==================== block 1
File: src/rtl/jtag_tap_sampled.sv
// jtag_tap_sampled: IEEE 1149.1 TAP target oversampled in the clk_i domain, with
//   IDCODE / BYPASS / CONFREG / MEMACC data registers; MEMACC issues single-beat
//   memory requests. Latency: pin edge to tck_rise/tck_fall pulse is 3 clk_i cycles.
// Ports: clk_i/rst_i (sync, active-high); jtag_tck_i/tms_i/tdi_i/trst_ni async pins;
//   jtag_tdo_o registered TDO; conf_reg_o CONFREG; mem_* req/gnt/rvalid port.
module jtag_tap_sampled #(
  parameter logic [31:0] IDCODE_VALUE = 32'h2495_11C3,
  parameter int          CONF_WIDTH   = 9
) (
  input  logic                  clk_i,
  input  logic                  rst_i,
  input  logic                  jtag_tck_i,
  input  logic                  jtag_trst_ni,
  input  logic                  jtag_tms_i,
  input  logic                  jtag_tdi_i,
  output logic                  jtag_tdo_o,
  output logic [CONF_WIDTH-1:0] conf_reg_o,
  output logic                  mem_req_o,
  output logic                  mem_we_o,
  output logic [31:0]           mem_addr_o,
  output logic [31:0]           mem_wdata_o,
  input  logic                  mem_gnt_i,
  input  logic                  mem_rvalid_i,
  input  logic [31:0]           mem_rdata_i
);

  localparam logic [3:0] TLR = 4'd0,  RTI = 4'd1,  SELDR = 4'd2,  CAPDR = 4'd3,
                         SHDR = 4'd4, EX1DR = 4'd5, PSDR = 4'd6,  EX2DR = 4'd7,
                         UPDR = 4'd8, SELIR = 4'd9, CAPIR = 4'd10, SHIR = 4'd11,
                         EX1IR = 4'd12, PSIR = 4'd13, EX2IR = 4'd14, UPIR = 4'd15;

  localparam logic [4:0] IR_IDCODE = 5'b00001;
  localparam logic [4:0] IR_CONF   = 5'b00100;
  localparam logic [4:0] IR_MEMACC = 5'b01000;

  localparam logic [1:0] M_IDLE = 2'd0, M_REQ = 2'd1, M_WAIT_R = 2'd2;

  // Synchronisers; tms/tdi get one extra stage so they line up with the edge pulses.
  logic tck_s1_q, tck_s2_q, tck_s3_q, tck_rise_q, tck_fall_q;
  logic tms_s1_q, tms_s2_q, tms_q, tdi_s1_q, tdi_s2_q, tdi_q;
  logic trst_s1_q, trst_s2_q;

  always_ff @(posedge clk_i) begin
    if (rst_i) begin
      {tck_s1_q, tck_s2_q, tck_s3_q, tck_rise_q, tck_fall_q} <= '0;
      {tms_s1_q, tms_s2_q, tms_q, tdi_s1_q, tdi_s2_q, tdi_q} <= '0;
      {trst_s1_q, trst_s2_q} <= '0;
    end else begin
      tck_s1_q   <= jtag_tck_i;
      tck_s2_q   <= tck_s1_q;
      tck_s3_q   <= tck_s2_q;
      tck_rise_q <= tck_s2_q & ~tck_s3_q;
      tck_fall_q <= ~tck_s2_q & tck_s3_q;
      tms_s1_q   <= jtag_tms_i;
      tms_s2_q   <= tms_s1_q;
      tms_q      <= tms_s2_q;
      tdi_s1_q   <= jtag_tdi_i;
      tdi_s2_q   <= tdi_s1_q;
      tdi_q      <= tdi_s2_q;
      trst_s1_q  <= jtag_trst_ni;
      trst_s2_q  <= trst_s1_q;
    end
  end

  logic [3:0]  tap_q, tap_d;
  logic [4:0]  ir_q, ir_sr_q;
  logic [64:0] dr_sr_q, dr_cap, dr_shift;
  logic        tdo_q;
  logic [CONF_WIDTH-1:0] conf_q;
  logic [1:0]  mem_st_q;
  logic        we_q, done_q, overrun_q;
  logic [31:0] addr_q, wdata_q, rdata_buf_q;
  logic        upd_dr, upd_mem, cap_mem;

  always_comb begin
    tap_d = tap_q;
    case (tap_q)
      TLR:     tap_d = tms_q ? TLR   : RTI;
      RTI:     tap_d = tms_q ? SELDR : RTI;
      SELDR:   tap_d = tms_q ? SELIR : CAPDR;
      CAPDR:   tap_d = tms_q ? EX1DR : SHDR;
      SHDR:    tap_d = tms_q ? EX1DR : SHDR;
      EX1DR:   tap_d = tms_q ? UPDR  : PSDR;
      PSDR:    tap_d = tms_q ? EX2DR : PSDR;
      EX2DR:   tap_d = tms_q ? UPDR  : SHDR;
      UPDR:    tap_d = tms_q ? SELDR : RTI;
      SELIR:   tap_d = tms_q ? TLR   : CAPIR;
      CAPIR:   tap_d = tms_q ? EX1IR : SHIR;
      SHIR:    tap_d = tms_q ? EX1IR : SHIR;
      EX1IR:   tap_d = tms_q ? UPIR  : PSIR;
      PSIR:    tap_d = tms_q ? EX2IR : PSIR;
      EX2IR:   tap_d = tms_q ? UPIR  : SHIR;
      default: tap_d = tms_q ? SELDR : RTI; // UPIR
    endcase
  end

  // TAP FSM, IR and TDO; trst_n resets only this part of the block.
  always_ff @(posedge clk_i) begin
    if (rst_i || !trst_s2_q) begin
      tap_q   <= TLR;
      ir_q    <= IR_IDCODE;
      ir_sr_q <= '0;
      tdo_q   <= 1'b0;
    end else begin
      if (tck_rise_q) begin
        tap_q <= tap_d;
        case (tap_q)
          CAPIR:   ir_sr_q <= 5'b00101;
          SHIR:    ir_sr_q <= {tdi_q, ir_sr_q[4:1]};
          UPIR:    ir_q    <= ir_sr_q;
          default: ;
        endcase
      end
      if (tap_q == TLR) ir_q <= IR_IDCODE;
      if (tck_fall_q) begin
        if (tap_q == SHIR)      tdo_q <= ir_sr_q[0];
        else if (tap_q == SHDR) tdo_q <= dr_sr_q[0];
        else                    tdo_q <= 1'b0;
      end
    end
  end

  always_comb begin
    dr_cap   = '0;
    dr_shift = '0;
    case (ir_q)
      IR_IDCODE: begin
        dr_cap[31:0]   = IDCODE_VALUE;
        dr_shift[31:0] = {tdi_q, dr_sr_q[31:1]};
      end
      IR_CONF: begin
        dr_cap[CONF_WIDTH-1:0]   = conf_q;
        dr_shift[CONF_WIDTH-1:0] = {tdi_q, dr_sr_q[CONF_WIDTH-1:1]};
      end
      IR_MEMACC: begin
        dr_cap   = {31'b0, overrun_q, rdata_buf_q, done_q};
        dr_shift = {tdi_q, dr_sr_q[64:1]};
      end
      default: dr_shift[0] = tdi_q; // BYPASS: capture value stays 0
    endcase
  end

  always_ff @(posedge clk_i) begin
    if (rst_i) begin
      dr_sr_q <= '0;
    end else if (tck_rise_q) begin
      if (tap_q == CAPDR)     dr_sr_q <= dr_cap;
      else if (tap_q == SHDR) dr_sr_q <= dr_shift;
    end
  end

  // Gated by trst so a TAP reset arriving on an Update-DR exit cannot fire an action.
  assign upd_dr  = tck_rise_q && trst_s2_q && (tap_q == UPDR);
  assign upd_mem = upd_dr && (ir_q == IR_MEMACC);
  assign cap_mem = tck_rise_q && trst_s2_q && (tap_q == CAPDR) && (ir_q == IR_MEMACC);

  always_ff @(posedge clk_i) begin
    if (rst_i)                            conf_q <= '0;
    else if (upd_dr && ir_q == IR_CONF)   conf_q <= dr_sr_q[CONF_WIDTH-1:0];
  end

  // Memory FSM. A completion moves out of WAIT_R in the same cycle, so an
  // update arriving then still sees the block busy and flags overrun.
  always_ff @(posedge clk_i) begin
    if (rst_i) begin
      mem_st_q    <= M_IDLE;
      we_q        <= 1'b0;
      addr_q      <= '0;
      wdata_q     <= '0;
      done_q      <= 1'b1;
      overrun_q   <= 1'b0;
      rdata_buf_q <= '0;
    end else begin
      case (mem_st_q)
        M_REQ:    if (mem_gnt_i) mem_st_q <= M_WAIT_R;
        M_WAIT_R: if (mem_rvalid_i) begin
          mem_st_q <= M_IDLE;
          done_q   <= 1'b1;
          if (!we_q) rdata_buf_q <= mem_rdata_i;
        end
        default: ;
      endcase
      if (upd_mem && mem_st_q == M_IDLE) begin
        addr_q   <= dr_sr_q[64:33];
        wdata_q  <= dr_sr_q[32:1];
        we_q     <= dr_sr_q[0];
        done_q   <= 1'b0;
        mem_st_q <= M_REQ;
      end
      // Setting the flag takes priority over the clear-on-capture.
      if (upd_mem && mem_st_q != M_IDLE) overrun_q <= 1'b1;
      else if (cap_mem)                  overrun_q <= 1'b0;
    end
  end

  assign jtag_tdo_o  = tdo_q;
  assign conf_reg_o  = conf_q;
  assign mem_req_o   = (mem_st_q == M_REQ);
  assign mem_we_o    = we_q;
  assign mem_addr_o  = addr_q;
  assign mem_wdata_o = wdata_q;

endmodule

File: config.mk
export PLATFORM = sky130hd
export DESIGN_NAME = jtag_tap_sampled
export DESIGN_NICKNAME = d
export VERILOG_FILES = /design/src/rtl/jtag_tap_sampled.sv
export SDC_FILE = /design/constraint.sdc
export NUM_CORES = 1
export LEC_CHECK = 0
export CAP_MARGIN = 5
export CORE_ASPECT_RATIO = 1.25
export CORE_MARGIN = 10
export CORE_UTILIZATION = 26
export DETAILED_ROUTE_END_ITERATION = 12
export HOLD_SLACK_MARGIN = 0.1
export PLACE_DENSITY = 0.53
export SYNTH_ARGS = -nofsm -noshare
export SYNTH_HDL_FRONTEND = slang
export SYNTH_SLANG_ARGS = --single-unit
File: constraint.sdc
create_clock -name clk_i -period 2.7 [get_ports clk_i]
set_clock_uncertainty 0.05 [all_clocks]
set_input_delay 0.405 -clock clk_i [delete_from_list [all_inputs] [get_ports clk_i]]
set_output_delay 0.405 -clock clk_i [all_outputs]
set_load 0.01 [all_outputs]
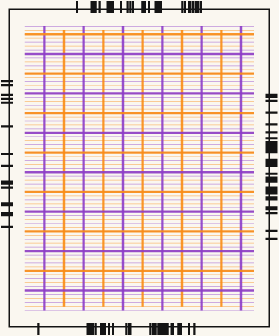
block_1/pdn.png
Pins as bars on the die edge.
legend:
  orange:
    net: VDD
  purple:
    net: VSS
met4 straps: 11
met1 rails: 73
met5 straps: 14
signal pins: 116
rows: 72

==> job_summary.md <==
### Flow metrics

| Metric | Value |
|---|---|
| Status | `finished, final reports clean` |
| Commonest cells after routing, fill and taps aside | `dfxtp_1, a21oi_1, nand2_1` |
| Non-Filler Instances | `1464` |
| Sw Ratio | `21.9%` |
| Routability cong. | `0.778` |
| Worst rel slew slack | `37.9%` |
| Combinational power | `0.269 mW` |
| Vias | `7242` |
| Final hold viol count | `0` |
| Final setup margin | `0.314 ns` |
| Max incr delay on CP | `0.79 ns` |
| First-pass GRT wire length | `38500 um` |
| Die Span Y | `218 um` |
| And+or+nand+nor area frac | `18.3%` |
| Post-synth EDFFs | `0` |
| Longest Clk Path Bufs | `3` |
| TritonCTS clock tree | `built` |
| Clock distribution power | `3.16 mW` |
| Slew Viols, Final | `0` |
| Largest area contributor in the netlist | `dfxtp_1` |
| Cell area after layout | `0.0104 mm^2` |
| Post-CTS Setup Bufs | `0` |
| Worst Setup SP | `ir_q[0]` |
| Top non-seq family | `AND-OR/OR-AND gates` |
| Initial antenna violation count | `0` |
| HP Class | `primary input to register` |
| Drt drc | `0` |
| First drt pass iteration count | `7` |
| Post-synth top cells | `dfxtp_1, a21oi_1, nand2_1` |
| Row cnt | `72` |
| RSZ-0062 raised after global routing | `false` |
| Root Buffer Master | `clkbuf_16` |
| Chip Area, Yosys | `0.00816 mm^2` |
| Worst IR drop on VDD | `371 uV` |
| Syn Area/Cell | `8.39 um^2` |
| Most used logic cell in the final layout | `dfxtp_1` |
| Ratio of cells with drive above 1 in the final layout | `7.57%` |
| Synth async-reset ratio | `0%` |
| Max-Cap Viols | `0` |
| Post-DRT Antenna Nets | `0` |
| Min-delay src | `rst_i` |
| Wirelength per Cell | `16.7 um` |
| Top-area cell share | `49.8%` |
| Slew @ Worst Pin | `0.926 ns` |
| Cell variety after synth | `55` |
| Arrival time at the worst endpoint | `2.77 ns` |
| CP Cell Sequence | `or3_1 > nor3_2 > buf_4 > nand3_1 > a21oi_1` |
| Worst r2r path cells | `5` |
| Die area | `0.0389 mm^2` |
| Routed WL | `24400 um` |
| Fmax | `0.419 GHz` |
| Hold_ws | `0.276 ns` |
| Clock Latency Late Sink | `0.51 ns` |
| Die Wd | `178 um` |
| Syn Inst Count | `972` |
| Cell with the most instances after synthesis | `dfxtp_1` |
| Yosys synthesis warning count | `0` |
| Complex Gates by Area | `23.7%` |
| Clk sinks | `203` |
| Slowest CP cell | `nor3_2` |
| Sequential fraction of the synthesis area | `49.8%` |
| Setup violators final | `0` |
| Via density | `4.95` |
-- layer usage --
| metal | wire [um] | GRT usage (%) | up-vias |
|---|---|---|---|
| li1 | - | - | 3615 |
| met1 | 11000 | 15.7 | 3432 |
| met2 | 11800 | 19.7 | 161 |
| met3 | 1130 | 1.82 | 34 |
| met4 | 548 | 3.81 | 0 |
| met5 | 0 | 0 | - |
-- cell type report --
class / instances / area [um^2]
tap: 407 / 509
inverter: 13 / 48.8
clock inverter: 6 / 105
multi-input combinational: 663 / 3660
sequential: 203 / 4060
timing repair buffer: 140 / 1400
clock buffer: 32 / 649
fill: 3265 / 20500

==================== block 2
`config.mk`:
```
export PLATFORM = sky130hd
export DESIGN_NAME = inst_fetch_buffer
export DESIGN_NICKNAME = d
export VERILOG_FILES = /design/src/rtl/fetch_pkg.sv /design/src/rtl/inst_fetch_buffer_sync_fifo.sv /design/src/rtl/inst_fetch_buffer.sv
export SDC_FILE = /design/constraint.sdc
export NUM_CORES = 1
export LEC_CHECK = 0
export CORE_MARGIN = 2
export CORE_UTILIZATION = 40
export CTS_CLUSTER_DIAMETER = 50
export CTS_CLUSTER_SIZE = 25
export DETAILED_ROUTE_END_ITERATION = 8
export PLACE_DENSITY = 0.72
export SYNTH_ARGS = -nofsm -noshare
export SYNTH_HDL_FRONTEND = slang
export SYNTH_SLANG_ARGS = --single-unit
```
`constraint.sdc`:
```
create_clock -name clk -period 3.9 [get_ports clk]
set_input_delay 1.17 -clock clk [delete_from_list [all_inputs] [get_ports clk]]
set_output_delay 1.17 -clock clk [all_outputs]
set_load 0.03 [all_outputs]
```
`src/rtl/fetch_pkg.sv`:
```
// Shared fetch-buffer types and default sizes.
// Imported by the fetch buffer and its FIFO.
package fetch_pkg;

  localparam int FETCH_ADDR_W    = 32;
  localparam int FETCH_INST_W    = 32;
  localparam int FETCH_DEPTH     = 4;
  localparam int FETCH_MAX_OUTST = 2;

  typedef struct packed {
    logic [FETCH_ADDR_W-1:0] pc;
    logic [FETCH_INST_W-1:0] inst;
  } fetch_entry_t;

  typedef struct packed {
    logic [FETCH_ADDR_W-1:0] addr;
    logic                    discard;
  } track_entry_t;

endpackage

```
`src/rtl/inst_fetch_buffer_sync_fifo.sv`:
```
// Generic synchronous FIFO with clear, occupancy count and exposed pointers.
// Pointers are exported so callers can keep side-band bits per slot.
module sync_fifo
  import fetch_pkg::*;
#(
  parameter type T     = logic [7:0],
  parameter int  DEPTH = 4,
  localparam int PW    = (DEPTH > 1) ? $clog2(DEPTH) : 1,
  localparam int CW    = $clog2(DEPTH + 1)
) (
  input  logic          clk,
  input  logic          rst,
  input  logic          push,
  input  logic          pop,
  input  logic          clear,
  input  T              din,
  output T              dout,
  output logic [CW-1:0] count,
  output logic          full,
  output logic          empty,
  output logic [PW-1:0] rd_ptr,
  output logic [PW-1:0] wr_ptr
);

  T mem [DEPTH];

  logic do_push;
  logic do_pop;

  function automatic logic [PW-1:0] nxt(input logic [PW-1:0] p);
    return (p == PW'(DEPTH - 1)) ? '0 : p + 1'b1;
  endfunction

  assign empty   = (count == '0);
  assign full    = (count == CW'(DEPTH));
  assign do_pop  = pop & ~empty;
  // a full FIFO can still accept when a pop frees the head slot
  assign do_push = push & (~full | do_pop);
  assign dout    = mem[rd_ptr];

  always_ff @(posedge clk or posedge rst) begin
    if (rst) begin
      rd_ptr <= '0;
      wr_ptr <= '0;
      count  <= '0;
    end else if (clear) begin
      rd_ptr <= '0;
      wr_ptr <= '0;
      count  <= '0;
    end else begin
      if (do_push) wr_ptr <= nxt(wr_ptr);
      if (do_pop)  rd_ptr <= nxt(rd_ptr);
      count <= count + CW'(do_push) - CW'(do_pop);
    end
  end

  always_ff @(posedge clk) begin
    if (do_push && !clear) mem[wr_ptr] <= din;
  end

endmodule

```
`src/rtl/inst_fetch_buffer.sv`:
```
// Instruction fetch buffer: issues in-order imem requests from the PC
// and queues returned {pc, inst} pairs for decode.
module inst_fetch_buffer
  import fetch_pkg::*;
#(
  parameter int ADDR_W    = FETCH_ADDR_W,
  parameter int INST_W    = FETCH_INST_W,
  parameter int DEPTH     = FETCH_DEPTH,
  parameter int MAX_OUTST = FETCH_MAX_OUTST
) (
  input  logic              clk,
  input  logic              rst,
  input  logic [ADDR_W-1:0] pc_addr,
  output logic              pc_enable,
  input  logic              flush,
  output logic              imem_req,
  output logic [ADDR_W-1:0] imem_addr,
  input  logic              imem_gnt,
  input  logic              imem_rvalid,
  input  logic [INST_W-1:0] imem_rdata,
  output logic              id_valid,
  output logic [ADDR_W-1:0] id_pc,
  output logic [INST_W-1:0] id_inst,
  input  logic              id_ready
);

  localparam int TPW = (MAX_OUTST > 1) ? $clog2(MAX_OUTST) : 1;
  localparam int TCW = $clog2(MAX_OUTST + 1);
  localparam int QPW = (DEPTH > 1) ? $clog2(DEPTH) : 1;
  localparam int QCW = $clog2(DEPTH + 1);

  typedef logic [ADDR_W-1:0] addr_t;
  typedef struct packed {
    logic [ADDR_W-1:0] pc;
    logic [INST_W-1:0] inst;
  } ent_t;

  logic           trk_push, trk_pop, trk_full, trk_empty;
  logic [TCW-1:0] inflight;
  logic [TPW-1:0] trk_rd_ptr, trk_wr_ptr;
  addr_t          trk_addr;
  logic [MAX_OUTST-1:0] discard;

  logic           q_push, q_pop, q_full, q_empty;
  logic [QCW-1:0] q_count;
  logic [QPW-1:0] q_rd_ptr, q_wr_ptr;
  ent_t           q_din, q_head;

  logic can_issue;
  logic rsp_fire;

  assign can_issue = ~trk_full
                   & (int'(q_count) + int'(inflight) < DEPTH);
  assign imem_req  = ~rst & ~flush & can_issue;
  assign imem_addr = pc_addr;
  assign pc_enable = ~rst & ((imem_req & imem_gnt) | flush);

  assign trk_push = imem_req & imem_gnt;
  assign rsp_fire = imem_rvalid & ~trk_empty;
  assign trk_pop  = rsp_fire;

  sync_fifo #(
    .T     (addr_t),
    .DEPTH (MAX_OUTST)
  ) u_tracker (
    .clk    (clk),
    .rst    (rst),
    .push   (trk_push),
    .pop    (trk_pop),
    .clear  (1'b0),
    .din    (pc_addr),
    .dout   (trk_addr),
    .count  (inflight),
    .full   (trk_full),
    .empty  (trk_empty),
    .rd_ptr (trk_rd_ptr),
    .wr_ptr (trk_wr_ptr)
  );

  // stale requests stay tracked so their responses are consumed and dropped
  always_ff @(posedge clk or posedge rst) begin
    if (rst) begin
      discard <= '0;
    end else if (flush) begin
      discard <= '1;
    end else if (trk_push) begin
      discard[trk_wr_ptr] <= 1'b0;
    end
  end

  assign q_push = rsp_fire & ~discard[trk_rd_ptr] & ~flush;
  assign q_pop  = id_valid & id_ready & ~flush;
  assign q_din  = '{pc: trk_addr, inst: imem_rdata};

  sync_fifo #(
    .T     (ent_t),
    .DEPTH (DEPTH)
  ) u_outq (
    .clk    (clk),
    .rst    (rst),
    .push   (q_push),
    .pop    (q_pop),
    .clear  (flush),
    .din    (q_din),
    .dout   (q_head),
    .count  (q_count),
    .full   (q_full),
    .empty  (q_empty),
    .rd_ptr (q_rd_ptr),
    .wr_ptr (q_wr_ptr)
  );

  assign id_valid = ~q_empty;
  assign id_pc    = id_valid ? q_head.pc   : '0;
  assign id_inst  = id_valid ? q_head.inst : '0;

  logic unused_ok;
  assign unused_ok = ^{q_full, q_rd_ptr, q_wr_ptr};

  a_no_orphan_rsp : assert property (
    @(posedge clk) disable iff (rst) !(imem_rvalid && trk_empty)
  );

endmodule

```
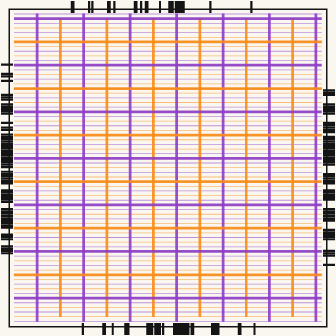
block_2/pdn.png
Pins as bars on the die edge.
legend:
  orange:
    net: VDD
  purple:
    net: VSS
met4 straps: 13
met5 straps: 13
core area: 0.0323 mm^2
Die Wd: 185 um
worst IR drop on VDD: 355 uV
Die Span Y: 185 um

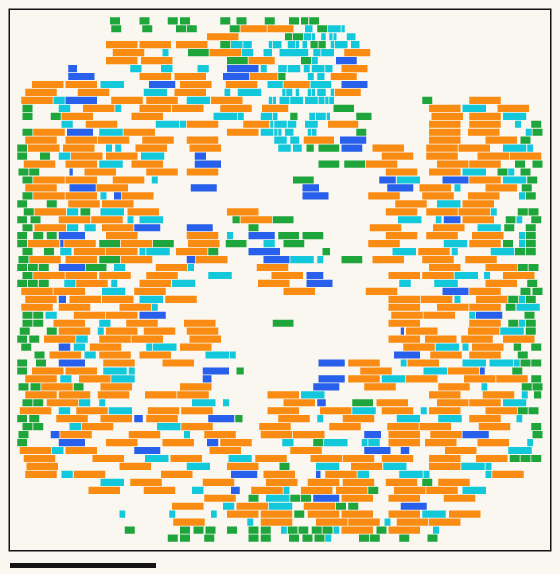
block_2/cell_classes.png
The bar under the picture is 50 um long.
legend:
  blue:
    class: clock drivers and dummy loads
    cells: 64
    share_of_their_area: 7.8%
  cyan:
    class: all other logic
    cells: 227
    share_of_their_area: 17%
  green:
    class: other buffers and delay cells
    cells: 193
    share_of_their_area: 13%
  orange:
    class: flip-flops
    cells: 333
    share_of_their_area: 62%
sequential cell area share: 60.0%
Layout Utilization: 51.4%

==> job_summary.md <==
### Flow metrics

| Metric | Value |
|---|---|
| Tool Warnings | `29` |
| H-Tree Depth | `2` |
| Levels on crit path | `4` |
| Sequential fraction of the synthesis area | `76.2%` |
| First-pass GRT wire length | `38100 um` |
| Clk_skew | `0.0179 ns` |
| Clock share of power | `33.7%` |
| Post-CTS Setup Bufs | `0` |
| CP bufs+invs | `2` |
| Status | `finished, final reports clean` |
| Synth async-reset ratio | `3.90%` |
| Longest Clk Path Bufs | `3` |
| GRT busiest layer | `met2` |
| Post-synth top cells | `edfxtp_1, and2_1, mux4_2` |
| Pwr dens | `623 mW/mm^2` |
| Hold depth | `1` |
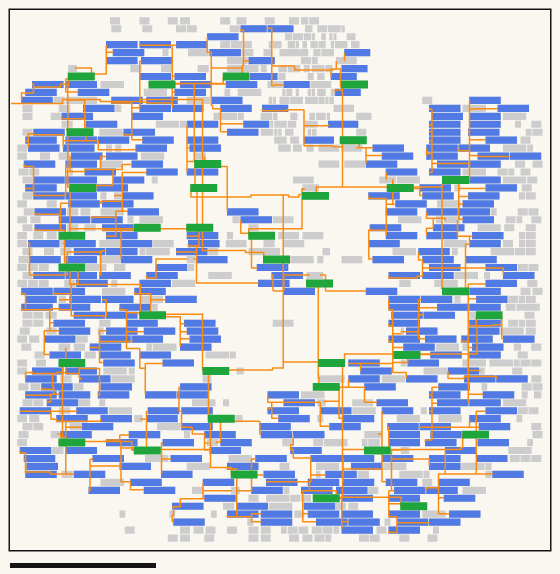
block_2/clock_map.png
The bar under the picture is 50 um long.
legend:
  orange:
    item: clock wires
    length: 3640 um
  green:
    item: cells driving clock nets
    count: 35
  blue:
    item: flip-flops
    count: 333
flops lie: all over the die
routed clock nets: 36

[path summary, 6_finish.rpt]
kind	end	slack (ns)
setup reg to reg	u_outq.count[2]	1.11
hold reg to reg	discard[0]	0.53
max in group asynchronous	u_outq.rd_ptr[0]	2.45
hold / removal	discard[0]	0.53
min in group asynchronous	u_outq.count[0]	1.06
setup / recovery	id_inst[29]	0.12
[state kept, by name, indices dropped and copies added, names as in the netlist]
signal	flops
u_tracker.wr_ptr	1
u_outq.wr_ptr	2
u_outq.rd_ptr	2
u_outq.count	3
discard	2
u_tracker.count	2
u_tracker.mem	64
u_outq.mem	256
u_tracker.rd_ptr	1

==================== block 3
block_3/pdn.png
Pins as bars on the die edge.
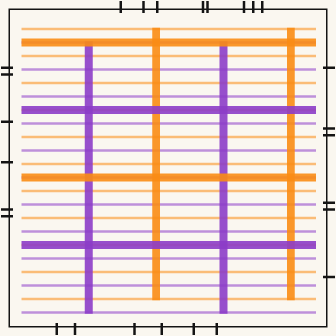
block_3/cell_classes.png
The bar under the picture is 20 um long.
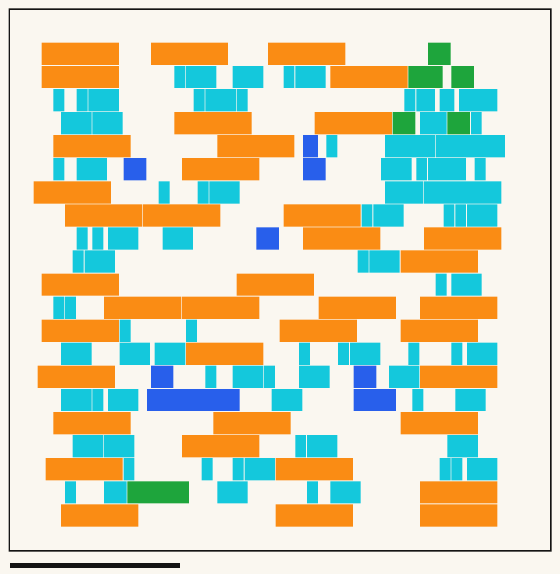
<file path="src/rtl/edge_sel_delay_line_pkg.sv">
// Shared constants and helpers for the edge-selectable delay line.
// Edge-select encodings and a ceil-log2 helper used to size the fill counter.
package edge_sel_pkg;

  localparam int EDGE_RISE = 0;
  localparam int EDGE_FALL = 1;

  function automatic int clog2(input int value);
    int r;
    int v;
    r = 0;
    v = value - 1;
    while (v > 0) begin
      r = r + 1;
      v = v >> 1;
    end
    return r;
  endfunction

endpackage

</file>
<file path="src/rtl/edge_sel_delay_line_if.sv">
// Data/control bundle between a producer and the edge-selectable delay line.
interface edge_sel_delay_line_if
  import edge_sel_pkg::*;
#(
  parameter int WIDTH = 8,
  parameter int DEPTH = 4
) ();

  localparam int CW = clog2(DEPTH + 1);

  logic             en;
  logic             clr;
  logic [WIDTH-1:0] d;
  logic             d_valid;
  logic [WIDTH-1:0] q;
  logic             q_valid;
  logic [CW-1:0]    fill_count;
  logic             full;

  modport master (
    output en, clr, d, d_valid,
    input  q, q_valid, fill_count, full
  );

  modport slave (
    input  en, clr, d, d_valid,
    output q, q_valid, fill_count, full
  );

endinterface

</file>
<file path="src/rtl/edge_sel_delay_line_dff_r.sv">
// One WIDTH-bit register on a build-time selected clock edge, with async reset,
// synchronous clear and enable (priority reset > clr > en > hold).
module edge_dff_r
  import edge_sel_pkg::*;
#(
  parameter int               WIDTH     = 8,
  parameter int               NEG_EDGE  = EDGE_FALL,
  parameter logic [WIDTH-1:0] RESET_VAL = '0
) (
  input  logic             clk,
  input  logic             reset,
  input  logic             en,
  input  logic             clr,
  input  logic [WIDTH-1:0] d,
  output logic [WIDTH-1:0] q
);

  logic [WIDTH-1:0] r_q;

  generate
    if (NEG_EDGE == EDGE_RISE) begin : g_rise
      always_ff @(posedge clk or posedge reset) begin
        if (reset)    r_q <= RESET_VAL;
        else if (clr) r_q <= RESET_VAL;
        else if (en)  r_q <= d;
      end
    end else begin : g_fall
      always_ff @(negedge clk or posedge reset) begin
        if (reset)    r_q <= RESET_VAL;
        else if (clr) r_q <= RESET_VAL;
        else if (en)  r_q <= d;
      end
    end
  endgenerate

  assign q = r_q;

endmodule

</file>
<file path="src/rtl/edge_sel_delay_line.sv">
// DEPTH-stage WIDTH-bit delay line with per-stage valids and a fill counter;
// all state captures on the edge chosen by NEG_EDGE.
module edge_sel_delay_line
  import edge_sel_pkg::*;
#(
  parameter int               WIDTH     = 8,
  parameter int               DEPTH     = 4,
  parameter int               NEG_EDGE  = EDGE_FALL,
  parameter logic [WIDTH-1:0] RESET_VAL = '0
) (
  input  logic                  clk,
  input  logic                  reset,
  edge_sel_delay_line_if.slave  bus
);

  localparam int            CW      = clog2(DEPTH + 1);
  localparam logic [CW-1:0] DEPTH_C = CW'(DEPTH);

  logic [WIDTH-1:0] w_din   [DEPTH];
  logic [WIDTH-1:0] w_stage [DEPTH];
  logic             w_vin   [DEPTH];
  logic             w_vld   [DEPTH];
  logic [CW-1:0]    w_fill;
  logic [CW-1:0]    w_fill_nxt;

  assign w_din[0] = bus.d;
  assign w_vin[0] = bus.d_valid;

  generate
    for (genvar i = 0; i < DEPTH; i++) begin : g_stage
      if (i > 0) begin : g_link
        assign w_din[i] = w_stage[i-1];
        assign w_vin[i] = w_vld[i-1];
      end

      edge_dff_r #(
        .WIDTH     (WIDTH),
        .NEG_EDGE  (NEG_EDGE),
        .RESET_VAL (RESET_VAL)
      ) u_data (
        .clk   (clk),
        .reset (reset),
        .en    (bus.en),
        .clr   (bus.clr),
        .d     (w_din[i]),
        .q     (w_stage[i])
      );

      edge_dff_r #(
        .WIDTH     (1),
        .NEG_EDGE  (NEG_EDGE),
        .RESET_VAL (1'b0)
      ) u_vld (
        .clk   (clk),
        .reset (reset),
        .en    (bus.en),
        .clr   (bus.clr),
        .d     (w_vin[i]),
        .q     (w_vld[i])
      );
    end
  endgenerate

  // A valid word in the last stage guarantees a non-zero count, and a full line
  // always has a valid last stage, so this sum never wraps.
  assign w_fill_nxt = w_fill + CW'(bus.d_valid) - CW'(w_vld[DEPTH-1]);

  edge_dff_r #(
    .WIDTH     (CW),
    .NEG_EDGE  (NEG_EDGE),
    .RESET_VAL ('0)
  ) u_fill (
    .clk   (clk),
    .reset (reset),
    .en    (bus.en),
    .clr   (bus.clr),
    .d     (w_fill_nxt),
    .q     (w_fill)
  );

  assign bus.q          = w_stage[DEPTH-1];
  assign bus.q_valid    = w_vld[DEPTH-1];
  assign bus.fill_count = w_fill;
  assign bus.full       = (w_fill == DEPTH_C);

endmodule
</file>
<file path="src/flat_wrapper.sv">
// flat-port wrapper written by rule: the top's interface ports become plain ports
module edge_sel_delay_line_flat import edge_sel_pkg::*;
#(
  parameter int               WIDTH     = 8,
  parameter int               DEPTH     = 4,
  parameter int               NEG_EDGE  = EDGE_FALL,
  parameter logic [WIDTH-1:0] RESET_VAL = '0
)
  (clk, reset, bus_en, bus_clr, bus_d, bus_d_valid, bus_q, bus_q_valid, bus_fill_count, bus_full);
  edge_sel_delay_line_if #(.WIDTH(WIDTH), .DEPTH(DEPTH)) bus_i ();
  input  logic clk;
  input  logic reset;
  input wire logic [$bits(bus_i.en)-1:0] bus_en;
  input wire logic [$bits(bus_i.clr)-1:0] bus_clr;
  input wire logic [$bits(bus_i.d)-1:0] bus_d;
  input wire logic [$bits(bus_i.d_valid)-1:0] bus_d_valid;
  output wire logic [$bits(bus_i.q)-1:0] bus_q;
  output wire logic [$bits(bus_i.q_valid)-1:0] bus_q_valid;
  output wire logic [$bits(bus_i.fill_count)-1:0] bus_fill_count;
  output wire logic [$bits(bus_i.full)-1:0] bus_full;
  assign bus_i.en = bus_en;
  assign bus_i.clr = bus_clr;
  assign bus_i.d = bus_d;
  assign bus_i.d_valid = bus_d_valid;
  assign bus_q = bus_i.q;
  assign bus_q_valid = bus_i.q_valid;
  assign bus_fill_count = bus_i.fill_count;
  assign bus_full = bus_i.full;
  edge_sel_delay_line #(.WIDTH(WIDTH), .DEPTH(DEPTH), .NEG_EDGE(NEG_EDGE), .RESET_VAL(RESET_VAL)) u_core (.clk(clk), .reset(reset), .bus(bus_i));
endmodule
</file>
<file path="config.mk">
export PLATFORM = sky130hd
export DESIGN_NAME = edge_sel_delay_line_flat
export DESIGN_NICKNAME = d
export VERILOG_FILES = /design/src/rtl/edge_sel_delay_line_pkg.sv /design/src/rtl/edge_sel_delay_line_if.sv /design/src/rtl/edge_sel_delay_line_dff_r.sv /design/src/rtl/edge_sel_delay_line.sv /design/src/flat_wrapper.sv
export SDC_FILE = /design/constraint.sdc
export NUM_CORES = 1
export LEC_CHECK = 0
export CAP_MARGIN = 20
export CORE_MARGIN = 2
export CORE_UTILIZATION = 47
export DETAILED_ROUTE_END_ITERATION = 10
export DONT_BUFFER_PORTS = 1
export GPL_ROUTABILITY_DRIVEN = 0
export HOLD_SLACK_MARGIN = 0.1
export PLACE_DENSITY = 0.59
export SETUP_SLACK_MARGIN = 0.15
export SKIP_CTS_REPAIR_TIMING = 1
export SYNTH_ARGS = -nofsm -noshare
export SYNTH_HDL_FRONTEND = slang
export SYNTH_SLANG_ARGS = --single-unit
</file>
<file path="constraint.sdc">
create_clock -name clk -period 2.1 [get_ports clk]
set_input_delay 0.315 -clock clk [delete_from_list [all_inputs] [get_ports clk]]
set_output_delay 0.315 -clock clk [all_outputs]
set_load 0.02 [all_outputs]
</file>
==> job_summary.md <==
### Flow metrics

| Metric | Value |
|---|---|
| First-pass GRT wire length | `4730 um` |
| Yosys synthesis warning count | `0` |
| Initial antenna violation count | `0` |
| Static Leakage | `0.950 nW` |
| Post-Syn Nets | `153` |
| Wirelength per Cell | `13.2 um` |
| Top pwr grp | `registers` |
| RSZ-0062 raised after global routing | `true` |
| Ratio of cells with drive above 1 in the final layout | `15.5%` |
| Hold depth | `2` |
| Sw Ratio | `21.4%` |
| First drt pass iteration count | `4` |
| Status | `complete, but fails checks` |
| Reg power frac | `55.8%` |
| Final setup margin | `-0.335 ns` |
| Post-synth EDFFs | `0` |
| Combinational power | `0.114 mW` |
| Synth async-reset ratio | `100%` |
| Logic pwr share | `8.0%` |
| Non-Filler Instances | `188` |
| Top-area cell share | `58.3%` |
| Setup TNS | `-2.13 ns` |
| Commonest cells after routing, fill and taps aside | `nor2_1, dfrtn_1, mux2i_1` |
| H-Tree Depth | `2` |
| Port-buffer cells | `0` |
| Layout Utilization | `54.2%` |
| HP Class | `register to register` |
| WS Path Type | `register to output port` |
| Failing checks | `negative setup slack` |
| Initial core utilization | `49.4%` |
| Global route overflow | `0` |
| Setup violators final | `13` |
| Min-delay src | `u_core.g_stage[0].u_data.q[4]` |
About block_3/pdn.png:
legend:
  orange:
    net: VDD
  purple:
    net: VSS
rows: 21
met1 rails: 22
met4 straps: 4
met5 straps: 4
signal pins: 26
worst IR drop on VDD: 417 uV
Die Wd: 63.7 um

About block_3/cell_classes.png:
legend:
  green:
    class: other buffers and delay cells
    cells: 6
    share_of_their_area: 3.4%
  orange:
    class: flip-flops
    cells: 39
    share_of_their_area: 55%
  cyan:
    class: all other logic
    cells: 89
    share_of_their_area: 37%
  blue:
    class: clock drivers and dummy loads
    cells: 8
    share_of_their_area: 4.8%

[per-layer routing]
layer	part of all wire, %	GRT usage, %	vias up
li1	-	-	458
met1	44	17.4	451
met2	50	26.2	18
met3	5.2	6.07	4
met4	1.2	4.89	0
met5	0	0	-
[layout make-up]
cell class | count | share of cell area, %
flip-flops and latches | 39 | 53.1
clock buffers | 6 | 2.79
multi-input cells | 85 | 34.7
repair buffers | 6 | 3.34
well taps | 46 | 3.13
inverters | 4 | 1.02
clock inverters | 2 | 1.91
[worst max-delay path: stages (launching register included)]
cell and delay (ns):
dfrtn_1 0.42, nor3b_2 0.17, buf_4 0.16

==================== block 4
block_4/cell_classes.png
The bar under the picture is 20 um long.
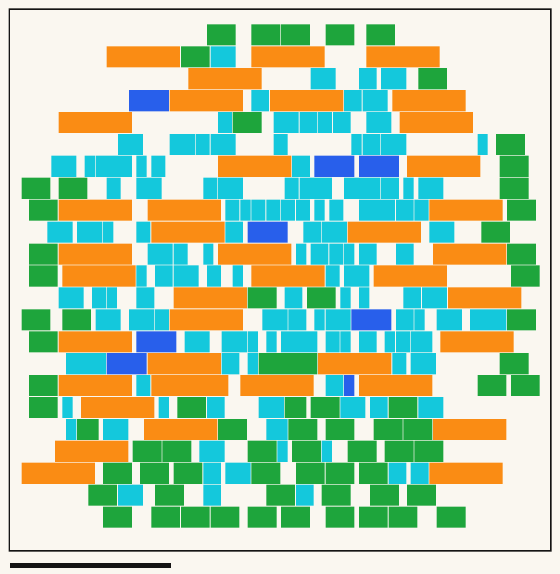
File: config.mk
export PLATFORM = sky130hd
export DESIGN_NAME = halt_ctrl
export DESIGN_NICKNAME = d
export VERILOG_FILES = /design/src/rtl/mips_ctrl_pkg.sv /design/src/rtl/btn_sync.sv /design/src/rtl/halt_ctrl.sv
export SDC_FILE = /design/constraint.sdc
export NUM_CORES = 1
export LEC_CHECK = 0
export ABC_AREA = 0
export CORE_UTILIZATION = 44
export DETAILED_ROUTE_END_ITERATION = 10
export PLACE_DENSITY = 0.85
export SLEW_MARGIN = 20
export SYNTH_ARGS = -nofsm -noshare
export SYNTH_HDL_FRONTEND = slang
export SYNTH_HIERARCHICAL = 1
export SYNTH_SLANG_ARGS = --single-unit
File: constraint.sdc
create_clock -name clk -period 2.4 [get_ports clk]
set_input_delay 0.24 -clock clk [delete_from_list [all_inputs] [get_ports clk]]
set_output_delay 0.24 -clock clk [all_outputs]
set_load 0.005 [all_outputs]
File: src/rtl/mips_ctrl_pkg.sv
// Shared definitions for the MIPS halt/resume control block.
// Holds the controller state encoding and the default halt service code.
package mips_ctrl_pkg;

  // Controller state encoding (RUN / HALT / STEP)
  typedef logic [1:0] state_t;

  localparam state_t ST_RUN  = 2'd0;
  localparam state_t ST_HALT = 2'd1;
  localparam state_t ST_STEP = 2'd2;

  // $v0 service code that requests a CPU halt
  localparam logic [31:0] DEFAULT_HALT_CODE = 32'd10;

  // True when a syscall is executing with the halt service code in $v0.
  // Full 32-bit compare: codes differing only in upper bits must not halt.
  function automatic logic is_halt_call(input logic        syscall_t,
                                        input logic [31:0] code,
                                        input logic [31:0] halt_code);
    return syscall_t && (code == halt_code);
  endfunction

endpackage

File: src/rtl/btn_sync.sv
// Push-button / switch conditioner: two-flop synchroniser followed by an
// edge flop. Produces the synchronised level and a one-cycle pulse per
// rising edge. All flops clear asynchronously on rst.
module btn_sync (
  input  logic clk,
  input  logic rst,
  input  logic btn,
  output logic level,
  output logic pulse
);

  logic sync1;
  logic sync2;
  logic prev;

  // Synchroniser chain plus previous-value flop for edge detection
  always_ff @(posedge clk or posedge rst) begin
    if (rst) begin
      sync1 <= 1'b0;
      sync2 <= 1'b0;
      prev  <= 1'b0;
    end else begin
      sync1 <= btn;
      sync2 <= sync1;
      prev  <= sync2;
    end
  end

  assign level = sync2;
  // Held button produces a single pulse: prev catches up one cycle later
  assign pulse = sync2 & ~prev;

endmodule

File: src/rtl/halt_ctrl.sv
// CPU halt/resume controller.
// A syscall with $v0 == HALT_CODE stops the CPU after that syscall retires;
// a press of the go button resumes it. run_en gates PC/pipeline writes.
// Optional single-step support is compiled in with `define STEP_MODE_EN:
// the step_mode switch then forces HALT from RUN, and each go press from
// HALT runs exactly one cycle (STEP) before halting again.
module halt_ctrl
  import mips_ctrl_pkg::*;
#(
  parameter logic [31:0] HALT_CODE = DEFAULT_HALT_CODE
) (
  input  logic        clk,
  input  logic        rst,
  input  logic        syscall_t,
  input  logic [31:0] A,
  input  logic        go,
  input  logic        step_mode,
  output logic        run_en,
  output logic        halted,
  output logic [31:0] halt_cnt
);

  state_t state;
  state_t state_next;

  logic halt_hit;
  logic go_level_unused;
  logic go_edge;
  logic step_sync;
  logic enter_halt;

  // Resume button: synchronise and reduce to one pulse per press
  btn_sync u_go_sync (
    .clk   (clk),
    .rst   (rst),
    .btn   (go),
    .level (go_level_unused),
    .pulse (go_edge)
  );

`ifdef STEP_MODE_EN
  logic step_pulse_unused;

  // Single-step switch: only its synchronised level is used
  btn_sync u_step_sync (
    .clk   (clk),
    .rst   (rst),
    .btn   (step_mode),
    .level (step_sync),
    .pulse (step_pulse_unused)
  );
`else
  logic unused_step_mode;

  assign unused_step_mode = step_mode;
  assign step_sync        = 1'b0;
`endif

  assign halt_hit = is_halt_call(syscall_t, A, HALT_CODE);

  // Next-state logic; halt_hit is only looked at while the CPU advances
  always_comb begin
    state_next = state;
    case (state)
      ST_RUN: begin
        // halt_hit outranks a simultaneous go_edge, which is simply dropped
        if (halt_hit || step_sync) begin
          state_next = ST_HALT;
        end
      end
      ST_HALT: begin
        if (go_edge) begin
          state_next = step_sync ? ST_STEP : ST_RUN;
        end
      end
      ST_STEP: begin
        // One advancing cycle only; a halt syscall here lands in the same HALT
        state_next = ST_HALT;
      end
      default: begin
        state_next = ST_RUN;
      end
    endcase
  end

  assign enter_halt = (state_next == ST_HALT) && (state != ST_HALT);

  // State register with registered Moore outputs
  always_ff @(posedge clk or posedge rst) begin
    if (rst) begin
      state  <= ST_RUN;
      run_en <= 1'b1;
      halted <= 1'b0;
    end else begin
      state  <= state_next;
      run_en <= (state_next != ST_HALT);
      halted <= (state_next == ST_HALT);
    end
  end

  // Count of HALT entries; wraps naturally at 2^32
  always_ff @(posedge clk or posedge rst) begin
    if (rst) begin
      halt_cnt <= 32'd0;
    end else if (enter_halt) begin
      halt_cnt <= halt_cnt + 32'd1;
    end
  end

endmodule

==> job_summary.md <==
### Flow metrics

| Metric | Value |
|---|---|
| Pwr dens | `621 mW/mm^2` |
| GRT busiest layer | `met2` |
| Core area | `0.00403 mm^2` |
| Antenna Cells | `0` |
| Commonest cells after routing, fill and taps aside | `clkdlybuf4s50_1, dfrtp_1, xor2_1` |
| Slew @ Worst Pin | `0.608 ns` |
| Worst r2r path cells | `6` |
| Complex Gates by Area | `1.41%` |
| Post-DRT Antenna Nets | `0` |
| Die area | `0.00449 mm^2` |
| I/O pin count | `71` |
| Gr usage total | `22.5%` |
| Most used logic cell in the final layout | `clkdlybuf4s50_1` |
| Worst IR drop on VDD | `556 uV` |
| Via density | `5.39` |
| Setup violators final | `0` |
| Worst setup SP type | `primary input` |
| Longest Clk Path Bufs | `2` |
| Status | `finished, final reports clean` |
| Port-buffer cells | `69` |
| Post-synth area hogs | `dfrtp_1, xor2_1, xnor2_1, nand4_1, nor4_1` |
| H-Tree Depth | `2` |
| Met2 Use GR | `35.4%` |
| Comb gate area | `843 um^2` |
| Top-area cell share | `51.1%` |
| Post-synth EDFFs | `0` |
| CP Data Required Time | `2.61 ns` |
| Worst R2R Start | `state[0]` |
About block_4/cell_classes.png:
legend:
  cyan:
    class: all other logic
    cells: 131
    share_of_their_area: 32%
  blue:
    class: clock drivers and dummy loads
    cells: 8
    share_of_their_area: 3.8%
  orange:
    class: flip-flops
    cells: 39
    share_of_their_area: 37%
  green:
    class: other buffers and delay cells
    cells: 72
    share_of_their_area: 27%

## layout make-up
cell class	count	share of cell area (%)
clock buffers	8	3.67
inverters	4	0.551
multi-input cells	127	31.0
flip-flops and latches	39	35.9
well taps	50	2.30
repair buffers	72	26.6
## registers in the layout (all words and copies together) (netlist names)
name / cells
halt_cnt: 32
run_en: 1
u_go_sync/level: 1
u_go_sync/prev: 1
state: 2
halted: 1
u_go_sync/sync1: 1
## power breakdown
group	switching [mW]	leakage (nW)	internal (mW)
Combinational	0.167	0.499	0.226
Clock	0.221	0.0515	0.262
Sequential	0.0890	0.438	0.726

==================== block 5
block_5/pdn.png
Pins as bars on the die edge.
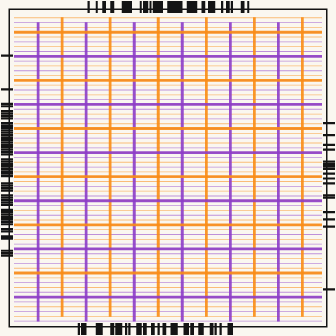
block_5/metal_stack.png
Only two layers are drawn.
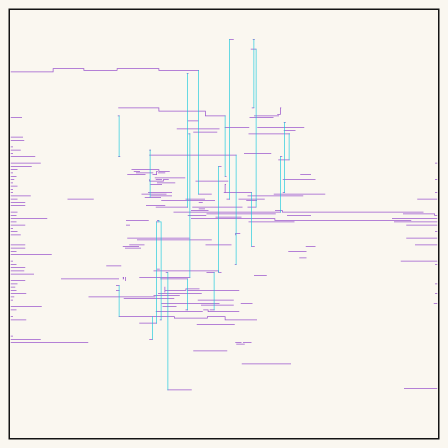
**src/rtl/mem_dump_tx.sv**
```systemverilog
// mem_dump_tx: snapshots the watched data-memory window and sends it
// as an 8N1 UART frame of header, data bytes and checksum.
module mem_dump_tx #(
  parameter int          CLKS_PER_BIT = 16,
  parameter int          NUM_BYTES    = 20,
  parameter logic [7:0]  HEADER       = 8'hA5
) (
  input  logic                   clk,
  input  logic                   rst,
  input  logic                   start,
  input  logic [8*NUM_BYTES-1:0] mem_flat,
  output logic                   tx,
  output logic                   busy,
  output logic                   done
);

  localparam int CW = (CLKS_PER_BIT > 1) ? $clog2(CLKS_PER_BIT) : 1;
  localparam int BW = $clog2(NUM_BYTES + 2);

  typedef enum logic [1:0] {
    IDLE,
    START,
    DATA,
    STOP
  } state_t;

  state_t                 state;
  logic [CW-1:0]          cnt;
  logic [2:0]             bit_idx;
  logic [BW-1:0]          byte_idx;
  logic [8*NUM_BYTES-1:0] snap;
  logic [7:0]             csum;
  logic [7:0]             cur;
  logic                   last_tick;
  logic                   last_byte;
  logic                   data_byte;

  assign last_tick = (cnt == CW'(CLKS_PER_BIT - 1));
  assign last_byte = (byte_idx == BW'(NUM_BYTES + 1));
  assign data_byte = (byte_idx != '0) && !last_byte;

  // byte currently on the wire: header, a snapshot byte or the checksum
  always_comb begin
    cur = HEADER;
    if (last_byte) begin
      cur = csum;
    end else begin
      for (int k = 0; k < NUM_BYTES; k++) begin
        if (byte_idx == BW'(k + 1)) cur = snap[8*k +: 8];
      end
    end
  end

  always_ff @(posedge clk or posedge rst) begin
    if (rst) begin
      state    <= IDLE;
      cnt      <= '0;
      bit_idx  <= '0;
      byte_idx <= '0;
      snap     <= '0;
      csum     <= '0;
      tx       <= 1'b1;
      busy     <= 1'b0;
      done     <= 1'b0;
    end else begin
      done <= 1'b0;
      unique case (state)
        IDLE: begin
          tx   <= 1'b1;
          busy <= 1'b0;
          if (start) begin
            snap     <= mem_flat;
            csum     <= '0;
            byte_idx <= '0;
            cnt      <= '0;
            tx       <= 1'b0;
            busy     <= 1'b1;
            state    <= START;
          end
        end
        START: begin
          if (last_tick) begin
            cnt     <= '0;
            bit_idx <= '0;
            tx      <= cur[0];
            state   <= DATA;
          end else begin
            cnt <= cnt + CW'(1);
          end
        end
        DATA: begin
          if (last_tick) begin
            cnt <= '0;
            if (bit_idx == 3'd7) begin
              tx    <= 1'b1;
              state <= STOP;
            end else begin
              bit_idx <= bit_idx + 3'd1;
              tx      <= cur[bit_idx + 3'd1];
            end
          end else begin
            cnt <= cnt + CW'(1);
          end
        end
        STOP: begin
          if (last_tick) begin
            cnt <= '0;
            // checksum is complete before its own start bit
            if (data_byte) csum <= csum + cur;
            if (!last_byte) begin
              byte_idx <= byte_idx + BW'(1);
              tx       <= 1'b0;
              state    <= START;
            end else begin
              tx    <= 1'b1;
              busy  <= 1'b0;
              done  <= 1'b1;
              state <= IDLE;
            end
          end else begin
            cnt <= cnt + CW'(1);
          end
        end
        default: state <= IDLE;
      endcase
    end
  end

endmodule

```
**config.mk**
```make
export PLATFORM = sky130hd
export DESIGN_NAME = mem_dump_tx
export DESIGN_NICKNAME = d
export VERILOG_FILES = /design/src/rtl/mem_dump_tx.sv
export SDC_FILE = /design/constraint.sdc
export NUM_CORES = 1
export LEC_CHECK = 0
export CORE_MARGIN = 2
export CORE_UTILIZATION = 33
export DETAILED_ROUTE_END_ITERATION = 12
export HOLD_SLACK_MARGIN = 0.05
export PLACE_DENSITY = 0.64
export SLEW_MARGIN = 20
export SYNTH_ARGS = -nofsm -noshare
export SYNTH_HDL_FRONTEND = slang
export SYNTH_SLANG_ARGS = --single-unit
```
**constraint.sdc**
```tcl
create_clock -name clk -period 8.8 [get_ports clk]
set_input_delay 2.2 -clock clk [delete_from_list [all_inputs] [get_ports clk]]
set_output_delay 2.2 -clock clk [all_outputs]
set_load 0.01 [all_outputs]
```
==> job_summary.md <==
### Flow metrics

| Metric | Value |
|---|---|
| Status | `finished, final reports clean` |
| Longest Clk Path Bufs | `2` |
| Multi-input gates | `634` |
| Static Leakage | `5.04 nW` |
| Area-dominant class | `combinational gates` |
| CTS Hold Bufs | `0` |
| Setup TNS | `0 ns` |
| Worst r2r path cells | `16` |
| Fmax | `0.214 GHz` |
| Hold depth | `1` |
| Number of clock buffers in the layout | `19` |
| Via density | `5.47` |
| Worst Setup SP | `byte_idx[0]` |
| CP Cell Sequence | `ha_1 > buf_4 > and3_1 > ha_1 > nand2_1 > a21oi_1 > nor4_1 > nor3_1 > nor3_1 > nor2_1 > ha_1 > nor3_1 > nor2_1 > o41ai_1 > xnor2_1 > o21ai_1` |
| Period utilization | `53.2%` |
| Complex Gates by Area | `14.4%` |
| Tool Warnings | `33` |
| Non-Filler Instances | `1440` |
| Crit. End Element | `register` |
| WHS Endpoint | `snap[100]` |
| Post-synth EDFFs | `0` |
| Fin nets | `1223` |
| Crit Path Max Fanout | `25` |
| Most used logic cell in the final layout | `dfrtp_1` |
| Largest area contributor in the netlist | `dfrtp_1` |
| Synth async-reset ratio | `100%` |
| Row cnt | `63` |
| Chip Area, Yosys | `0.0100 mm^2` |
| Pwr dens | `251 mW/mm^2` |
| Tap Cells | `390` |
| Arrival time at the worst endpoint | `5.00 ns` |
| Wirelength per Cell | `20.9 um` |
| Initial antenna violation count | `0` |
| Clock network share of area | `4.52%` |
| Initial DRC count | `699` |
## Picture notes: block_5/pdn.png
legend:
  orange:
    net: VDD
  purple:
    net: VSS
met5 straps: 12
met4 straps: 12
signal pins: 166
worst IR drop on VDD: 108 uV
core area: 0.0298 mm^2
Die Span Y: 178 um
Die Wd: 178 um

## Picture notes: block_5/metal_stack.png
legend:
  purple:
    layer: met3
    wire_length: 1840 um
  cyan:
    layer: met4
    wire_length: 750 um

[report_power, final]
group / switching (mW) / internal (mW)
clock: 0.340 / 0.424
sequential: 0.282 / 1.25
combinational: 0.327 / 0.517
[metal layers]
layer  vias up  share of wire [%]  global-route usage [%]
met5         -                  0                       0
met4         0                2.5                    6.64
met3        47                6.1                    3.73
met2       301                 47                    30.1
met1      3918                 44                    26.4
li1       3607                  -                       -

==================== block 6
block_6/pdn.png
Pins as bars on the die edge.
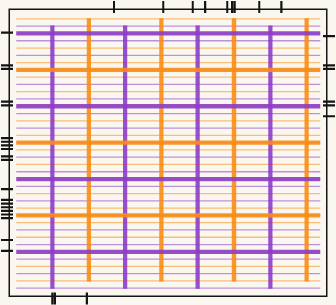
block_6/cell_classes.png
The bar under the picture is 20 um long.
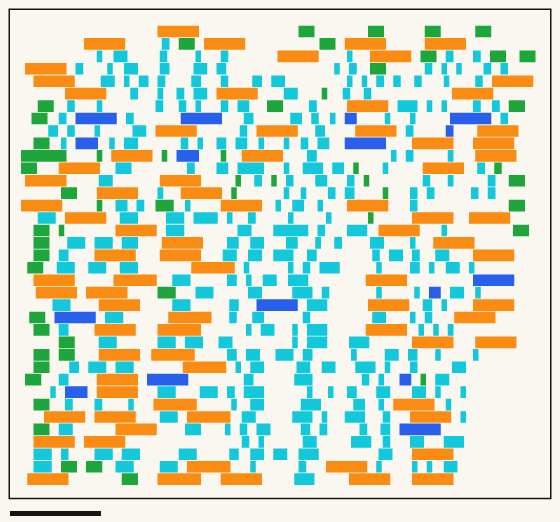
block_6/clock_map.png
The bar under the picture is 20 um long.
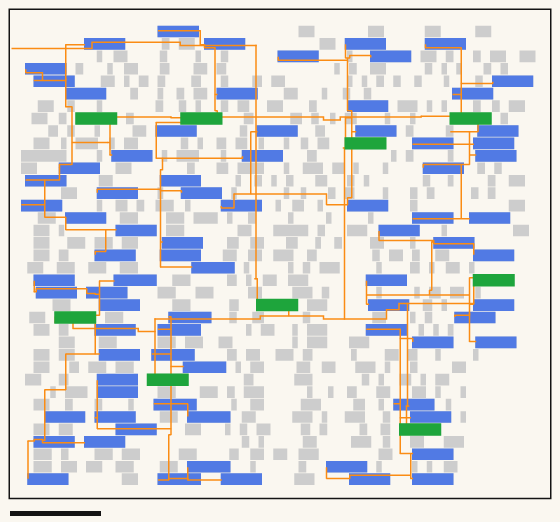
## config.mk

```make
export PLATFORM = sky130hd
export DESIGN_NAME = sample_clk_gen
export DESIGN_NICKNAME = d
export VERILOG_FILES = /design/src/rtl/sample_clk_gen.sv
export SDC_FILE = /design/constraint.sdc
export NUM_CORES = 1
export LEC_CHECK = 0
export CAP_MARGIN = 20
export CELL_PAD_IN_SITES_DETAIL_PLACEMENT = 2
export CELL_PAD_IN_SITES_GLOBAL_PLACEMENT = 2
export CORE_ASPECT_RATIO = 0.9
export CORE_MARGIN = 2
export CORE_UTILIZATION = 35
export CTS_CLUSTER_DIAMETER = 120
export DETAILED_ROUTE_END_ITERATION = 12
export GPL_TIMING_DRIVEN = 0
export HOLD_SLACK_MARGIN = 0.08
export PLACE_DENSITY_LB_ADDON = 0.1
export SYNTH_ARGS = -nofsm -noshare
export SYNTH_HDL_FRONTEND = slang
export SYNTH_SLANG_ARGS = --single-unit
```

## constraint.sdc

```tcl
create_clock -name clk -period 5.9 [get_ports clk]
set_clock_uncertainty 0.05 [all_clocks]
set_input_delay 1.475 -clock clk [delete_from_list [all_inputs] [get_ports clk]]
set_output_delay 1.475 -clock clk [all_outputs]
set_load 0.02 [all_outputs]
```

## src/rtl/sample_clk_gen.sv

```systemverilog
// Programmable sample-clock generator for the FFT capture path: divides clk by a
// loadable half-period, strobes sample_en on each rise and tracks frame position.
module sample_clk_gen #(
  parameter int CNT_W       = 16,
  parameter int DEFAULT_DIV = 6103,
  parameter int MIN_DIV     = 2,
  parameter int FRAME_LEN   = 4096,
  localparam int IDX_W      = $clog2(FRAME_LEN)
) (
  input  logic             clk,
  input  logic             rst,
  input  logic             enable,
  input  logic [CNT_W-1:0] div_in,
  input  logic             div_load,
  output logic             div_pending,
  output logic             running,
  output logic             sample_clk,
  output logic             sample_en,
  output logic [IDX_W-1:0] sample_idx,
  output logic             frame_start,
  output logic             frame_done
);

  localparam logic [CNT_W-1:0] DEF_C    = CNT_W'(DEFAULT_DIV);
  localparam logic [CNT_W-1:0] MIN_C    = CNT_W'(MIN_DIV);
  localparam logic [IDX_W-1:0] LAST_IDX = IDX_W'(FRAME_LEN - 1);

  typedef enum logic [1:0] {IDLE, RUN, DRAIN} state_e;

  state_e           state_q;
  logic [CNT_W-1:0] cnt_q, div_cur_q, div_pend_q;
  logic             pend_v_q, sclk_q, sen_q, fs_q, fd_q, running_q;
  logic [IDX_W-1:0] idx_q, nxt_q;

  logic             tc, rise, apply;
  logic [CNT_W-1:0] ld_val, div_cur_d, div_pend_d;
  logic             pend_v_d;

  // A new divisor only takes effect while idle or on a rising edge of sample_clk,
  // so every half-period already in progress runs to its full length.
  always_comb begin
    tc         = (cnt_q >= (div_cur_q - CNT_W'(1)));
    rise       = (state_q == RUN) && enable && !sclk_q && tc;
    apply      = pend_v_q && ((state_q == IDLE) || rise);
    ld_val     = (div_in < MIN_C) ? MIN_C : div_in;
    div_cur_d  = apply ? div_pend_q : div_cur_q;
    div_pend_d = div_load ? ld_val : div_pend_q;
    pend_v_d   = div_load ? 1'b1 : (apply ? 1'b0 : pend_v_q);
  end

  always_ff @(posedge clk or posedge rst) begin
    if (rst) begin
      state_q    <= IDLE;
      cnt_q      <= '0;
      div_cur_q  <= DEF_C;
      div_pend_q <= '0;
      pend_v_q   <= 1'b0;
      sclk_q     <= 1'b0;
      sen_q      <= 1'b0;
      fs_q       <= 1'b0;
      fd_q       <= 1'b0;
      running_q  <= 1'b0;
      idx_q      <= '0;
      nxt_q      <= '0;
    end else begin
      div_cur_q  <= div_cur_d;
      div_pend_q <= div_pend_d;
      pend_v_q   <= pend_v_d;
      sen_q      <= 1'b0;
      fs_q       <= 1'b0;
      fd_q       <= 1'b0;
      case (state_q)
        IDLE: begin
          cnt_q  <= '0;
          sclk_q <= 1'b0;
          idx_q  <= '0;
          nxt_q  <= '0;
          if (enable) begin
            state_q   <= RUN;
            running_q <= 1'b1;
          end
        end
        default: begin
          if (!enable && !sclk_q) begin
            // Stopping in the low half: leave at once, no further rise.
            state_q   <= IDLE;
            running_q <= 1'b0;
            cnt_q     <= '0;
            idx_q     <= '0;
            nxt_q     <= '0;
          end else begin
            if (tc) begin
              cnt_q  <= '0;
              sclk_q <= !sclk_q;
              if (!sclk_q) begin
                sen_q <= 1'b1;
                idx_q <= nxt_q;
                fs_q  <= (nxt_q == '0);
                fd_q  <= (nxt_q == LAST_IDX);
                nxt_q <= nxt_q + IDX_W'(1);
              end
            end else begin
              cnt_q <= cnt_q + CNT_W'(1);
            end
            // Without enable the high half is finished before returning to idle.
            if (enable) begin
              state_q <= RUN;
            end else if (tc) begin
              state_q   <= IDLE;
              running_q <= 1'b0;
              idx_q     <= '0;
              nxt_q     <= '0;
            end else begin
              state_q <= DRAIN;
            end
          end
        end
      endcase
    end
  end

  assign div_pending = pend_v_q;
  assign running     = running_q;
  assign sample_clk  = sclk_q;
  assign sample_en   = sen_q;
  assign sample_idx  = idx_q;
  assign frame_start = fs_q;
  assign frame_done  = fd_q;

endmodule

```

==> job_summary.md <==
### Flow metrics

| Metric | Value |
|---|---|
| XOR/XNOR Fraction of Synth Area | `7.05%` |
| Layout Utilization | `43.6%` |
| Non-Filler Instances | `603` |
| Clk sinks | `80` |
| Port-buffer cells | `36` |
| Dpl cells | `587` |
| Routed WL | `10800 um` |
| Combinational power | `0.162 mW` |
| Comb gate area | `0.00196 mm^2` |
| Arrival time at the worst endpoint | `5.00 ns` |
| Syn Inst Count | `394` |
| Final setup margin | `1.06 ns` |
| CTS Hold Bufs | `0` |
| Logic pwr share | `12.1%` |
| Status | `finished, final reports clean` |
## Picture notes: block_6/pdn.png
legend:
  orange:
    net: VDD
  purple:
    net: VSS
met5 straps: 7
rows: 37
met1 rails: 38

## Picture notes: block_6/cell_classes.png
legend:
  green:
    class: other buffers and delay cells
    cells: 54
    share_of_their_area: 9.8%
  cyan:
    class: all other logic
    cells: 297
    share_of_their_area: 42%
  blue:
    class: clock drivers and dummy loads
    cells: 16
    share_of_their_area: 6.1%
  orange:
    class: flip-flops
    cells: 80
    share_of_their_area: 42%

## Picture notes: block_6/clock_map.png
legend:
  green:
    item: cells driving clock nets
    count: 9
  orange:
    item: clock wires
    length: 1210 um
  blue:
    item: flip-flops
    count: 80
flops lie: all over the die
routed clock nets: 10

[final cells by class]
class	instances	share of cell area, %
repair buffers	37	7.79
inverters	13	1.03
plain buffers	17	1.61
clock inverters	4	0.553
flip-flops and latches	80	40.4
multi-input cells	284	39.3
well taps	156	3.92
clock buffers	12	5.35
[per-layer routing]
layer	routed length [um]	GRT usage, %
met5	0	0
met4	124	5.42
met3	413	4.95
met2	4830	28.7
met1	5460	26.6

==================== block 7
block_7/pdn.png
Pins as bars on the die edge.
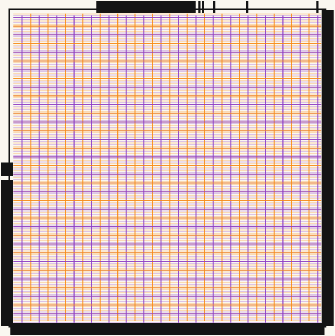
block_7/cell_classes.png
The bar under the picture is 100 um long.
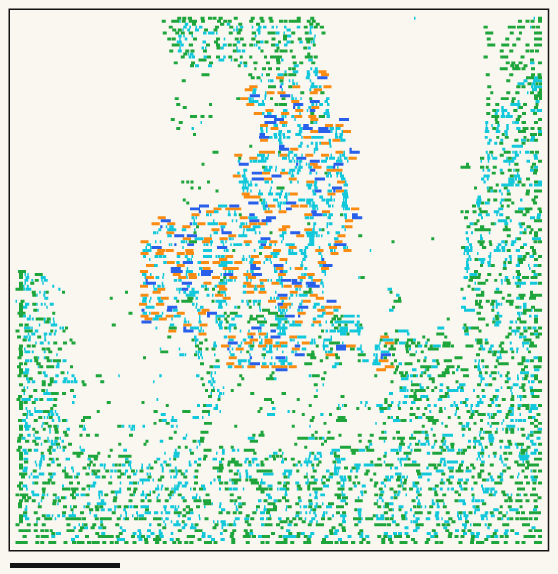
block_7/clock_map.png
The bar under the picture is 100 um long.
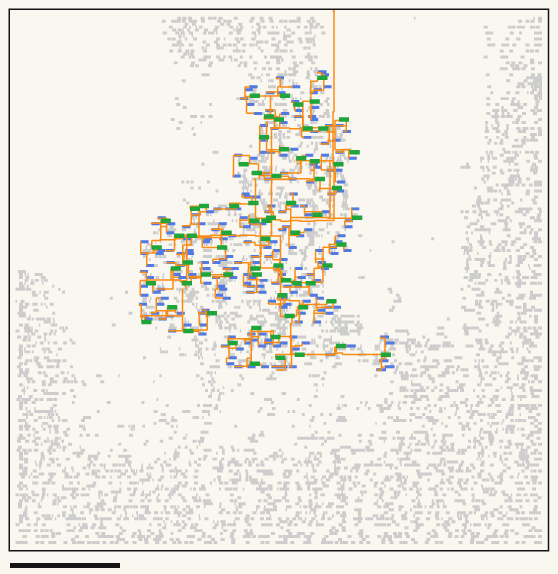
[config.mk]
export PLATFORM = sky130hd
export DESIGN_NAME = snake_vga_render
export DESIGN_NICKNAME = d
export VERILOG_FILES = /design/src/rtl/snake_vga_render.sv
export SDC_FILE = /design/constraint.sdc
export NUM_CORES = 1
export LEC_CHECK = 0
export CAP_MARGIN = 10
export CORE_AREA = 5 5 486 488
export CTS_CLUSTER_DIAMETER = 30
export DETAILED_ROUTE_END_ITERATION = 10
export DIE_AREA = 0 0 491 493
export PLACE_DENSITY = 0.3
export SYNTH_ARGS = -nofsm -noshare
export SYNTH_HDL_FRONTEND = slang
export SYNTH_SLANG_ARGS = --single-unit
[constraint.sdc]
create_clock -name i_Clk -period 3.73 [get_ports i_Clk]
set_clock_uncertainty 0.15 [all_clocks]
set_input_delay 0.373 -clock i_Clk [delete_from_list [all_inputs] [get_ports i_Clk]]
set_output_delay 0.373 -clock i_Clk [all_outputs]
set_load 0.02 [all_outputs]
[src/rtl/snake_vga_render.sv]
// snake_vga_render: VGA reader of the snake state bus (one 10x10 cell per grid position).
// A per-line scan FSM builds the next line's row bitmap during horizontal blanking.
module snake_vga_render #(
    parameter int MAX_SIZE = 100,
    parameter int XSIZE    = 48,
    parameter int YSIZE    = 64,
    parameter int CLK_DIV  = 2
) (
    input  logic                  i_Clk,
    input  logic                  i_Rst,
    input  logic [MAX_SIZE*6-1:0] i_Body_x,
    input  logic [MAX_SIZE*6-1:0] i_Body_y,
    input  logic [5:0]            i_Item_x,
    input  logic [5:0]            i_Item_y,
    input  logic [11:0]           i_Size,
    input  logic                  i_Stop,
    output logic                  o_Hsync,
    output logic                  o_Vsync,
    output logic [3:0]            o_Red,
    output logic [3:0]            o_Green,
    output logic [3:0]            o_Blue,
    output logic                  o_Frame_Done
);
    // Visible area follows the grid size; porches and sync widths are fixed.
    localparam int H_VIS = YSIZE * 10;
    localparam int H_SS  = H_VIS + 16;
    localparam int H_SE  = H_SS + 96;
    localparam int H_TOT = H_SE + 48;
    localparam int V_VIS = XSIZE * 10;
    localparam int V_SS  = V_VIS + 10;
    localparam int V_SE  = V_SS + 2;
    localparam int V_TOT = V_SE + 33;
    localparam int DW    = (CLK_DIV > 1) ? $clog2(CLK_DIV) : 1;
    localparam int IW    = $clog2(MAX_SIZE + 1);
    localparam int YW    = (YSIZE > 1) ? $clog2(YSIZE) : 1;
    localparam int BW    = $clog2(MAX_SIZE * 6);

    typedef enum logic [1:0] {
        S_IDLE,
        S_CLEAR,
        S_SCAN,
        S_DONE
    } scan_t;

    logic [DW-1:0]    div_q, div_d;
    logic [9:0]       h_q, h_d, v_q, v_d;
    logic [3:0]       px_sub_q, px_sub_d, ln_sub_q, ln_sub_d;
    logic [6:0]       cell_col_q, cell_col_d;
    logic [5:0]       cell_row_q, cell_row_d;
    logic [5:0]       item_x_q, item_x_d, item_y_q, item_y_d;
    logic [IW-1:0]    size_l_q, size_l_d;
    scan_t            st_q, st_d;
    logic [5:0]       tgt_row_q, tgt_row_d;
    logic [IW-1:0]    idx_q, idx_d;
    logic [YSIZE-1:0] shadow_q, shadow_d, active_q, active_d;
    logic [5:0]       head_col_s_q, head_col_s_d, head_col_q, head_col_d;
    logic             head_vld_s_q, head_vld_s_d, head_vld_q, head_vld_d;
    logic             hsync_q, hsync_d, vsync_q, vsync_d, fdone_q, fdone_d;
    logic [11:0]      rgb_q, rgb_d;

    logic          pix_en, h_end, v_end, line_end, vis, wall;
    logic          is_head, is_item, is_body, ent_ok;
    logic [5:0]    nxt_row, ent_x, ent_y;
    logic [IW-1:0] rd_idx;
    logic [BW-1:0] ent_base;
    logic [11:0]   rgb_c;

    assign pix_en   = (div_q == DW'(CLK_DIV - 1));
    assign h_end    = (h_q == 10'(H_TOT - 1));
    assign v_end    = (v_q == 10'(V_TOT - 1));
    assign line_end = pix_en && h_end;

    always_comb begin
        div_d      = div_q + 1'b1;
        h_d        = h_q;
        v_d        = v_q;
        px_sub_d   = px_sub_q;
        cell_col_d = cell_col_q;
        ln_sub_d   = ln_sub_q;
        cell_row_d = cell_row_q;
        if (pix_en) begin
            div_d = '0;
            if (h_end) begin
                h_d        = '0;
                px_sub_d   = '0;
                cell_col_d = '0;
            end else begin
                h_d = h_q + 10'd1;
                if (px_sub_q == 4'd9) begin
                    px_sub_d   = '0;
                    cell_col_d = cell_col_q + 7'd1;
                end else begin
                    px_sub_d = px_sub_q + 4'd1;
                end
            end
        end
        if (line_end) begin
            if (v_end) begin
                v_d        = '0;
                ln_sub_d   = '0;
                cell_row_d = '0;
            end else begin
                v_d = v_q + 10'd1;
                if (ln_sub_q == 4'd9) begin
                    ln_sub_d   = '0;
                    cell_row_d = cell_row_q + 6'd1;
                end else begin
                    ln_sub_d = ln_sub_q + 4'd1;
                end
            end
        end
    end

    always_comb begin
        item_x_d = item_x_q;
        item_y_d = item_y_q;
        size_l_d = size_l_q;
        if (pix_en && h_q == 10'd0 && v_q == 10'd0) begin
            item_x_d = i_Item_x;
            item_y_d = i_Item_y;
            size_l_d = (i_Size > 12'(MAX_SIZE)) ? IW'(MAX_SIZE) : i_Size[IW-1:0];
        end
    end

    always_comb begin
        if (v_end) begin
            nxt_row = '0;
        end else if (ln_sub_q == 4'd9) begin
            nxt_row = cell_row_q + 6'd1;
        end else begin
            nxt_row = cell_row_q;
        end
    end

    // idx reaches size_l on the terminating cycle; keep that read in range.
    assign rd_idx   = (int'(idx_q) < MAX_SIZE) ? idx_q : '0;
    assign ent_base = BW'(rd_idx) * BW'(6);
    assign ent_x    = i_Body_x[ent_base +: 6];
    assign ent_y    = i_Body_y[ent_base +: 6];
    assign ent_ok   = (ent_x == tgt_row_q) && (7'(ent_x) < 7'(XSIZE))
                   && (7'(ent_y) < 7'(YSIZE));

    always_comb begin
        st_d         = st_q;
        tgt_row_d    = tgt_row_q;
        idx_d        = idx_q;
        shadow_d     = shadow_q;
        head_col_s_d = head_col_s_q;
        head_vld_s_d = head_vld_s_q;
        active_d     = active_q;
        head_col_d   = head_col_q;
        head_vld_d   = head_vld_q;
        unique case (st_q)
            S_IDLE: begin
                if (pix_en && h_q == 10'(H_VIS - 1)) begin
                    st_d      = S_CLEAR;
                    tgt_row_d = nxt_row;
                end
            end
            S_CLEAR: begin
                shadow_d     = '0;
                head_col_s_d = '0;
                head_vld_s_d = 1'b0;
                idx_d        = '0;
                st_d         = S_SCAN;
            end
            S_SCAN: begin
                if (idx_q == size_l_q) begin
                    st_d = S_DONE;
                end else begin
                    if (ent_ok) begin
                        shadow_d[ent_y[YW-1:0]] = 1'b1;
                        if (idx_q == '0) begin
                            head_col_s_d = ent_y;
                            head_vld_s_d = 1'b1;
                        end
                    end
                    idx_d = idx_q + 1'b1;
                end
                if (line_end) st_d = S_IDLE;
            end
            S_DONE: begin
                if (line_end) begin
                    active_d   = shadow_q;
                    head_col_d = head_col_s_q;
                    head_vld_d = head_vld_s_q;
                    st_d       = S_IDLE;
                end
            end
        endcase
        if (st_q == S_CLEAR && line_end) st_d = S_IDLE;
    end

    assign vis     = (h_q < 10'(H_VIS)) && (v_q < 10'(V_VIS));
    assign wall    = (cell_row_q == 6'd0) || (cell_row_q == 6'(XSIZE - 1))
                  || (cell_col_q == 7'd0) || (cell_col_q == 7'(YSIZE - 1));
    assign is_head = head_vld_q && (cell_col_q == {1'b0, head_col_q});
    assign is_item = (cell_row_q == item_x_q) && (cell_col_q == {1'b0, item_y_q});
    assign is_body = active_q[cell_col_q[YW-1:0]];

    always_comb begin
        rgb_c = 12'h000;
        if (!vis) begin
            rgb_c = 12'h000;
        end else if (wall) begin
            rgb_c = 12'h888;
        end else if (is_head) begin
            rgb_c = i_Stop ? 12'hF00 : 12'h0F0;
        end else if (is_item) begin
            rgb_c = 12'hF00;
        end else if (is_body) begin
            rgb_c = i_Stop ? 12'h800 : 12'h080;
        end
    end

    always_comb begin
        hsync_d = hsync_q;
        vsync_d = vsync_q;
        rgb_d   = rgb_q;
        if (pix_en) begin
            hsync_d = !(h_q >= 10'(H_SS) && h_q < 10'(H_SE));
            vsync_d = !(v_q >= 10'(V_SS) && v_q < 10'(V_SE));
            rgb_d   = rgb_c;
        end
        fdone_d = pix_en && (h_q == 10'd0) && (v_q == 10'(V_VIS));
    end

    always_ff @(posedge i_Clk) begin
        if (!i_Rst) begin
            div_q        <= '0;
            h_q          <= '0;
            v_q          <= '0;
            px_sub_q     <= '0;
            cell_col_q   <= '0;
            ln_sub_q     <= '0;
            cell_row_q   <= '0;
            item_x_q     <= '0;
            item_y_q     <= '0;
            size_l_q     <= '0;
            st_q         <= S_IDLE;
            tgt_row_q    <= '0;
            idx_q        <= '0;
            shadow_q     <= '0;
            active_q     <= '0;
            head_col_s_q <= '0;
            head_vld_s_q <= 1'b0;
            head_col_q   <= '0;
            head_vld_q   <= 1'b0;
            hsync_q      <= 1'b1;
            vsync_q      <= 1'b1;
            fdone_q      <= 1'b0;
            rgb_q        <= '0;
        end else begin
            div_q        <= div_d;
            h_q          <= h_d;
            v_q          <= v_d;
            px_sub_q     <= px_sub_d;
            cell_col_q   <= cell_col_d;
            ln_sub_q     <= ln_sub_d;
            cell_row_q   <= cell_row_d;
            item_x_q     <= item_x_d;
            item_y_q     <= item_y_d;
            size_l_q     <= size_l_d;
            st_q         <= st_d;
            tgt_row_q    <= tgt_row_d;
            idx_q        <= idx_d;
            shadow_q     <= shadow_d;
            active_q     <= active_d;
            head_col_s_q <= head_col_s_d;
            head_vld_s_q <= head_vld_s_d;
            head_col_q   <= head_col_d;
            head_vld_q   <= head_vld_d;
            hsync_q      <= hsync_d;
            vsync_q      <= vsync_d;
            fdone_q      <= fdone_d;
            rgb_q        <= rgb_d;
        end
    end

    assign o_Hsync      = hsync_q;
    assign o_Vsync      = vsync_q;
    assign o_Red        = rgb_q[11:8];
    assign o_Green      = rgb_q[7:4];
    assign o_Blue       = rgb_q[3:0];
    assign o_Frame_Done = fdone_q;
endmodule
==> job_summary.md <==
### Flow metrics

| Metric | Value |
|---|---|
| Status | `complete, but fails checks` |
| Failing checks | `negative setup slack` |
| Commonest cells after routing, fill and taps aside | `clkdlybuf4s50_1, nand2_1, buf_4` |
| XOR/XNOR Fraction of Synth Area | `2.43%` |
| H-Tree Depth | `3` |
| Final setup margin | `-0.434 ns` |
| Clock slew at reported path FFs | `0.04 ns` |
| Worst setup SP type | `register` |
| Post-DRT Antenna Nets | `0` |
| Hold depth | `2` |
| WS Path Type | `register to register` |
| Setup violators final | `71` |
| Ys cells | `2960` |
| Min-delay src | `i_Rst` |
| Met2 Use GR | `37.6%` |
| Vias | `31300` |
| CP endpoint | `shadow_q[29]` |
Notes on block_7/pdn.png above:
legend:
  purple:
    net: VSS
  orange:
    net: VDD
met5 straps: 35
met1 rails: 178
rows: 177
met4 straps: 35

Notes on block_7/cell_classes.png above:
legend:
  cyan:
    class: all other logic
    cells: 2460
    share_of_their_area: 40%
  orange:
    class: flip-flops
    cells: 226
    share_of_their_area: 11%
  blue:
    class: clock drivers and dummy loads
    cells: 121
    share_of_their_area: 5.6%
  green:
    class: other buffers and delay cells
    cells: 1858
    share_of_their_area: 44%
sequential cell area share: 9.90%
cell area after layout: 0.0459 mm^2
Layout Utilization: 19.9%
row cnt: 177
core area: 0.231 mm^2

Notes on block_7/clock_map.png above:
legend:
  blue:
    item: flip-flops
    count: 226
  green:
    item: cells driving clock nets
    count: 69
  orange:
    item: clock wires
    length: 4600 um
routed clock nets: 70

## layout make-up
cell class | count | area (um^2)
fillers | 26000 | 185000
multi-input cells | 2413 | 16500
repair buffers | 1858 | 18500
well taps | 3043 | 3810
inverters | 47 | 178
clock buffers | 97 | 2010
clock inverters | 24 | 340
diodes | 26 | 65.1
flip-flops and latches | 226 | 4550
## per-stage QoR
step	TNS [ns]	util [%]	area [um^2]
4_1_cts	-27.83	19.5	45100
6_report	-25.12	19.9	45900
2_1_floorplan	0	-	21300
3_5_place_dp	-77.21	18.0	41600
3_3_place_gp	-73.91	18.0	41600
5_1_grt	-34.07	19.8	45900

==================== block 8
### src/rtl/stopwatch_pkg.sv
// ------------------------------------------------------------------
// stopwatch_pkg: shared state encoding and widths. Rev 1.0
// ------------------------------------------------------------------
`default_nettype none

package stopwatch_pkg;

  typedef enum logic [1:0] {
    IDLE  = 2'd0,
    RUN   = 2'd1,
    PAUSE = 2'd2,
    DONE  = 2'd3
  } stopwatch_state_t;

  localparam int PRESCALE_BITS = 16;

endpackage

`default_nettype wire

### src/rtl/flex_counter.sv
// ------------------------------------------------------------------
// flex_counter: clearable up-counter that rolls over to 1 after rollover_val. Rev 1.0
// ------------------------------------------------------------------
`default_nettype none

module flex_counter #(
  parameter int NUM_CNT_BITS = 4
) (
  input  logic                    clk,
  input  logic                    n_rst,
  input  logic                    clear,
  input  logic                    count_enable,
  input  logic [NUM_CNT_BITS-1:0] rollover_val,
  output logic [NUM_CNT_BITS-1:0] count_out,
  output logic                    rollover_flag
);

  logic [NUM_CNT_BITS-1:0] next_count;
  logic                    next_flag;

  always_comb begin
    next_count = count_out;
    if (clear) begin
      next_count = '0;
    end else if (count_enable) begin
      if (count_out == rollover_val) begin
        next_count = NUM_CNT_BITS'(1);
      end else begin
        next_count = count_out + NUM_CNT_BITS'(1);
      end
    end
    // Registered flag tracks the count, so it stays high while the count sits at rollover_val.
    next_flag = (next_count == rollover_val);
  end

  always_ff @(posedge clk or negedge n_rst) begin
    if (!n_rst) begin
      count_out     <= '0;
      rollover_flag <= 1'b0;
    end else begin
      count_out     <= next_count;
      rollover_flag <= next_flag;
    end
  end

endmodule

`default_nettype wire

### src/rtl/stopwatch_ctrl.sv
// ------------------------------------------------------------------
// stopwatch_ctrl: run/pause/clear sequencer around prescale and count flex_counters. Rev 1.0
// ------------------------------------------------------------------
`default_nettype none

import stopwatch_pkg::*;

module stopwatch_ctrl #(
  parameter int NUM_CNT_BITS = 4,
  parameter int PRESCALE     = 4,
  parameter int TERMINAL     = 9
) (
  input  logic                    clk,
  input  logic                    rst,
  input  logic                    start_btn,
  input  logic                    clear_btn,
  output logic [NUM_CNT_BITS-1:0] count_out,
  output logic                    tick,
  output logic                    running,
  output logic                    paused,
  output logic                    done
);

  localparam logic [PRESCALE_BITS-1:0] PRESCALE_VAL = PRESCALE_BITS'(PRESCALE);
  localparam logic [NUM_CNT_BITS-1:0]  TERMINAL_VAL = NUM_CNT_BITS'(TERMINAL);
  localparam logic [NUM_CNT_BITS-1:0]  TERMINAL_M1  = NUM_CNT_BITS'(TERMINAL - 1);

  stopwatch_state_t state, state_next;

  logic                     start_q, clear_q;
  logic                     start_evt, clear_evt;
  logic                     presc_clear;
  logic                     presc_flag;
  logic [PRESCALE_BITS-1:0] presc_cnt_unused;
  logic                     count_flag_unused;

  assign start_evt = start_btn & ~start_q;
  assign clear_evt = clear_btn & ~clear_q;
  assign tick      = presc_flag & (state == RUN);

  always_ff @(posedge clk or posedge rst) begin
    if (rst) begin
      state   <= IDLE;
      start_q <= 1'b0;
      clear_q <= 1'b0;
    end else begin
      state   <= state_next;
      start_q <= start_btn;
      clear_q <= clear_btn;
    end
  end

  always_comb begin
    state_next  = state;
    presc_clear = clear_evt;
    case (state)
      IDLE: begin
        if (!clear_evt && start_evt) begin
          state_next  = RUN;
          presc_clear = 1'b1;
        end
      end
      RUN: begin
        // The terminal tick outranks a pause request landing on the same cycle.
        if (clear_evt) begin
          state_next = IDLE;
        end else if (tick && (count_out == TERMINAL_M1)) begin
          state_next = DONE;
        end else if (start_evt) begin
          state_next = PAUSE;
        end
      end
      PAUSE: begin
        if (clear_evt) begin
          state_next = IDLE;
        end else if (start_evt) begin
          state_next = RUN;
        end
      end
      DONE: begin
        if (clear_evt) begin
          state_next = IDLE;
        end
      end
      default: state_next = IDLE;
    endcase
  end

  assign running = (state == RUN);
  assign paused  = (state == PAUSE);
  assign done    = (state == DONE);

  flex_counter #(
    .NUM_CNT_BITS (PRESCALE_BITS)
  ) u_prescale (
    .clk           (clk),
    .n_rst         (~rst),
    .clear         (presc_clear),
    .count_enable  (state == RUN),
    .rollover_val  (PRESCALE_VAL),
    .count_out     (presc_cnt_unused),
    .rollover_flag (presc_flag)
  );

  flex_counter #(
    .NUM_CNT_BITS (NUM_CNT_BITS)
  ) u_count (
    .clk           (clk),
    .n_rst         (~rst),
    .clear         (clear_evt),
    .count_enable  (tick),
    .rollover_val  (TERMINAL_VAL),
    .count_out     (count_out),
    .rollover_flag (count_flag_unused)
  );

endmodule

`default_nettype wire

### config.mk
export PLATFORM = sky130hd
export DESIGN_NAME = stopwatch_ctrl
export DESIGN_NICKNAME = d
export VERILOG_FILES = /design/src/rtl/stopwatch_pkg.sv /design/src/rtl/flex_counter.sv /design/src/rtl/stopwatch_ctrl.sv
export SDC_FILE = /design/constraint.sdc
export NUM_CORES = 1
export LEC_CHECK = 0
export CORE_UTILIZATION = 30
export DETAILED_ROUTE_END_ITERATION = 7
export GPL_ROUTABILITY_DRIVEN = 0
export RECOVER_POWER = 50
export SYNTH_ARGS = -nofsm -noshare
export SYNTH_HDL_FRONTEND = slang
export SYNTH_SLANG_ARGS = --single-unit
### constraint.sdc
create_clock -name clk -period 6.05 [get_ports clk]
set_clock_uncertainty 0.2 [all_clocks]
set_input_delay 1.5125 -clock clk [delete_from_list [all_inputs] [get_ports clk]]
set_output_delay 1.5125 -clock clk [all_outputs]
set_load 0.02 [all_outputs]
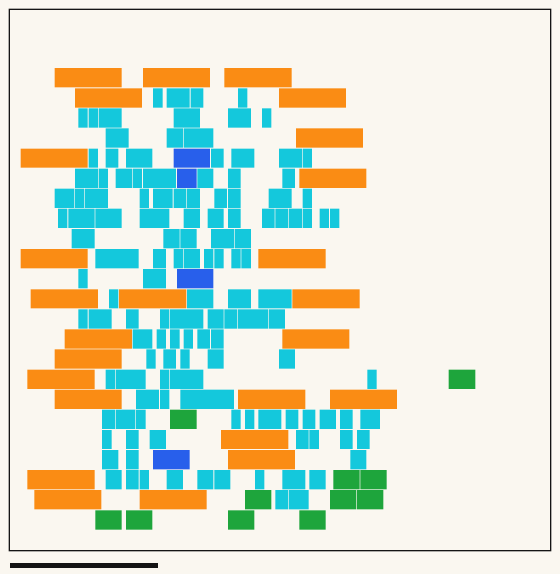
block_8/cell_classes.png
The bar under the picture is 20 um long.
legend:
  green:
    class: other buffers and delay cells
    cells: 11
    share_of_their_area: 6.9%
  blue:
    class: clock drivers and dummy loads
    cells: 4
    share_of_their_area: 3.0%
  cyan:
    class: all other logic
    cells: 131
    share_of_their_area: 51%
  orange:
    class: flip-flops
    cells: 25
    share_of_their_area: 39%

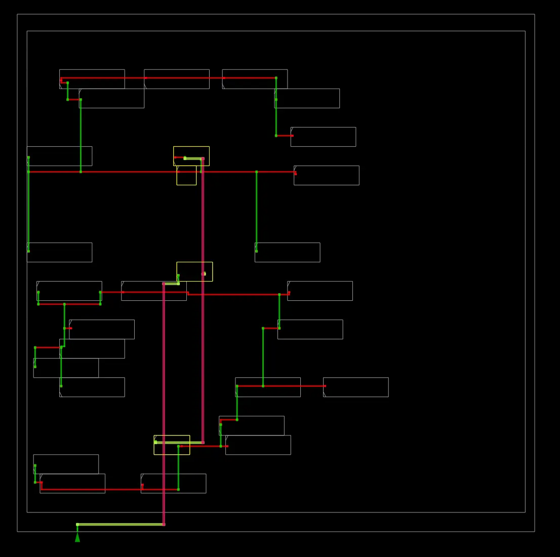
block_8/final_clocks.png
number of clock buffers in the layout: 3
seq_cells: 25
TritonCTS Buffers: 3
clock distribution power: 0.104 mW
clk sinks: 25

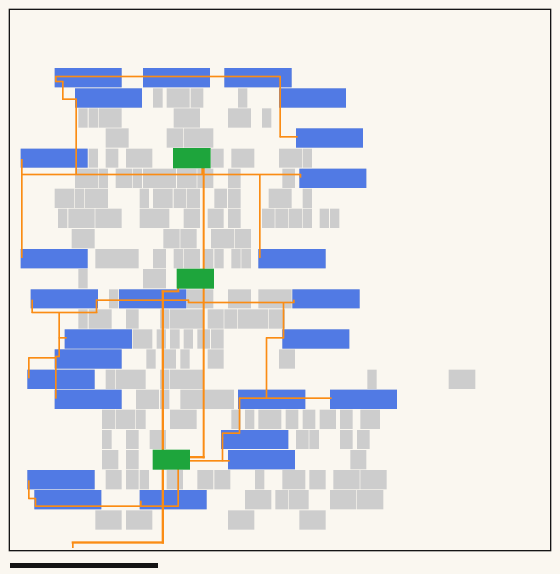
block_8/clock_map.png
The bar under the picture is 20 um long.
legend:
  blue:
    item: flip-flops
    count: 25
  orange:
    item: clock wires
    length: 357 um
  green:
    item: cells driving clock nets
    count: 3
routed clock nets: 4

==> job_summary.md <==
### Flow metrics

| Metric | Value |
|---|---|
| Status | `finished, final reports clean` |
| Signal buf overhead | `6.53%` |
| Switching power | `0.0955 mW` |
| Synthesis-to-layout area growth | `11.1%` |
| CP Data Required Time | `6.04 ns` |
| Tap Cells | `67` |
| Chip Area, Yosys | `0.00152 mm^2` |
| Arrival time at the worst endpoint | `3.77 ns` |
| Fraction of standard cell area in multi-input logic | `47.1%` |
| Core area | `0.00479 mm^2` |
| Max reg flops | `16` |
| XOR/XNOR Fraction of Synth Area | `9.16%` |
| Top Layer Used | `met4` |
| Seq. cell area | `626 um^2` |
| Routed wl met2 | `1240 um` |
| Antenna Cells | `0` |
| Slew Viols, Final | `0` |
| And+or+nand+nor area frac | `32.9%` |
| CP endpoint | `u_prescale.rollover_flag` |
| Detail Placement HPWL | `2060 um` |
| Met1 Usage GRT | `16.7%` |
| Sequential cell area share | `37.1%` |
| Yosys synthesis warning count | `0` |
| Routed WL | `2870 um` |
| Levels on crit path | `7` |
| CP bufs+invs | `1` |
| Adders+Majority by Area | `1.65%` |
| Setup violators final | `0` |
| Clock network share of area | `2.90%` |
| Logic inverters | `6` |
| Crit. End Element | `register` |
| Synth async-reset ratio | `100%` |
| Post-synth area hogs | `dfrtp_1, nor2_1, xnor2_1, nor3_1, xor2_1` |
| Clock slew at reported path FFs | `0.09 ns` |
| Min-delay src | `start_q` |
through the flow:
stage / setup WS, ns / hold slack [ns] / instance area, um^2 / power [mW] / instances
finish: 2.28 / 0.366 / 1690 / 0.337 / 238
floorplan: 2.76 / 0.328 / 1520 / 0.222 / 167
global placement: 2.15 / 0.364 / 1640 / 0.238 / 234
detailed placement: 2.10 / 0.365 / 1640 / 0.237 / 234
CTS: 2.34 / 0.378 / 1690 / 0.343 / 238
global route: 2.20 / 0.428 / 1690 / 0.355 / 238

==================== block 9
block_9/pdn.png
Pins as bars on the die edge.
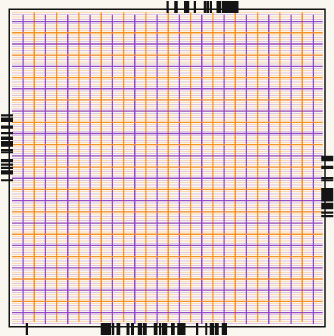
block_9/cell_classes.png
The bar under the picture is 100 um long.
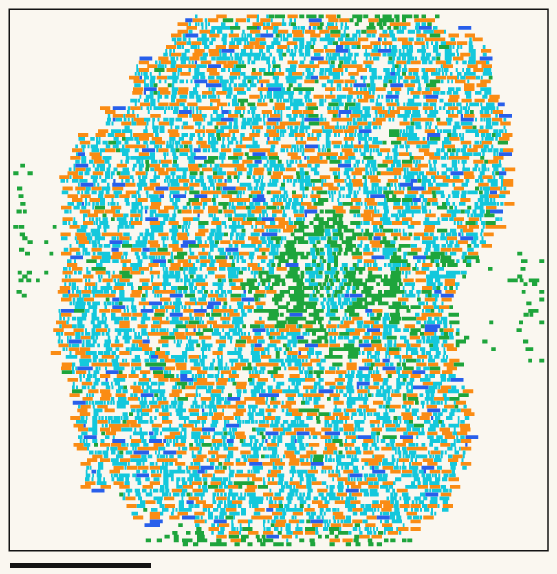
--- src/rtl/regfile_mp.sv ---
// rtl/regfile_mp.sv - multi-read-port register file with pending-write scoreboard
//
// Purpose: 2**ADDR_W x DATA_W register file for the pipelined MIPS datapath.
//   Register 0 is hardwired to zero. Each entry has a busy bit: it is set by
//   decode on allocation and cleared by the writeback write. Every read port
//   returns registered data, the registered busy bit and a one-cycle valid
//   pulse.
// Optional feature: define REGFILE_BYPASS_EN to forward a same-edge writeback
//   to a read of the same nonzero index. Without it, such a read returns the
//   pre-write entry and busy bit.
// Ports:
//   Clk        clock, all state updates on the rising edge
//   Rst        synchronous active-high reset
//   RegWrite   write enable; WriteR index, WriteD signed data
//   AllocEn    mark AllocR busy (write in flight)
//   ReadEn     per-port read enable
//   ReadR      packed read indices, port i at [i*ADDR_W +: ADDR_W]
//   ReadD      packed registered read data, port i at [i*DATA_W +: DATA_W]
//   ReadValid  per-port one-cycle pulse after each enabled read
//   ReadBusy   per-port registered busy bit of the register read
module regfile_mp #(
  parameter int DATA_W = 32,
  parameter int ADDR_W = 5,
  parameter int NREAD  = 2
) (
  input  logic                     Clk,
  input  logic                     Rst,
  input  logic                     RegWrite,
  input  logic [ADDR_W-1:0]        WriteR,
  input  logic signed [DATA_W-1:0] WriteD,
  input  logic                     AllocEn,
  input  logic [ADDR_W-1:0]        AllocR,
  input  logic [NREAD-1:0]         ReadEn,
  input  logic [NREAD*ADDR_W-1:0]  ReadR,
  output logic [NREAD*DATA_W-1:0]  ReadD,
  output logic [NREAD-1:0]         ReadValid,
  output logic [NREAD-1:0]         ReadBusy
);

  localparam int DEPTH = 1 << ADDR_W;

  logic [DATA_W-1:0]       mem_q [DEPTH];
  logic [DATA_W-1:0]       mem_d [DEPTH];
  logic [DEPTH-1:0]        busy_q, busy_d;
  logic [NREAD*DATA_W-1:0] rd_q, rd_d;
  logic [NREAD-1:0]        rv_q, rv_d;
  logic [NREAD-1:0]        rb_q, rb_d;
  logic [ADDR_W-1:0]       idx;

  // Storage and scoreboard next state. Index 0 is never written or
  // allocated, so it stays at its reset value of zero forever.
  always_comb begin
    mem_d  = mem_q;
    busy_d = busy_q;
    if (RegWrite && (WriteR != '0)) begin
      mem_d[WriteR]  = WriteD;
      busy_d[WriteR] = 1'b0;
    end
    // Applied after the write so a same-edge allocation (new producer) wins.
    if (AllocEn && (AllocR != '0)) begin
      busy_d[AllocR] = 1'b1;
    end
  end

  // Read ports: disabled ports hold data/busy and drop valid.
  always_comb begin
    rd_d = rd_q;
    rb_d = rb_q;
    rv_d = ReadEn;
    idx  = '0;
    for (int i = 0; i < NREAD; i++) begin
      idx = ReadR[i*ADDR_W +: ADDR_W];
      if (ReadEn[i]) begin
`ifdef REGFILE_BYPASS_EN
        if (RegWrite && (WriteR == idx) && (idx != '0)) begin
          rd_d[i*DATA_W +: DATA_W] = WriteD;
          rb_d[i]                  = AllocEn && (AllocR == idx);
        end else begin
          rd_d[i*DATA_W +: DATA_W] = mem_q[idx];
          rb_d[i]                  = busy_q[idx];
        end
`else
        rd_d[i*DATA_W +: DATA_W] = mem_q[idx];
        rb_d[i]                  = busy_q[idx];
`endif
      end
    end
  end

  always_ff @(posedge Clk) begin
    if (Rst) begin
      for (int k = 0; k < DEPTH; k++) begin
        mem_q[k] <= '0;
      end
      busy_q <= '0;
      rd_q   <= '0;
      rv_q   <= '0;
      rb_q   <= '0;
    end else begin
      mem_q  <= mem_d;
      busy_q <= busy_d;
      rd_q   <= rd_d;
      rv_q   <= rv_d;
      rb_q   <= rb_d;
    end
  end

  assign ReadD     = rd_q;
  assign ReadValid = rv_q;
  assign ReadBusy  = rb_q;

endmodule

--- config.mk ---
export PLATFORM = sky130hd
export DESIGN_NAME = regfile_mp
export DESIGN_NICKNAME = d
export VERILOG_FILES = /design/src/rtl/regfile_mp.sv
export SDC_FILE = /design/constraint.sdc
export NUM_CORES = 2
export LEC_CHECK = 0
export CORE_AREA = 2 2 380 382
export CTS_CLUSTER_SIZE = 12
export DETAILED_ROUTE_END_ITERATION = 6
export DIE_AREA = 0 0 382 384
export PLACE_DENSITY = 0.62
export SLEW_MARGIN = 15
export SYNTH_ARGS = -nofsm -noshare
export SYNTH_HDL_FRONTEND = slang
export SYNTH_SLANG_ARGS = --single-unit
--- constraint.sdc ---
create_clock -name Clk -period 2.4 [get_ports Clk]
set_clock_uncertainty 0.05 [all_clocks]
set_input_delay 0.6 -clock Clk [delete_from_list [all_inputs] [get_ports Clk]]
set_output_delay 0.6 -clock Clk [all_outputs]
set_load 0.005 [all_outputs]
==> job_summary.md <==
### Flow metrics

| Metric | Value |
|---|---|
| Post-CTS Resized | `55` |
| Ys cells | `7068` |
| WS Path Type | `register to output port` |
| Post-CTS Setup Bufs | `3` |
| Most common flop cell mapped by yosys | `dfxtp_1` |
| Post-DRT Antenna Nets | `0` |
| Met1 Usage GRT | `41.5%` |
| Minimum clock period | `2.38 ns` |
| Cell family contributing the most delay on the critical path | `buffers and inverters` |
| First-pass GRT wire length | `356000 um` |
| Clock share of power | `43.5%` |
| Longest Clk Path Bufs | `3` |
| Routed wl met2 | `106000 um` |
| Post-synth area hogs | `dfxtp_1, mux2i_1, nand2_1, a21oi_1, a22oi_1` |
| Clock slew at reported path FFs | `0.06 ns` |
| Tap Cells | `1903` |
| Tool Warnings | `35` |
| Crit Path Max Fanout | `2` |
| Worst rel slew slack | `32.6%` |
| Yosys reg bits | `1124` |
| Largest net degree at the start of global routing | `115` |
| Seq. cell area | `0.0226 mm^2` |
| Drt drc | `4` |
| Worst Setup SP | `ReadD[15]` |
| Initial antenna violation count | `11` |
| Failing checks | `design-rule violations` |
| Hold_ws | `0.158 ns` |
| HP Class | `primary input to register` |
| Root Buffer Master | `clkbuf_16` |
| Comb gate area | `0.0313 mm^2` |
| Setup violators final | `0` |
| Logic pwr share | `12.1%` |
| Fraction of standard cell area in multi-input logic | `44.9%` |
| CP Cell Sequence | `clkdlybuf4s50_1` |
| Plain + repair buffers | `791` |
| Period utilization | `99.1%` |
| Clock network share of area | `5.54%` |
| Status | `complete, but fails checks` |
| I/O pin count | `126` |
| Pwr dens | `618 mW/mm^2` |
| WL met1 | `95900 um` |
Notes on block_9/pdn.png above:
legend:
  purple:
    net: VSS
  orange:
    net: VDD
signal pins: 126
met1 rails: 140
met5 straps: 27
rows: 139
met4 straps: 27
worst IR drop on VDD: 562 uV
Die Span Y: 384 um
core area: 0.143 mm^2
Die Wd: 382 um

Notes on block_9/cell_classes.png above:
legend:
  blue:
    class: clock drivers and dummy loads
    cells: 206
    share_of_their_area: 5.7%
  green:
    class: other buffers and delay cells
    cells: 791
    share_of_their_area: 14%
  orange:
    class: flip-flops
    cells: 1124
    share_of_their_area: 34%
  cyan:
    class: all other logic
    cells: 5242
    share_of_their_area: 47%
sequential cell area share: 32.4%
row cnt: 139
Layout Utilization: 48.8%
cell area after layout: 0.0697 mm^2

==> kinds of logic after synthesis <==
| logic type | Yosys count |
|---|---|
| AOI/OAI and AO/OA | 1881 |
| buffers and inverters | 704 |
| DFF | 1124 |
| muxes | 1056 |
| and+or+nand+nor | 2303 |
==> sequential cells by signal (all words and copies together), names as in the netlist <==
register   count
busy_q        32
ReadBusy       2
mem_q       1024
ReadD         64
ReadValid      2
==> final timing paths <==
check | to | slack, ns | cells after the start
max | ReadD[15] | 0.02 | 1
min | mem_q[671] | 0.16 | 2
max reg2reg | ReadD[63] | 0.52 | 5
min reg2reg | mem_q[317] | 0.42 | 2

==================== block 10
block_10/pdn.png
Pins as bars on the die edge.
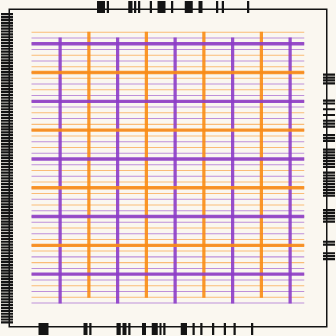
block_10/final_clocks.png
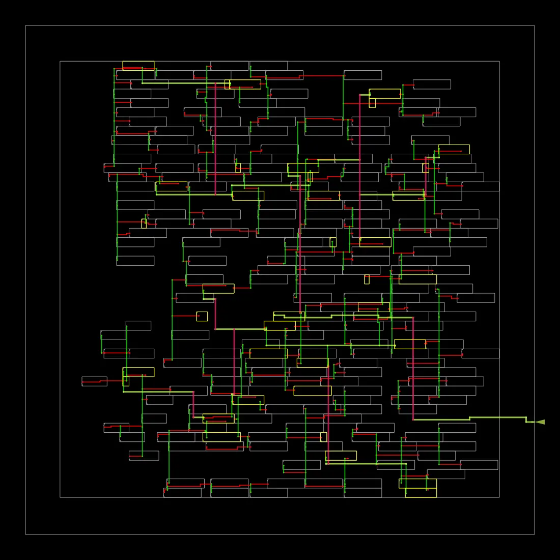
**config.mk**
```make
export PLATFORM = sky130hd
export DESIGN_NAME = mem_port_master
export DESIGN_NICKNAME = d
export VERILOG_FILES = /design/src/rtl/mem_port_master.sv
export SDC_FILE = /design/constraint.sdc
export NUM_CORES = 1
export LEC_CHECK = 0
export CORE_MARGIN = 10
export CORE_UTILIZATION = 55
export DETAILED_ROUTE_END_ITERATION = 7
export HOLD_SLACK_MARGIN = 0.05
export PLACE_DENSITY = 0.86
export SLEW_MARGIN = 25
export SYNTH_ARGS = -nofsm -noshare
export SYNTH_HDL_FRONTEND = slang
export SYNTH_SLANG_ARGS = --single-unit
export TNS_END_PERCENT = 1
```
**constraint.sdc**
```tcl
create_clock -name clk -period 7.36 [get_ports clk]
set_input_delay 0.736 -clock clk [delete_from_list [all_inputs] [get_ports clk]]
set_output_delay 0.736 -clock clk [all_outputs]
set_load 0.05 [all_outputs]
```
**src/rtl/mem_port_master.sv**
```systemverilog
// Load/store initiator for the 32x64k single-port data memory with a credit-limited response FIFO.
// Optional macro MEM_ADDR_CHECK_EN: compare returned Ao against the issued load address (sticky err).
module mem_port_master #(
  parameter int unsigned WORD      = 32,
  parameter int unsigned ADDR      = 16,
  parameter int unsigned RSP_DEPTH = 4
) (
  input  logic            clk,
  input  logic            rst,
  input  logic            req_valid,
  output logic            req_ready,
  input  logic            req_we,
  input  logic [ADDR-1:0] req_addr,
  input  logic [WORD-1:0] req_wdata,
  output logic            rsp_valid,
  input  logic            rsp_ready,
  output logic [WORD-1:0] rsp_data,
  output logic [ADDR-1:0] rsp_addr,
  output logic [ADDR-1:0] mem_a,
  output logic            mem_w,
  output logic [WORD-1:0] mem_d,
  input  logic [WORD-1:0] mem_q,
  input  logic [ADDR-1:0] mem_ao,
  output logic            err
);

  localparam int unsigned PW = $clog2(RSP_DEPTH);
  localparam int unsigned CW = PW + 1;
  localparam logic [CW-1:0] DEPTH_C = CW'(RSP_DEPTH);

  logic            inflight_q, inflight_d;
  logic [PW-1:0]   wptr_q, wptr_d, rptr_q, rptr_d;
  logic [CW-1:0]   count_q, count_d, occ;
  logic [WORD-1:0] data_q [RSP_DEPTH];
  logic [ADDR-1:0] addr_q [RSP_DEPTH];
  logic            fire, push, pop;
  logic [ADDR-1:0] push_addr;

  always_comb begin
    // Credit counts the load still in the memory pipe, so the FIFO can never overflow.
    occ        = count_q + CW'(inflight_q);
    req_ready  = (occ < DEPTH_C) & ~rst;
    fire       = req_valid & req_ready;
    mem_a      = req_addr;
    mem_d      = req_wdata;
    mem_w      = fire & req_we;
    inflight_d = fire & ~req_we;
    push       = inflight_q;
    rsp_valid  = (count_q != '0);
    pop        = rsp_valid & rsp_ready;
    wptr_d     = push ? wptr_q + PW'(1) : wptr_q;
    rptr_d     = pop ? rptr_q + PW'(1) : rptr_q;
    count_d    = count_q + CW'(push) - CW'(pop);
    rsp_data   = data_q[rptr_q];
    rsp_addr   = addr_q[rptr_q];
  end

  always_ff @(posedge clk) begin
    if (rst) begin
      inflight_q <= 1'b0;
      wptr_q     <= '0;
      rptr_q     <= '0;
      count_q    <= '0;
      for (int unsigned i = 0; i < RSP_DEPTH; i++) begin
        data_q[i] <= '0;
        addr_q[i] <= '0;
      end
    end else begin
      inflight_q <= inflight_d;
      wptr_q     <= wptr_d;
      rptr_q     <= rptr_d;
      count_q    <= count_d;
      if (push) begin
        data_q[wptr_q] <= mem_q;
        addr_q[wptr_q] <= push_addr;
      end
    end
  end

`ifdef MEM_ADDR_CHECK_EN
  logic [ADDR-1:0] exp_addr_q;
  logic            err_q;

  always_ff @(posedge clk) begin
    if (rst) begin
      exp_addr_q <= '0;
      err_q      <= 1'b0;
    end else begin
      if (inflight_d) exp_addr_q <= req_addr;
      if (push && (mem_ao != exp_addr_q)) err_q <= 1'b1;
    end
  end

  always_comb begin
    push_addr = exp_addr_q;
    err       = err_q;
  end
`else
  always_comb begin
    push_addr = mem_ao;
    err       = 1'b0;
  end
`endif

endmodule

```
==> job_summary.md <==
### Flow metrics

| Metric | Value |
|---|---|
| Synth async-reset ratio | `0%` |
| Static Leakage | `3.86 nW` |
| Met2 Use GR | `29.1%` |
| Chip Area, Yosys | `0.00918 mm^2` |
| Sw Ratio | `28.5%` |
| Setup TNS | `0 ns` |
| Clock share of power | `33.9%` |
| Design Power | `3.29 mW` |
| Hold depth | `2` |
| Cell variety after synth | `32` |
| Status | `finished, final reports clean` |
| Top-area cell share | `62.8%` |
| DP Area | `0.00997 mm^2` |
| Seq. cell area | `0.00597 mm^2` |
| Largest area contributor in the netlist | `edfxtp_1` |
| Post-CTS Setup Bufs | `0` |
| Antenna Cells | `0` |
| Worst rel slew slack | `46.9%` |
| Cell Area, Synth | `0.00918 mm^2` |
| Slew Viols, Final | `0` |
| CP bufs+invs | `2` |
| Post-synth EDFFs | `192` |
| Post-Syn Nets | `669` |
| Via density | `5.53` |
| Reg power frac | `41.6%` |
| Fmax | `0.280 GHz` |
| Min-delay src | `rptr_q[1]` |
About block_10/pdn.png:
legend:
  purple:
    net: VSS
  orange:
    net: VDD
signal pins: 201
met4 straps: 9
Die Wd: 149 um
Die Span Y: 149 um
core area: 0.0165 mm^2
worst IR drop on VDD: 151 uV

About block_10/final_clocks.png:
clk sinks: 202
clock distribution power: 1.12 mW
number of clock buffers in the layout: 22
clk_skew: 0.00622 ns
TritonCTS Buffers: 21

kinds of logic after synthesis:
logic type / Yosys count / synth area share, %
buffers and inverters: 86 / 6.70
adders and majority gates: 4 / 0.545
and+or+nand+nor: 212 / 14.7
muxes: 51 / 12.1
AOI/OAI and AO/OA: 5 / 0.450
other: 1 / 0.0408
xor gates and xnor gates: 3 / 0.436
DFF: 202 / 65.0
cell type report:
class	instances	share of cell area, %
well taps	220	2.57
clock inverters	15	1.85
clock buffers	22	4.93
multi-input cells	276	24.3
repair buffers	111	10.5
flip-flops and latches	202	55.7
inverters	4	0.140

==================== block 11
block_11/pdn.png
Pins as bars on the die edge.
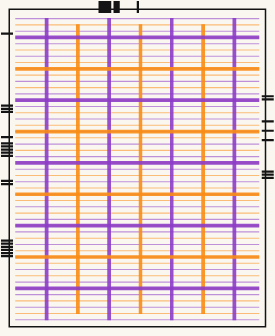
block_11/cell_classes.png
The bar under the picture is 20 um long.
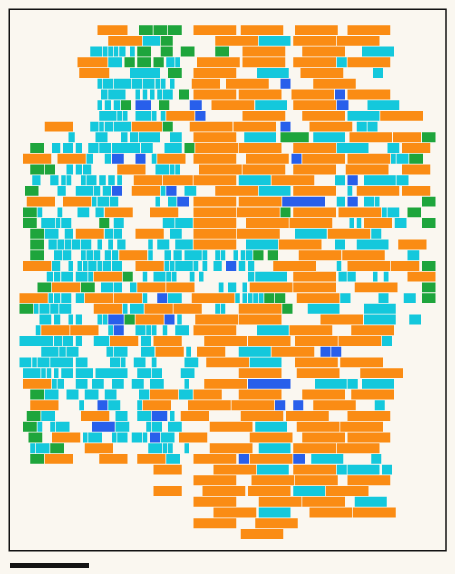
===== src/rtl/uart_pkg.sv =====
// Shared definitions for the UART receiver: FSM state encoding and parity method constants.
package uart_pkg;

  typedef enum logic [2:0] {
    IDLE,
    START,
    DATA,
    PARITY,
    STOP
  } rxState_e;

  localparam logic PARITY_EVEN = 1'b0;
  localparam logic PARITY_ODD  = 1'b1;

  // dataXor is the XOR of all data bits; returns 1 when the received parity bit is wrong.
  function automatic logic parityErr(input logic dataXor, input logic parBit, input logic method);
    case (method)
      PARITY_EVEN: return dataXor ^ parBit;
      PARITY_ODD:  return ~(dataXor ^ parBit);
      default:     return 1'b0;
    endcase
  endfunction

endpackage


===== src/rtl/uart_sync_fifo.sv =====
// Synchronous FIFO with registered read data, occupancy level and sticky overflow.
module uart_sync_fifo #(
  parameter int WIDTH = 8,
  parameter int DEPTH = 16
) (
  input  logic                     clk,
  input  logic                     rst,
  input  logic                     clr,
  input  logic                     wrEn,
  input  logic [WIDTH-1:0]         wrData,
  input  logic                     rdEn,
  output logic [WIDTH-1:0]         rdData,
  output logic                     empty,
  output logic                     full,
  output logic                     over,
  output logic [$clog2(DEPTH):0]   level,
  output logic                     written
);

  localparam int AW = $clog2(DEPTH);

  logic [WIDTH-1:0] mem [DEPTH];
  logic [AW-1:0]    wrPtr;
  logic [AW-1:0]    rdPtr;
  logic             doRd;
  logic             doWr;

  assign empty = (level == '0);
  assign full  = (level == (AW+1)'(DEPTH));
  assign doRd  = rdEn && !empty;
  // A read in the same cycle frees a slot, so a write into a full FIFO still succeeds.
  assign doWr  = wrEn && (!full || doRd);

  always_ff @(posedge clk) begin
    if (rst) begin
      wrPtr   <= '0;
      rdPtr   <= '0;
      level   <= '0;
      over    <= 1'b0;
      rdData  <= '0;
      written <= 1'b0;
    end else if (clr) begin
      wrPtr   <= '0;
      rdPtr   <= '0;
      level   <= '0;
      over    <= 1'b0;
      written <= 1'b0;
    end else begin
      written <= doWr;
      if (doWr) wrPtr <= wrPtr + 1'b1;
      if (doRd) begin
        rdPtr  <= rdPtr + 1'b1;
        rdData <= mem[rdPtr];
      end
      if (wrEn && !doWr) over <= 1'b1;
      if (doWr && !doRd) level <= level + 1'b1;
      else if (doRd && !doWr) level <= level - 1'b1;
    end
  end

  always_ff @(posedge clk) begin
    if (doWr && !clr && !rst) mem[wrPtr] <= wrData;
  end

endmodule


===== src/rtl/uart_rx_param.sv =====
// Parametrised UART receiver with receive FIFO and sticky error flags.
// Define UART_RX_MAJORITY_VOTE_EN to decide each bit by 2-of-3 vote around the mid sample.
module uart_rx_param
  import uart_pkg::*;
#(
  parameter int DATA_W     = 8,
  parameter int FIFO_DEPTH = 16
) (
  input  logic                        clk,
  input  logic                        rst,
  input  logic                        p_Enable_i,
  input  logic                        AcqSig_i,
  input  logic [3:0]                  AcqNumPerBit_i,
  input  logic                        p_ParityEnable_i,
  input  logic                        ParityMethod_i,
  input  logic                        p_BigEnd_i,
  input  logic                        Rx_i,
  input  logic                        n_Rd_i,
  input  logic                        n_Clr_i,
  output logic [DATA_W-1:0]           Data_o,
  output logic                        p_Empty_o,
  output logic                        p_Full_o,
  output logic                        p_Over_o,
  output logic [$clog2(FIFO_DEPTH):0] Level_o,
  output logic                        p_ParityErr_o,
  output logic                        p_FrameErr_o,
  output logic                        p_ByteRcvd_o,
  output rxState_e                    dbgState
);

  logic              rxMeta, rxSync, rxPrev;
  rxState_e          state;
  logic [3:0]        acqCnt, acqNum, bitCnt;
  logic [3:0]        midCnt, lastCnt, decCnt;
  logic              bitVal;
  logic [DATA_W-1:0] shreg, frameData;
  logic              parEn, parMethod, bigEnd, parErrPend, frameWr;

  assign dbgState = state;
  assign midCnt   = acqNum >> 1;
  assign lastCnt  = acqNum - 4'd1;

  always_ff @(posedge clk) begin
    if (rst) begin
      rxMeta <= 1'b1;
      rxSync <= 1'b1;
      rxPrev <= 1'b1;
    end else begin
      rxMeta <= Rx_i;
      rxSync <= rxMeta;
      rxPrev <= rxSync;
    end
  end

`ifdef UART_RX_MAJORITY_VOTE_EN
  logic vote0, vote1;
  always_ff @(posedge clk) begin
    if (rst) begin
      vote0 <= 1'b1;
      vote1 <= 1'b1;
    end else if (AcqSig_i) begin
      if (acqCnt == midCnt - 4'd1) vote0 <= rxSync;
      if (acqCnt == midCnt) vote1 <= rxSync;
    end
  end
  // Decision is taken on the mid+1 strobe, when all three samples are available.
  assign decCnt = midCnt + 4'd1;
  assign bitVal = (vote0 & vote1) | (vote0 & rxSync) | (vote1 & rxSync);
`else
  assign decCnt = midCnt;
  assign bitVal = rxSync;
`endif

  always_ff @(posedge clk) begin
    if (rst) begin
      state         <= IDLE;
      acqCnt        <= '0;
      acqNum        <= '0;
      bitCnt        <= '0;
      shreg         <= '0;
      parEn         <= 1'b0;
      parMethod     <= 1'b0;
      bigEnd        <= 1'b0;
      parErrPend    <= 1'b0;
      frameWr       <= 1'b0;
      frameData     <= '0;
      p_ParityErr_o <= 1'b0;
      p_FrameErr_o  <= 1'b0;
    end else begin
      frameWr <= 1'b0;
      if (!n_Clr_i) begin
        p_ParityErr_o <= 1'b0;
        p_FrameErr_o  <= 1'b0;
      end
      if (state != IDLE && !p_Enable_i) begin
        state <= IDLE;
      end else if (state == IDLE) begin
        if (p_Enable_i && rxPrev && !rxSync) begin
          state      <= START;
          acqCnt     <= '0;
          bitCnt     <= '0;
          acqNum     <= AcqNumPerBit_i;
          parEn      <= p_ParityEnable_i;
          parMethod  <= ParityMethod_i;
          bigEnd     <= p_BigEnd_i;
          parErrPend <= 1'b0;
        end
      end else if (AcqSig_i) begin
        acqCnt <= (acqCnt == lastCnt) ? '0 : acqCnt + 4'd1;
        if (acqCnt == decCnt) begin
          case (state)
            START:  if (bitVal) state <= IDLE;
            DATA:   shreg <= bigEnd ? {shreg[DATA_W-2:0], bitVal} : {bitVal, shreg[DATA_W-1:1]};
            PARITY: parErrPend <= parityErr(^shreg, bitVal, parMethod);
            STOP: begin
              // Flags commit only here so an aborted frame leaves them untouched.
              frameWr   <= 1'b1;
              frameData <= shreg;
              state     <= IDLE;
              if (n_Clr_i) begin
                if (parErrPend) p_ParityErr_o <= 1'b1;
                if (!bitVal) p_FrameErr_o <= 1'b1;
              end
            end
            default: ;
          endcase
        end
        if (acqCnt == lastCnt) begin
          case (state)
            START:  state <= DATA;
            DATA: begin
              if (bitCnt == 4'(DATA_W - 1)) begin
                bitCnt <= '0;
                state  <= parEn ? PARITY : STOP;
              end else begin
                bitCnt <= bitCnt + 4'd1;
              end
            end
            PARITY: state <= STOP;
            default: ;
          endcase
        end
      end
    end
  end

  uart_sync_fifo #(
    .WIDTH (DATA_W),
    .DEPTH (FIFO_DEPTH)
  ) u_fifo (
    .clk     (clk),
    .rst     (rst),
    .clr     (!n_Clr_i),
    .wrEn    (frameWr),
    .wrData  (frameData),
    .rdEn    (!n_Rd_i),
    .rdData  (Data_o),
    .empty   (p_Empty_o),
    .full    (p_Full_o),
    .over    (p_Over_o),
    .level   (Level_o),
    .written (p_ByteRcvd_o)
  );

endmodule


===== config.mk =====
export PLATFORM = sky130hd
export DESIGN_NAME = uart_rx_param
export DESIGN_NICKNAME = d
export VERILOG_FILES = /design/src/rtl/uart_pkg.sv /design/src/rtl/uart_sync_fifo.sv /design/src/rtl/uart_rx_param.sv
export SDC_FILE = /design/constraint.sdc
export NUM_CORES = 1
export LEC_CHECK = 0
export CORE_ASPECT_RATIO = 1.25
export CORE_MARGIN = 2
export CORE_UTILIZATION = 56
export CTS_BUF_LIST = sky130_fd_sc_hd__clkbuf_4
export DETAILED_ROUTE_END_ITERATION = 12
export PLACE_DENSITY = 0.78
export SLEW_MARGIN = 15
export SYNTH_ARGS = -nofsm -noshare
export SYNTH_HDL_FRONTEND = slang
export SYNTH_SLANG_ARGS = --single-unit

===== constraint.sdc =====
create_clock -name clk -period 2.8 [get_ports clk]
set_input_delay 0.28 -clock clk [delete_from_list [all_inputs] [get_ports clk]]
set_output_delay 0.28 -clock clk [all_outputs]
set_load 0.05 [all_outputs]

==> job_summary.md <==
### Flow metrics

| Metric | Value |
|---|---|
| Metal3 WL | `643 um` |
| Internal | `3.60 mW` |
| TritonCTS clock tree | `built` |
| Global route overflow | `0` |
| Cell family contributing the most delay on the critical path | `simple AND/OR/NAND/NOR gates` |
| Hold depth | `2` |
| Slew Viols, Final | `0` |
| Clock distribution power | `1.55 mW` |
| Drt drc | `0` |
| Worst IR drop on VDD | `291 uV` |
| Worst slack, placed | `-0.0683 ns` |
| WS Path Type | `register to register` |
| Worst R2R Start | `u_fifo.level[1]` |
| Area-dominant class | `registers` |
| Wirelength per Cell | `18.9 um` |
| Most common cell on crit path | `a21oi_2` |
| Logic pwr share | `1.8%` |
| DP Area | `0.00856 mm^2` |
| Largest area contributor in the netlist | `edfxtp_1` |
| I/O pin count | `36` |
| Final hold viol count | `0` |
| Multi-input gates | `321` |
| Tool Warnings | `30` |
| Fillers | `1010` |
| Cell Area, Synth | `0.00793 mm^2` |
| HP Class | `primary input to register` |
| Max-Cap Viols | `0` |
| Static Leakage | `2.71 nW` |
| Min-delay src | `Rx_i` |
| Setup TNS | `0 ns` |
| Tap Cells | `175` |
| Slew @ Worst Pin | `0.871 ns` |
| Initial antenna violation count | `1` |
| Worst Setup SP | `u_fifo.level[1]` |
| Routed WL | `14900 um` |
| Sequential fraction of the synthesis area | `64.6%` |
| Combinational power | `0.0809 mW` |
| Arrival time at the worst endpoint | `3.16 ns` |
| Initial DRC count | `309` |
| GRT busiest layer | `met2` |
| Post-CTS Resized | `2` |
| Number of clock buffers in the layout | `18` |
| Longest Clk Path Bufs | `2` |
| Mux frac, synth | `12.5%` |
| Grt met3 use | `5.18%` |
| Routed wl met2 | `7970 um` |
| Routability cong. | `0.836` |
| Sw Ratio | `22.1%` |
| Fraction of standard cell area in multi-input logic | `30.0%` |
| CTS Hold Bufs | `0` |
| CP bufs+invs | `2` |
| Post-Syn Nets | `582` |
| Synthesis-to-layout area growth | `12.1%` |
| Hold_ws | `0.259 ns` |
| Post-DRT Antenna Nets | `0` |
| Yosys synthesis warning count | `0` |
| Via density | `5.88` |
| Vias in the first global route | `4681` |
| Met2 Use GR | `36.7%` |
| Status | `finished, final reports clean` |
| Dpl cells | `755` |
| Worst rel slew slack | `42.0%` |
| Worst r2r path cells | `11` |
Notes on block_11/pdn.png above:
legend:
  purple:
    net: VSS
  orange:
    net: VDD
met1 rails: 49
met4 straps: 7
met5 straps: 9
rows: 48

Notes on block_11/cell_classes.png above:
legend:
  blue:
    class: clock drivers and dummy loads
    cells: 32
    share_of_their_area: 3.6%
  orange:
    class: flip-flops
    cells: 192
    share_of_their_area: 59%
  cyan:
    class: all other logic
    cells: 335
    share_of_their_area: 31%
  green:
    class: other buffers and delay cells
    cells: 53
    share_of_their_area: 5.7%
core area: 0.0138 mm^2
row cnt: 48
sequential cell area share: 57.8%
cell area after layout: 0.00889 mm^2

## synth_stat cells (2+ instances only)
cell type and n:
edfxtp_1 128, nor2_1 72, dfxtp_1 64, mux4_2 32, mux2i_1 25, nand2_1 23, a22oi_1 17, a21oi_1 15
inv_1 14, clkbuf_1 13, ha_1 13, xor2_1 12, xnor2_1 11, a211oi_1 10, nor3_1 10, a22o_1 8
o21ai_0 8, buf_2 7, nand2b_1 7, buf_1 6, or3_1 6, nand4_1 5, nand3_1 4, nor2b_1 4
or2_2 4, or4_1 4, a31oi_1 3, and2_1 3, nand4b_1 3, a32oi_1 2, mux2_2 2, o21bai_1 2

==================== block 12
block_12/pdn.png
Pins as bars on the die edge.
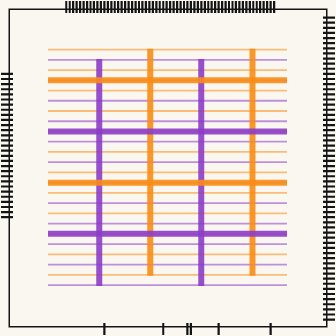
File: src/rtl/dmem_arbiter.sv
// Data-memory arbiter: MEM-stage core port vs. bursting external loader; one beat per cycle, core preferred.
// Optional DMEM_ARB_STARVE_LIMIT_EN: bounds core stall time during long external bursts.
module dmem_arbiter #(
  parameter int ADDR_WIDTH   = 12,
  parameter int WORD_WIDTH   = 16,
  parameter int MAX_BURST    = 8,
  parameter int STARVE_LIMIT = 4
) (
  input  logic                  clock,
  input  logic                  reset,
  input  logic                  core_req,
  input  logic                  core_we,
  input  logic [ADDR_WIDTH-1:0] core_addr,
  input  logic [WORD_WIDTH-1:0] core_wdata,
  output logic                  core_stall,
  output logic [WORD_WIDTH-1:0] core_rdata,
  output logic                  core_rvalid,
  input  logic                  ext_req,
  input  logic                  ext_we,
  input  logic [ADDR_WIDTH-1:0] ext_addr,
  input  logic [WORD_WIDTH-1:0] ext_wdata,
  input  logic                  ext_last,
  output logic                  ext_gnt,
  output logic [WORD_WIDTH-1:0] ext_rdata,
  output logic                  ext_rvalid,
  output logic [ADDR_WIDTH-1:0] mem_rd_addr,
  output logic [ADDR_WIDTH-1:0] mem_wr_addr,
  output logic [WORD_WIDTH-1:0] mem_wr_word,
  output logic                  mem_write_en,
  input  logic [WORD_WIDTH-1:0] mem_rd_word
);

  localparam int CNT_W = (MAX_BURST > 1) ? $clog2(MAX_BURST) : 1;

  typedef enum logic [1:0] {IDLE, CORE, EXT} state_t;

  state_t           state, state_nxt;
  logic [CNT_W-1:0] burst_cnt, burst_cnt_nxt;
  logic             turn_q;
  logic             rd_core_q, rd_ext_q;
  logic             core_acc, ext_acc, burst_end, starve_hit;

  assign burst_end = ext_acc && (ext_last || burst_cnt == CNT_W'(MAX_BURST - 1));

`ifdef DMEM_ARB_STARVE_LIMIT_EN
  localparam int SW = $clog2(STARVE_LIMIT + 1);
  logic [SW-1:0] starve_cnt;

  assign starve_hit = (state == EXT) && core_stall && (starve_cnt == SW'(STARVE_LIMIT - 1));

  always_ff @(posedge clock or posedge reset) begin
    if (reset)
      starve_cnt <= '0;
    else if (starve_hit || !(state == EXT && core_stall))
      starve_cnt <= '0;
    else
      starve_cnt <= starve_cnt + 1'b1;
  end
`else
  assign starve_hit = 1'b0;
`endif

  always_ff @(posedge clock or posedge reset) begin
    if (reset) begin
      state     <= IDLE;
      burst_cnt <= '0;
      turn_q    <= 1'b0;
      rd_core_q <= 1'b0;
      rd_ext_q  <= 1'b0;
    end else begin
      state     <= state_nxt;
      burst_cnt <= burst_cnt_nxt;
      turn_q    <= burst_end && (state_nxt == EXT);
      rd_core_q <= core_acc && !core_we;
      rd_ext_q  <= ext_acc && !ext_we;
    end
  end

  // A burst that ends with the loader still requesting re-enters EXT through one
  // idle turnaround cycle (turn_q) so each grant is at most MAX_BURST back-to-back beats.
  always_comb begin
    state_nxt     = state;
    burst_cnt_nxt = burst_cnt;
    case (state)
      IDLE: begin
        if (core_req)     state_nxt = CORE;
        else if (ext_req) state_nxt = EXT;
      end
      CORE: begin
        if (!core_req) state_nxt = ext_req ? EXT : IDLE;
      end
      EXT: begin
        if (!ext_req)                     state_nxt = IDLE;
        else if (starve_hit)              state_nxt = CORE;
        else if (burst_end)               state_nxt = core_req ? CORE : EXT;
        else if (turn_q && core_req)      state_nxt = CORE;
      end
      default: state_nxt = IDLE;
    endcase
    if (burst_end || starve_hit || state_nxt != EXT)
      burst_cnt_nxt = '0;
    else if (ext_acc)
      burst_cnt_nxt = burst_cnt + 1'b1;
  end

  // Outputs are gated by reset so every port reads zero during the reset cycle.
  always_comb begin
    core_acc = 1'b0;
    ext_acc  = 1'b0;
    if (!reset) begin
      case (state)
        IDLE: begin
          core_acc = core_req;
          ext_acc  = !core_req && ext_req;
        end
        CORE:    core_acc = core_req;
        EXT:     ext_acc  = ext_req && !turn_q;
        default: ;
      endcase
    end
    mem_rd_addr  = '0;
    mem_wr_addr  = '0;
    mem_wr_word  = '0;
    mem_write_en = 1'b0;
    if (core_acc) begin
      mem_rd_addr  = core_addr;
      mem_wr_addr  = core_addr;
      mem_wr_word  = core_wdata;
      mem_write_en = core_we;
    end else if (ext_acc) begin
      mem_rd_addr  = ext_addr;
      mem_wr_addr  = ext_addr;
      mem_wr_word  = ext_wdata;
      mem_write_en = ext_we;
    end
    core_stall  = core_req && !core_acc && !reset;
    ext_gnt     = ext_acc;
    core_rvalid = rd_core_q;
    ext_rvalid  = rd_ext_q;
    core_rdata  = rd_core_q ? mem_rd_word : '0;
    ext_rdata   = rd_ext_q ? mem_rd_word : '0;
  end

endmodule

File: config.mk
export PLATFORM = sky130hd
export DESIGN_NAME = dmem_arbiter
export DESIGN_NICKNAME = d
export VERILOG_FILES = /design/src/rtl/dmem_arbiter.sv
export SDC_FILE = /design/constraint.sdc
export NUM_CORES = 1
export LEC_CHECK = 0
export ABC_AREA = 1
export CAP_MARGIN = 0
export CORE_MARGIN = 10
export CORE_UTILIZATION = 26
export CTS_CLUSTER_DIAMETER = 40
export DETAILED_ROUTE_END_ITERATION = 10
export PLACE_DENSITY = 0.88
export SLEW_MARGIN = 5
export SYNTH_ARGS = -nofsm -noshare
export SYNTH_HDL_FRONTEND = slang
export SYNTH_SLANG_ARGS = --single-unit
File: constraint.sdc
create_clock -name clock -period 4.2 [get_ports clock]
set_clock_uncertainty 0.1 [all_clocks]
set_input_delay 0.84 -clock clock [delete_from_list [all_inputs] [get_ports clock]]
set_output_delay 0.84 -clock clock [all_outputs]
set_load 0.05 [all_outputs]
==> job_summary.md <==
### Flow metrics

| Metric | Value |
|---|---|
| Post-CTS Setup Bufs | `0` |
| Area-dominant class | `buffers` |
| Vias | `1631` |
| Max-Cap Viols | `0` |
| Seq. cell area | `200 um^2` |
| Worst Setup SP | `ext_req` |
| Slowest CP cell | `clkdlybuf4s50_1` |
| Chip Area, Yosys | `0.00106 mm^2` |
| Logic pwr share | `66.7%` |
| Combinational power | `0.352 mW` |
| Commonest cells after routing, fill and taps aside | `clkdlybuf4s50_1, nand2_1, inv_1` |
| Most used logic cell in the final layout | `clkdlybuf4s50_1` |
| Routed WL | `6430 um` |
| Yosys reg bits | `8` |
| Seq_cells | `8` |
| Dpl cells | `351` |
| Longest Clk Path Bufs | `2` |
| CP Cell Sequence | `clkdlybuf4s50_1 > nand2_1 > nor2_1 > inv_1 > nor2_8 > a22o_1 > buf_12` |
| First-pass GRT wire length | `9740 um` |
| I/O pin count | `156` |
| CP bufs+invs | `3` |
| Largest net degree at the start of global routing | `36` |
| Status | `finished, final reports clean` |
| Initial DRC count | `62` |
Notes on block_12/pdn.png above:
legend:
  orange:
    net: VDD
  purple:
    net: VSS
met4 straps: 4
met1 rails: 24
core area: 0.00397 mm^2
worst IR drop on VDD: 127 uV

[routing by layer]
layer / vias to the layer above / wire length, um
met4: 0 / 151
met1: 714 / 2410
met3: 10 / 577
met5: - / 0
met2: 112 / 3290
li1: 795 / -
[cell usage after synthesis]
master and n:
nand4_1 3, and3_1 1, o21ai_0 1, a21oi_1 1, nand2_1 42, inv_1 39, nand2_2 2, buf_4 14
dfrtp_1 8, nor2_8 1, nor3_1 2, ha_1 2, nand3_1 7, inv_2 1, nor2_1 5, or2_2 1
clkbuf_1 5, buf_2 3, a22o_1 28, xor2_1 1


==> layout pictures side by side <==
Routed metal, one color a layer.
Only two layers are drawn.
Plate I
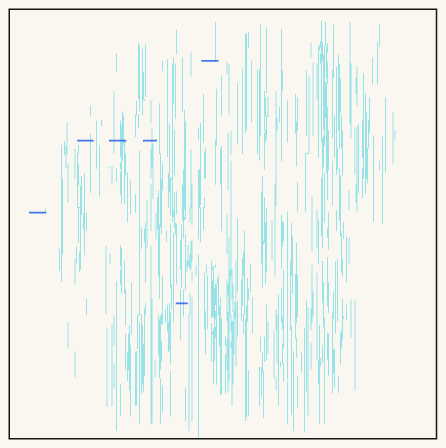
Plate II
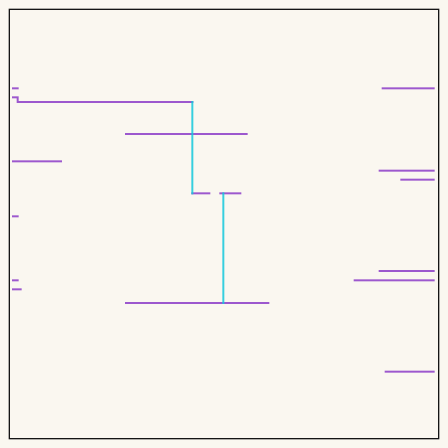
Plate III
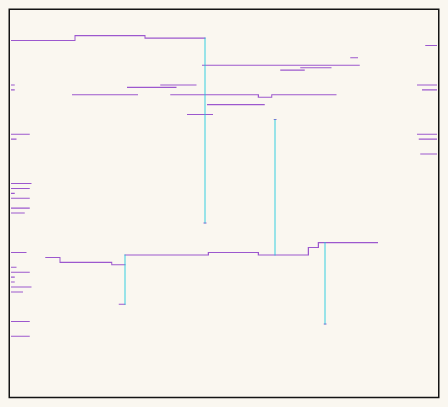
Plate IV
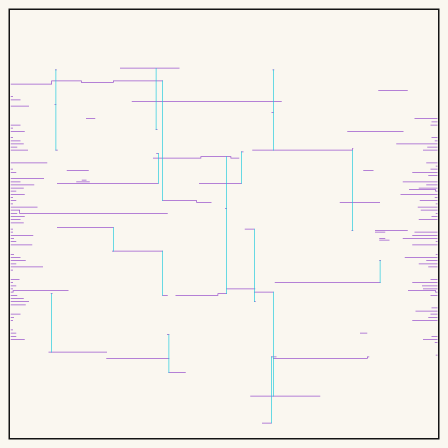
Plate V
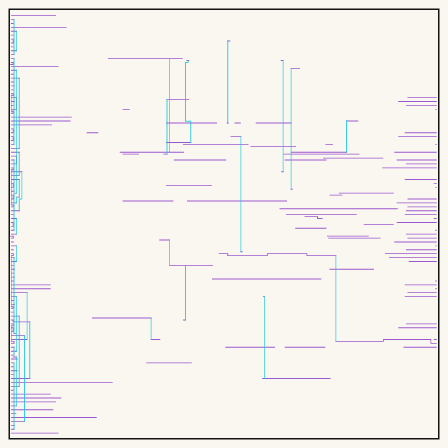
Plate VI
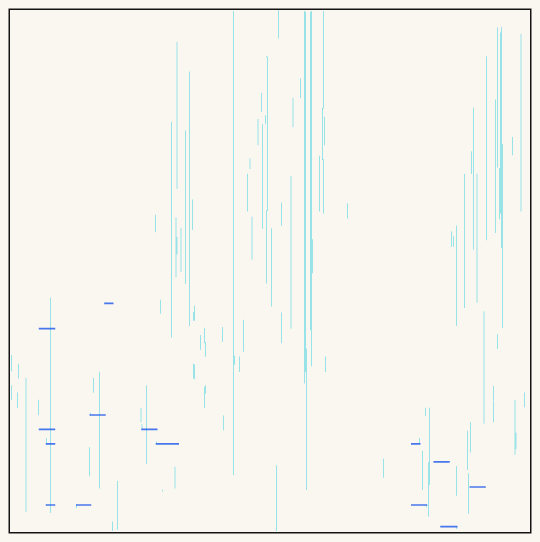
Block 3 is Plate II.
Block 7 is Plate VI.
Block 6 is Plate III.
Block 9 is Plate I.
Block 2 is Plate IV.
Block 10 is Plate V.

Key to Plate I:
legend:
  blue:
    layer: met5
    wire_length: 74.5 um
  cyan:
    layer: met4
    wire_length: 17400 um


## Gallery

Routed clock nets over the placement.
panel A
The bar under the picture is 50 um long.
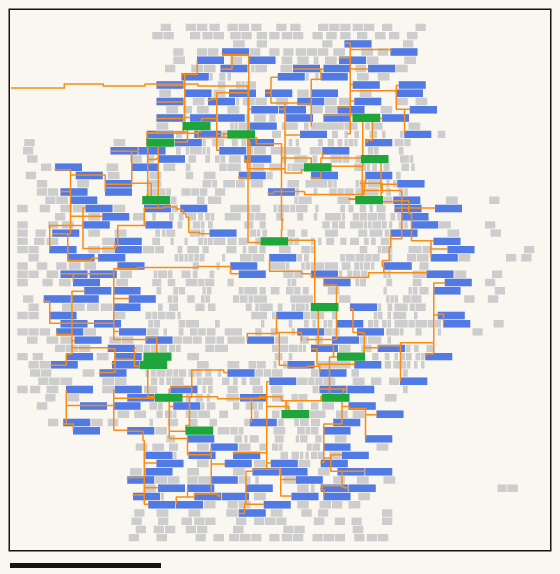
panel B
The bar under the picture is 20 um long.
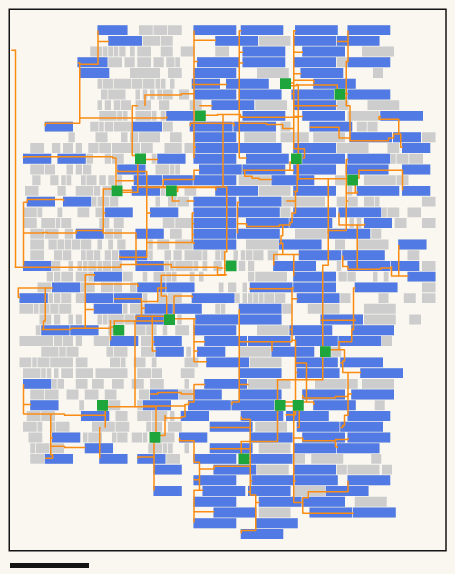
panel C
The bar under the picture is 50 um long.
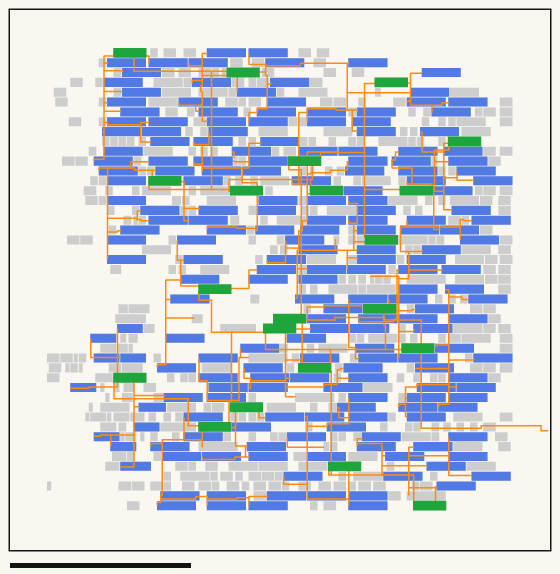
panel D
The bar under the picture is 100 um long.
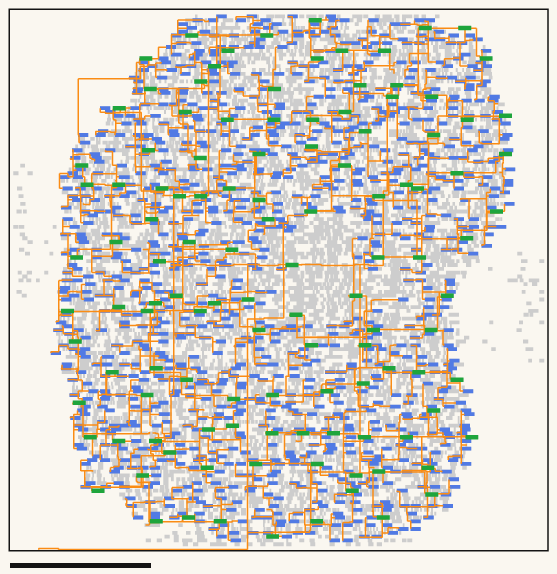
panel E
The bar under the picture is 20 um long.
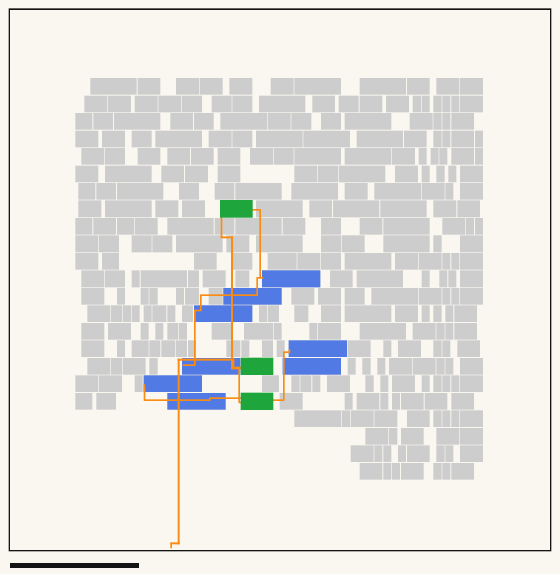
panel F
The bar under the picture is 50 um long.
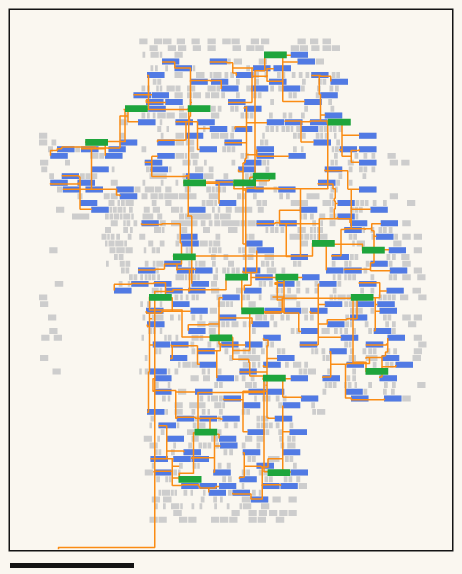
block 9: panel D
block 5: panel A
block 11: panel B
block 10: panel C
block 12: panel E
block 1: panel F
- most sequential cells: panel D

Key to panel A:
legend:
  orange:
    item: clock wires
    length: 2390 um
  blue:
    item: flip-flops
    count: 185
  green:
    item: cells driving clock nets
    count: 17
routed clock nets: 18

Power and IR drop assume default switching activity.
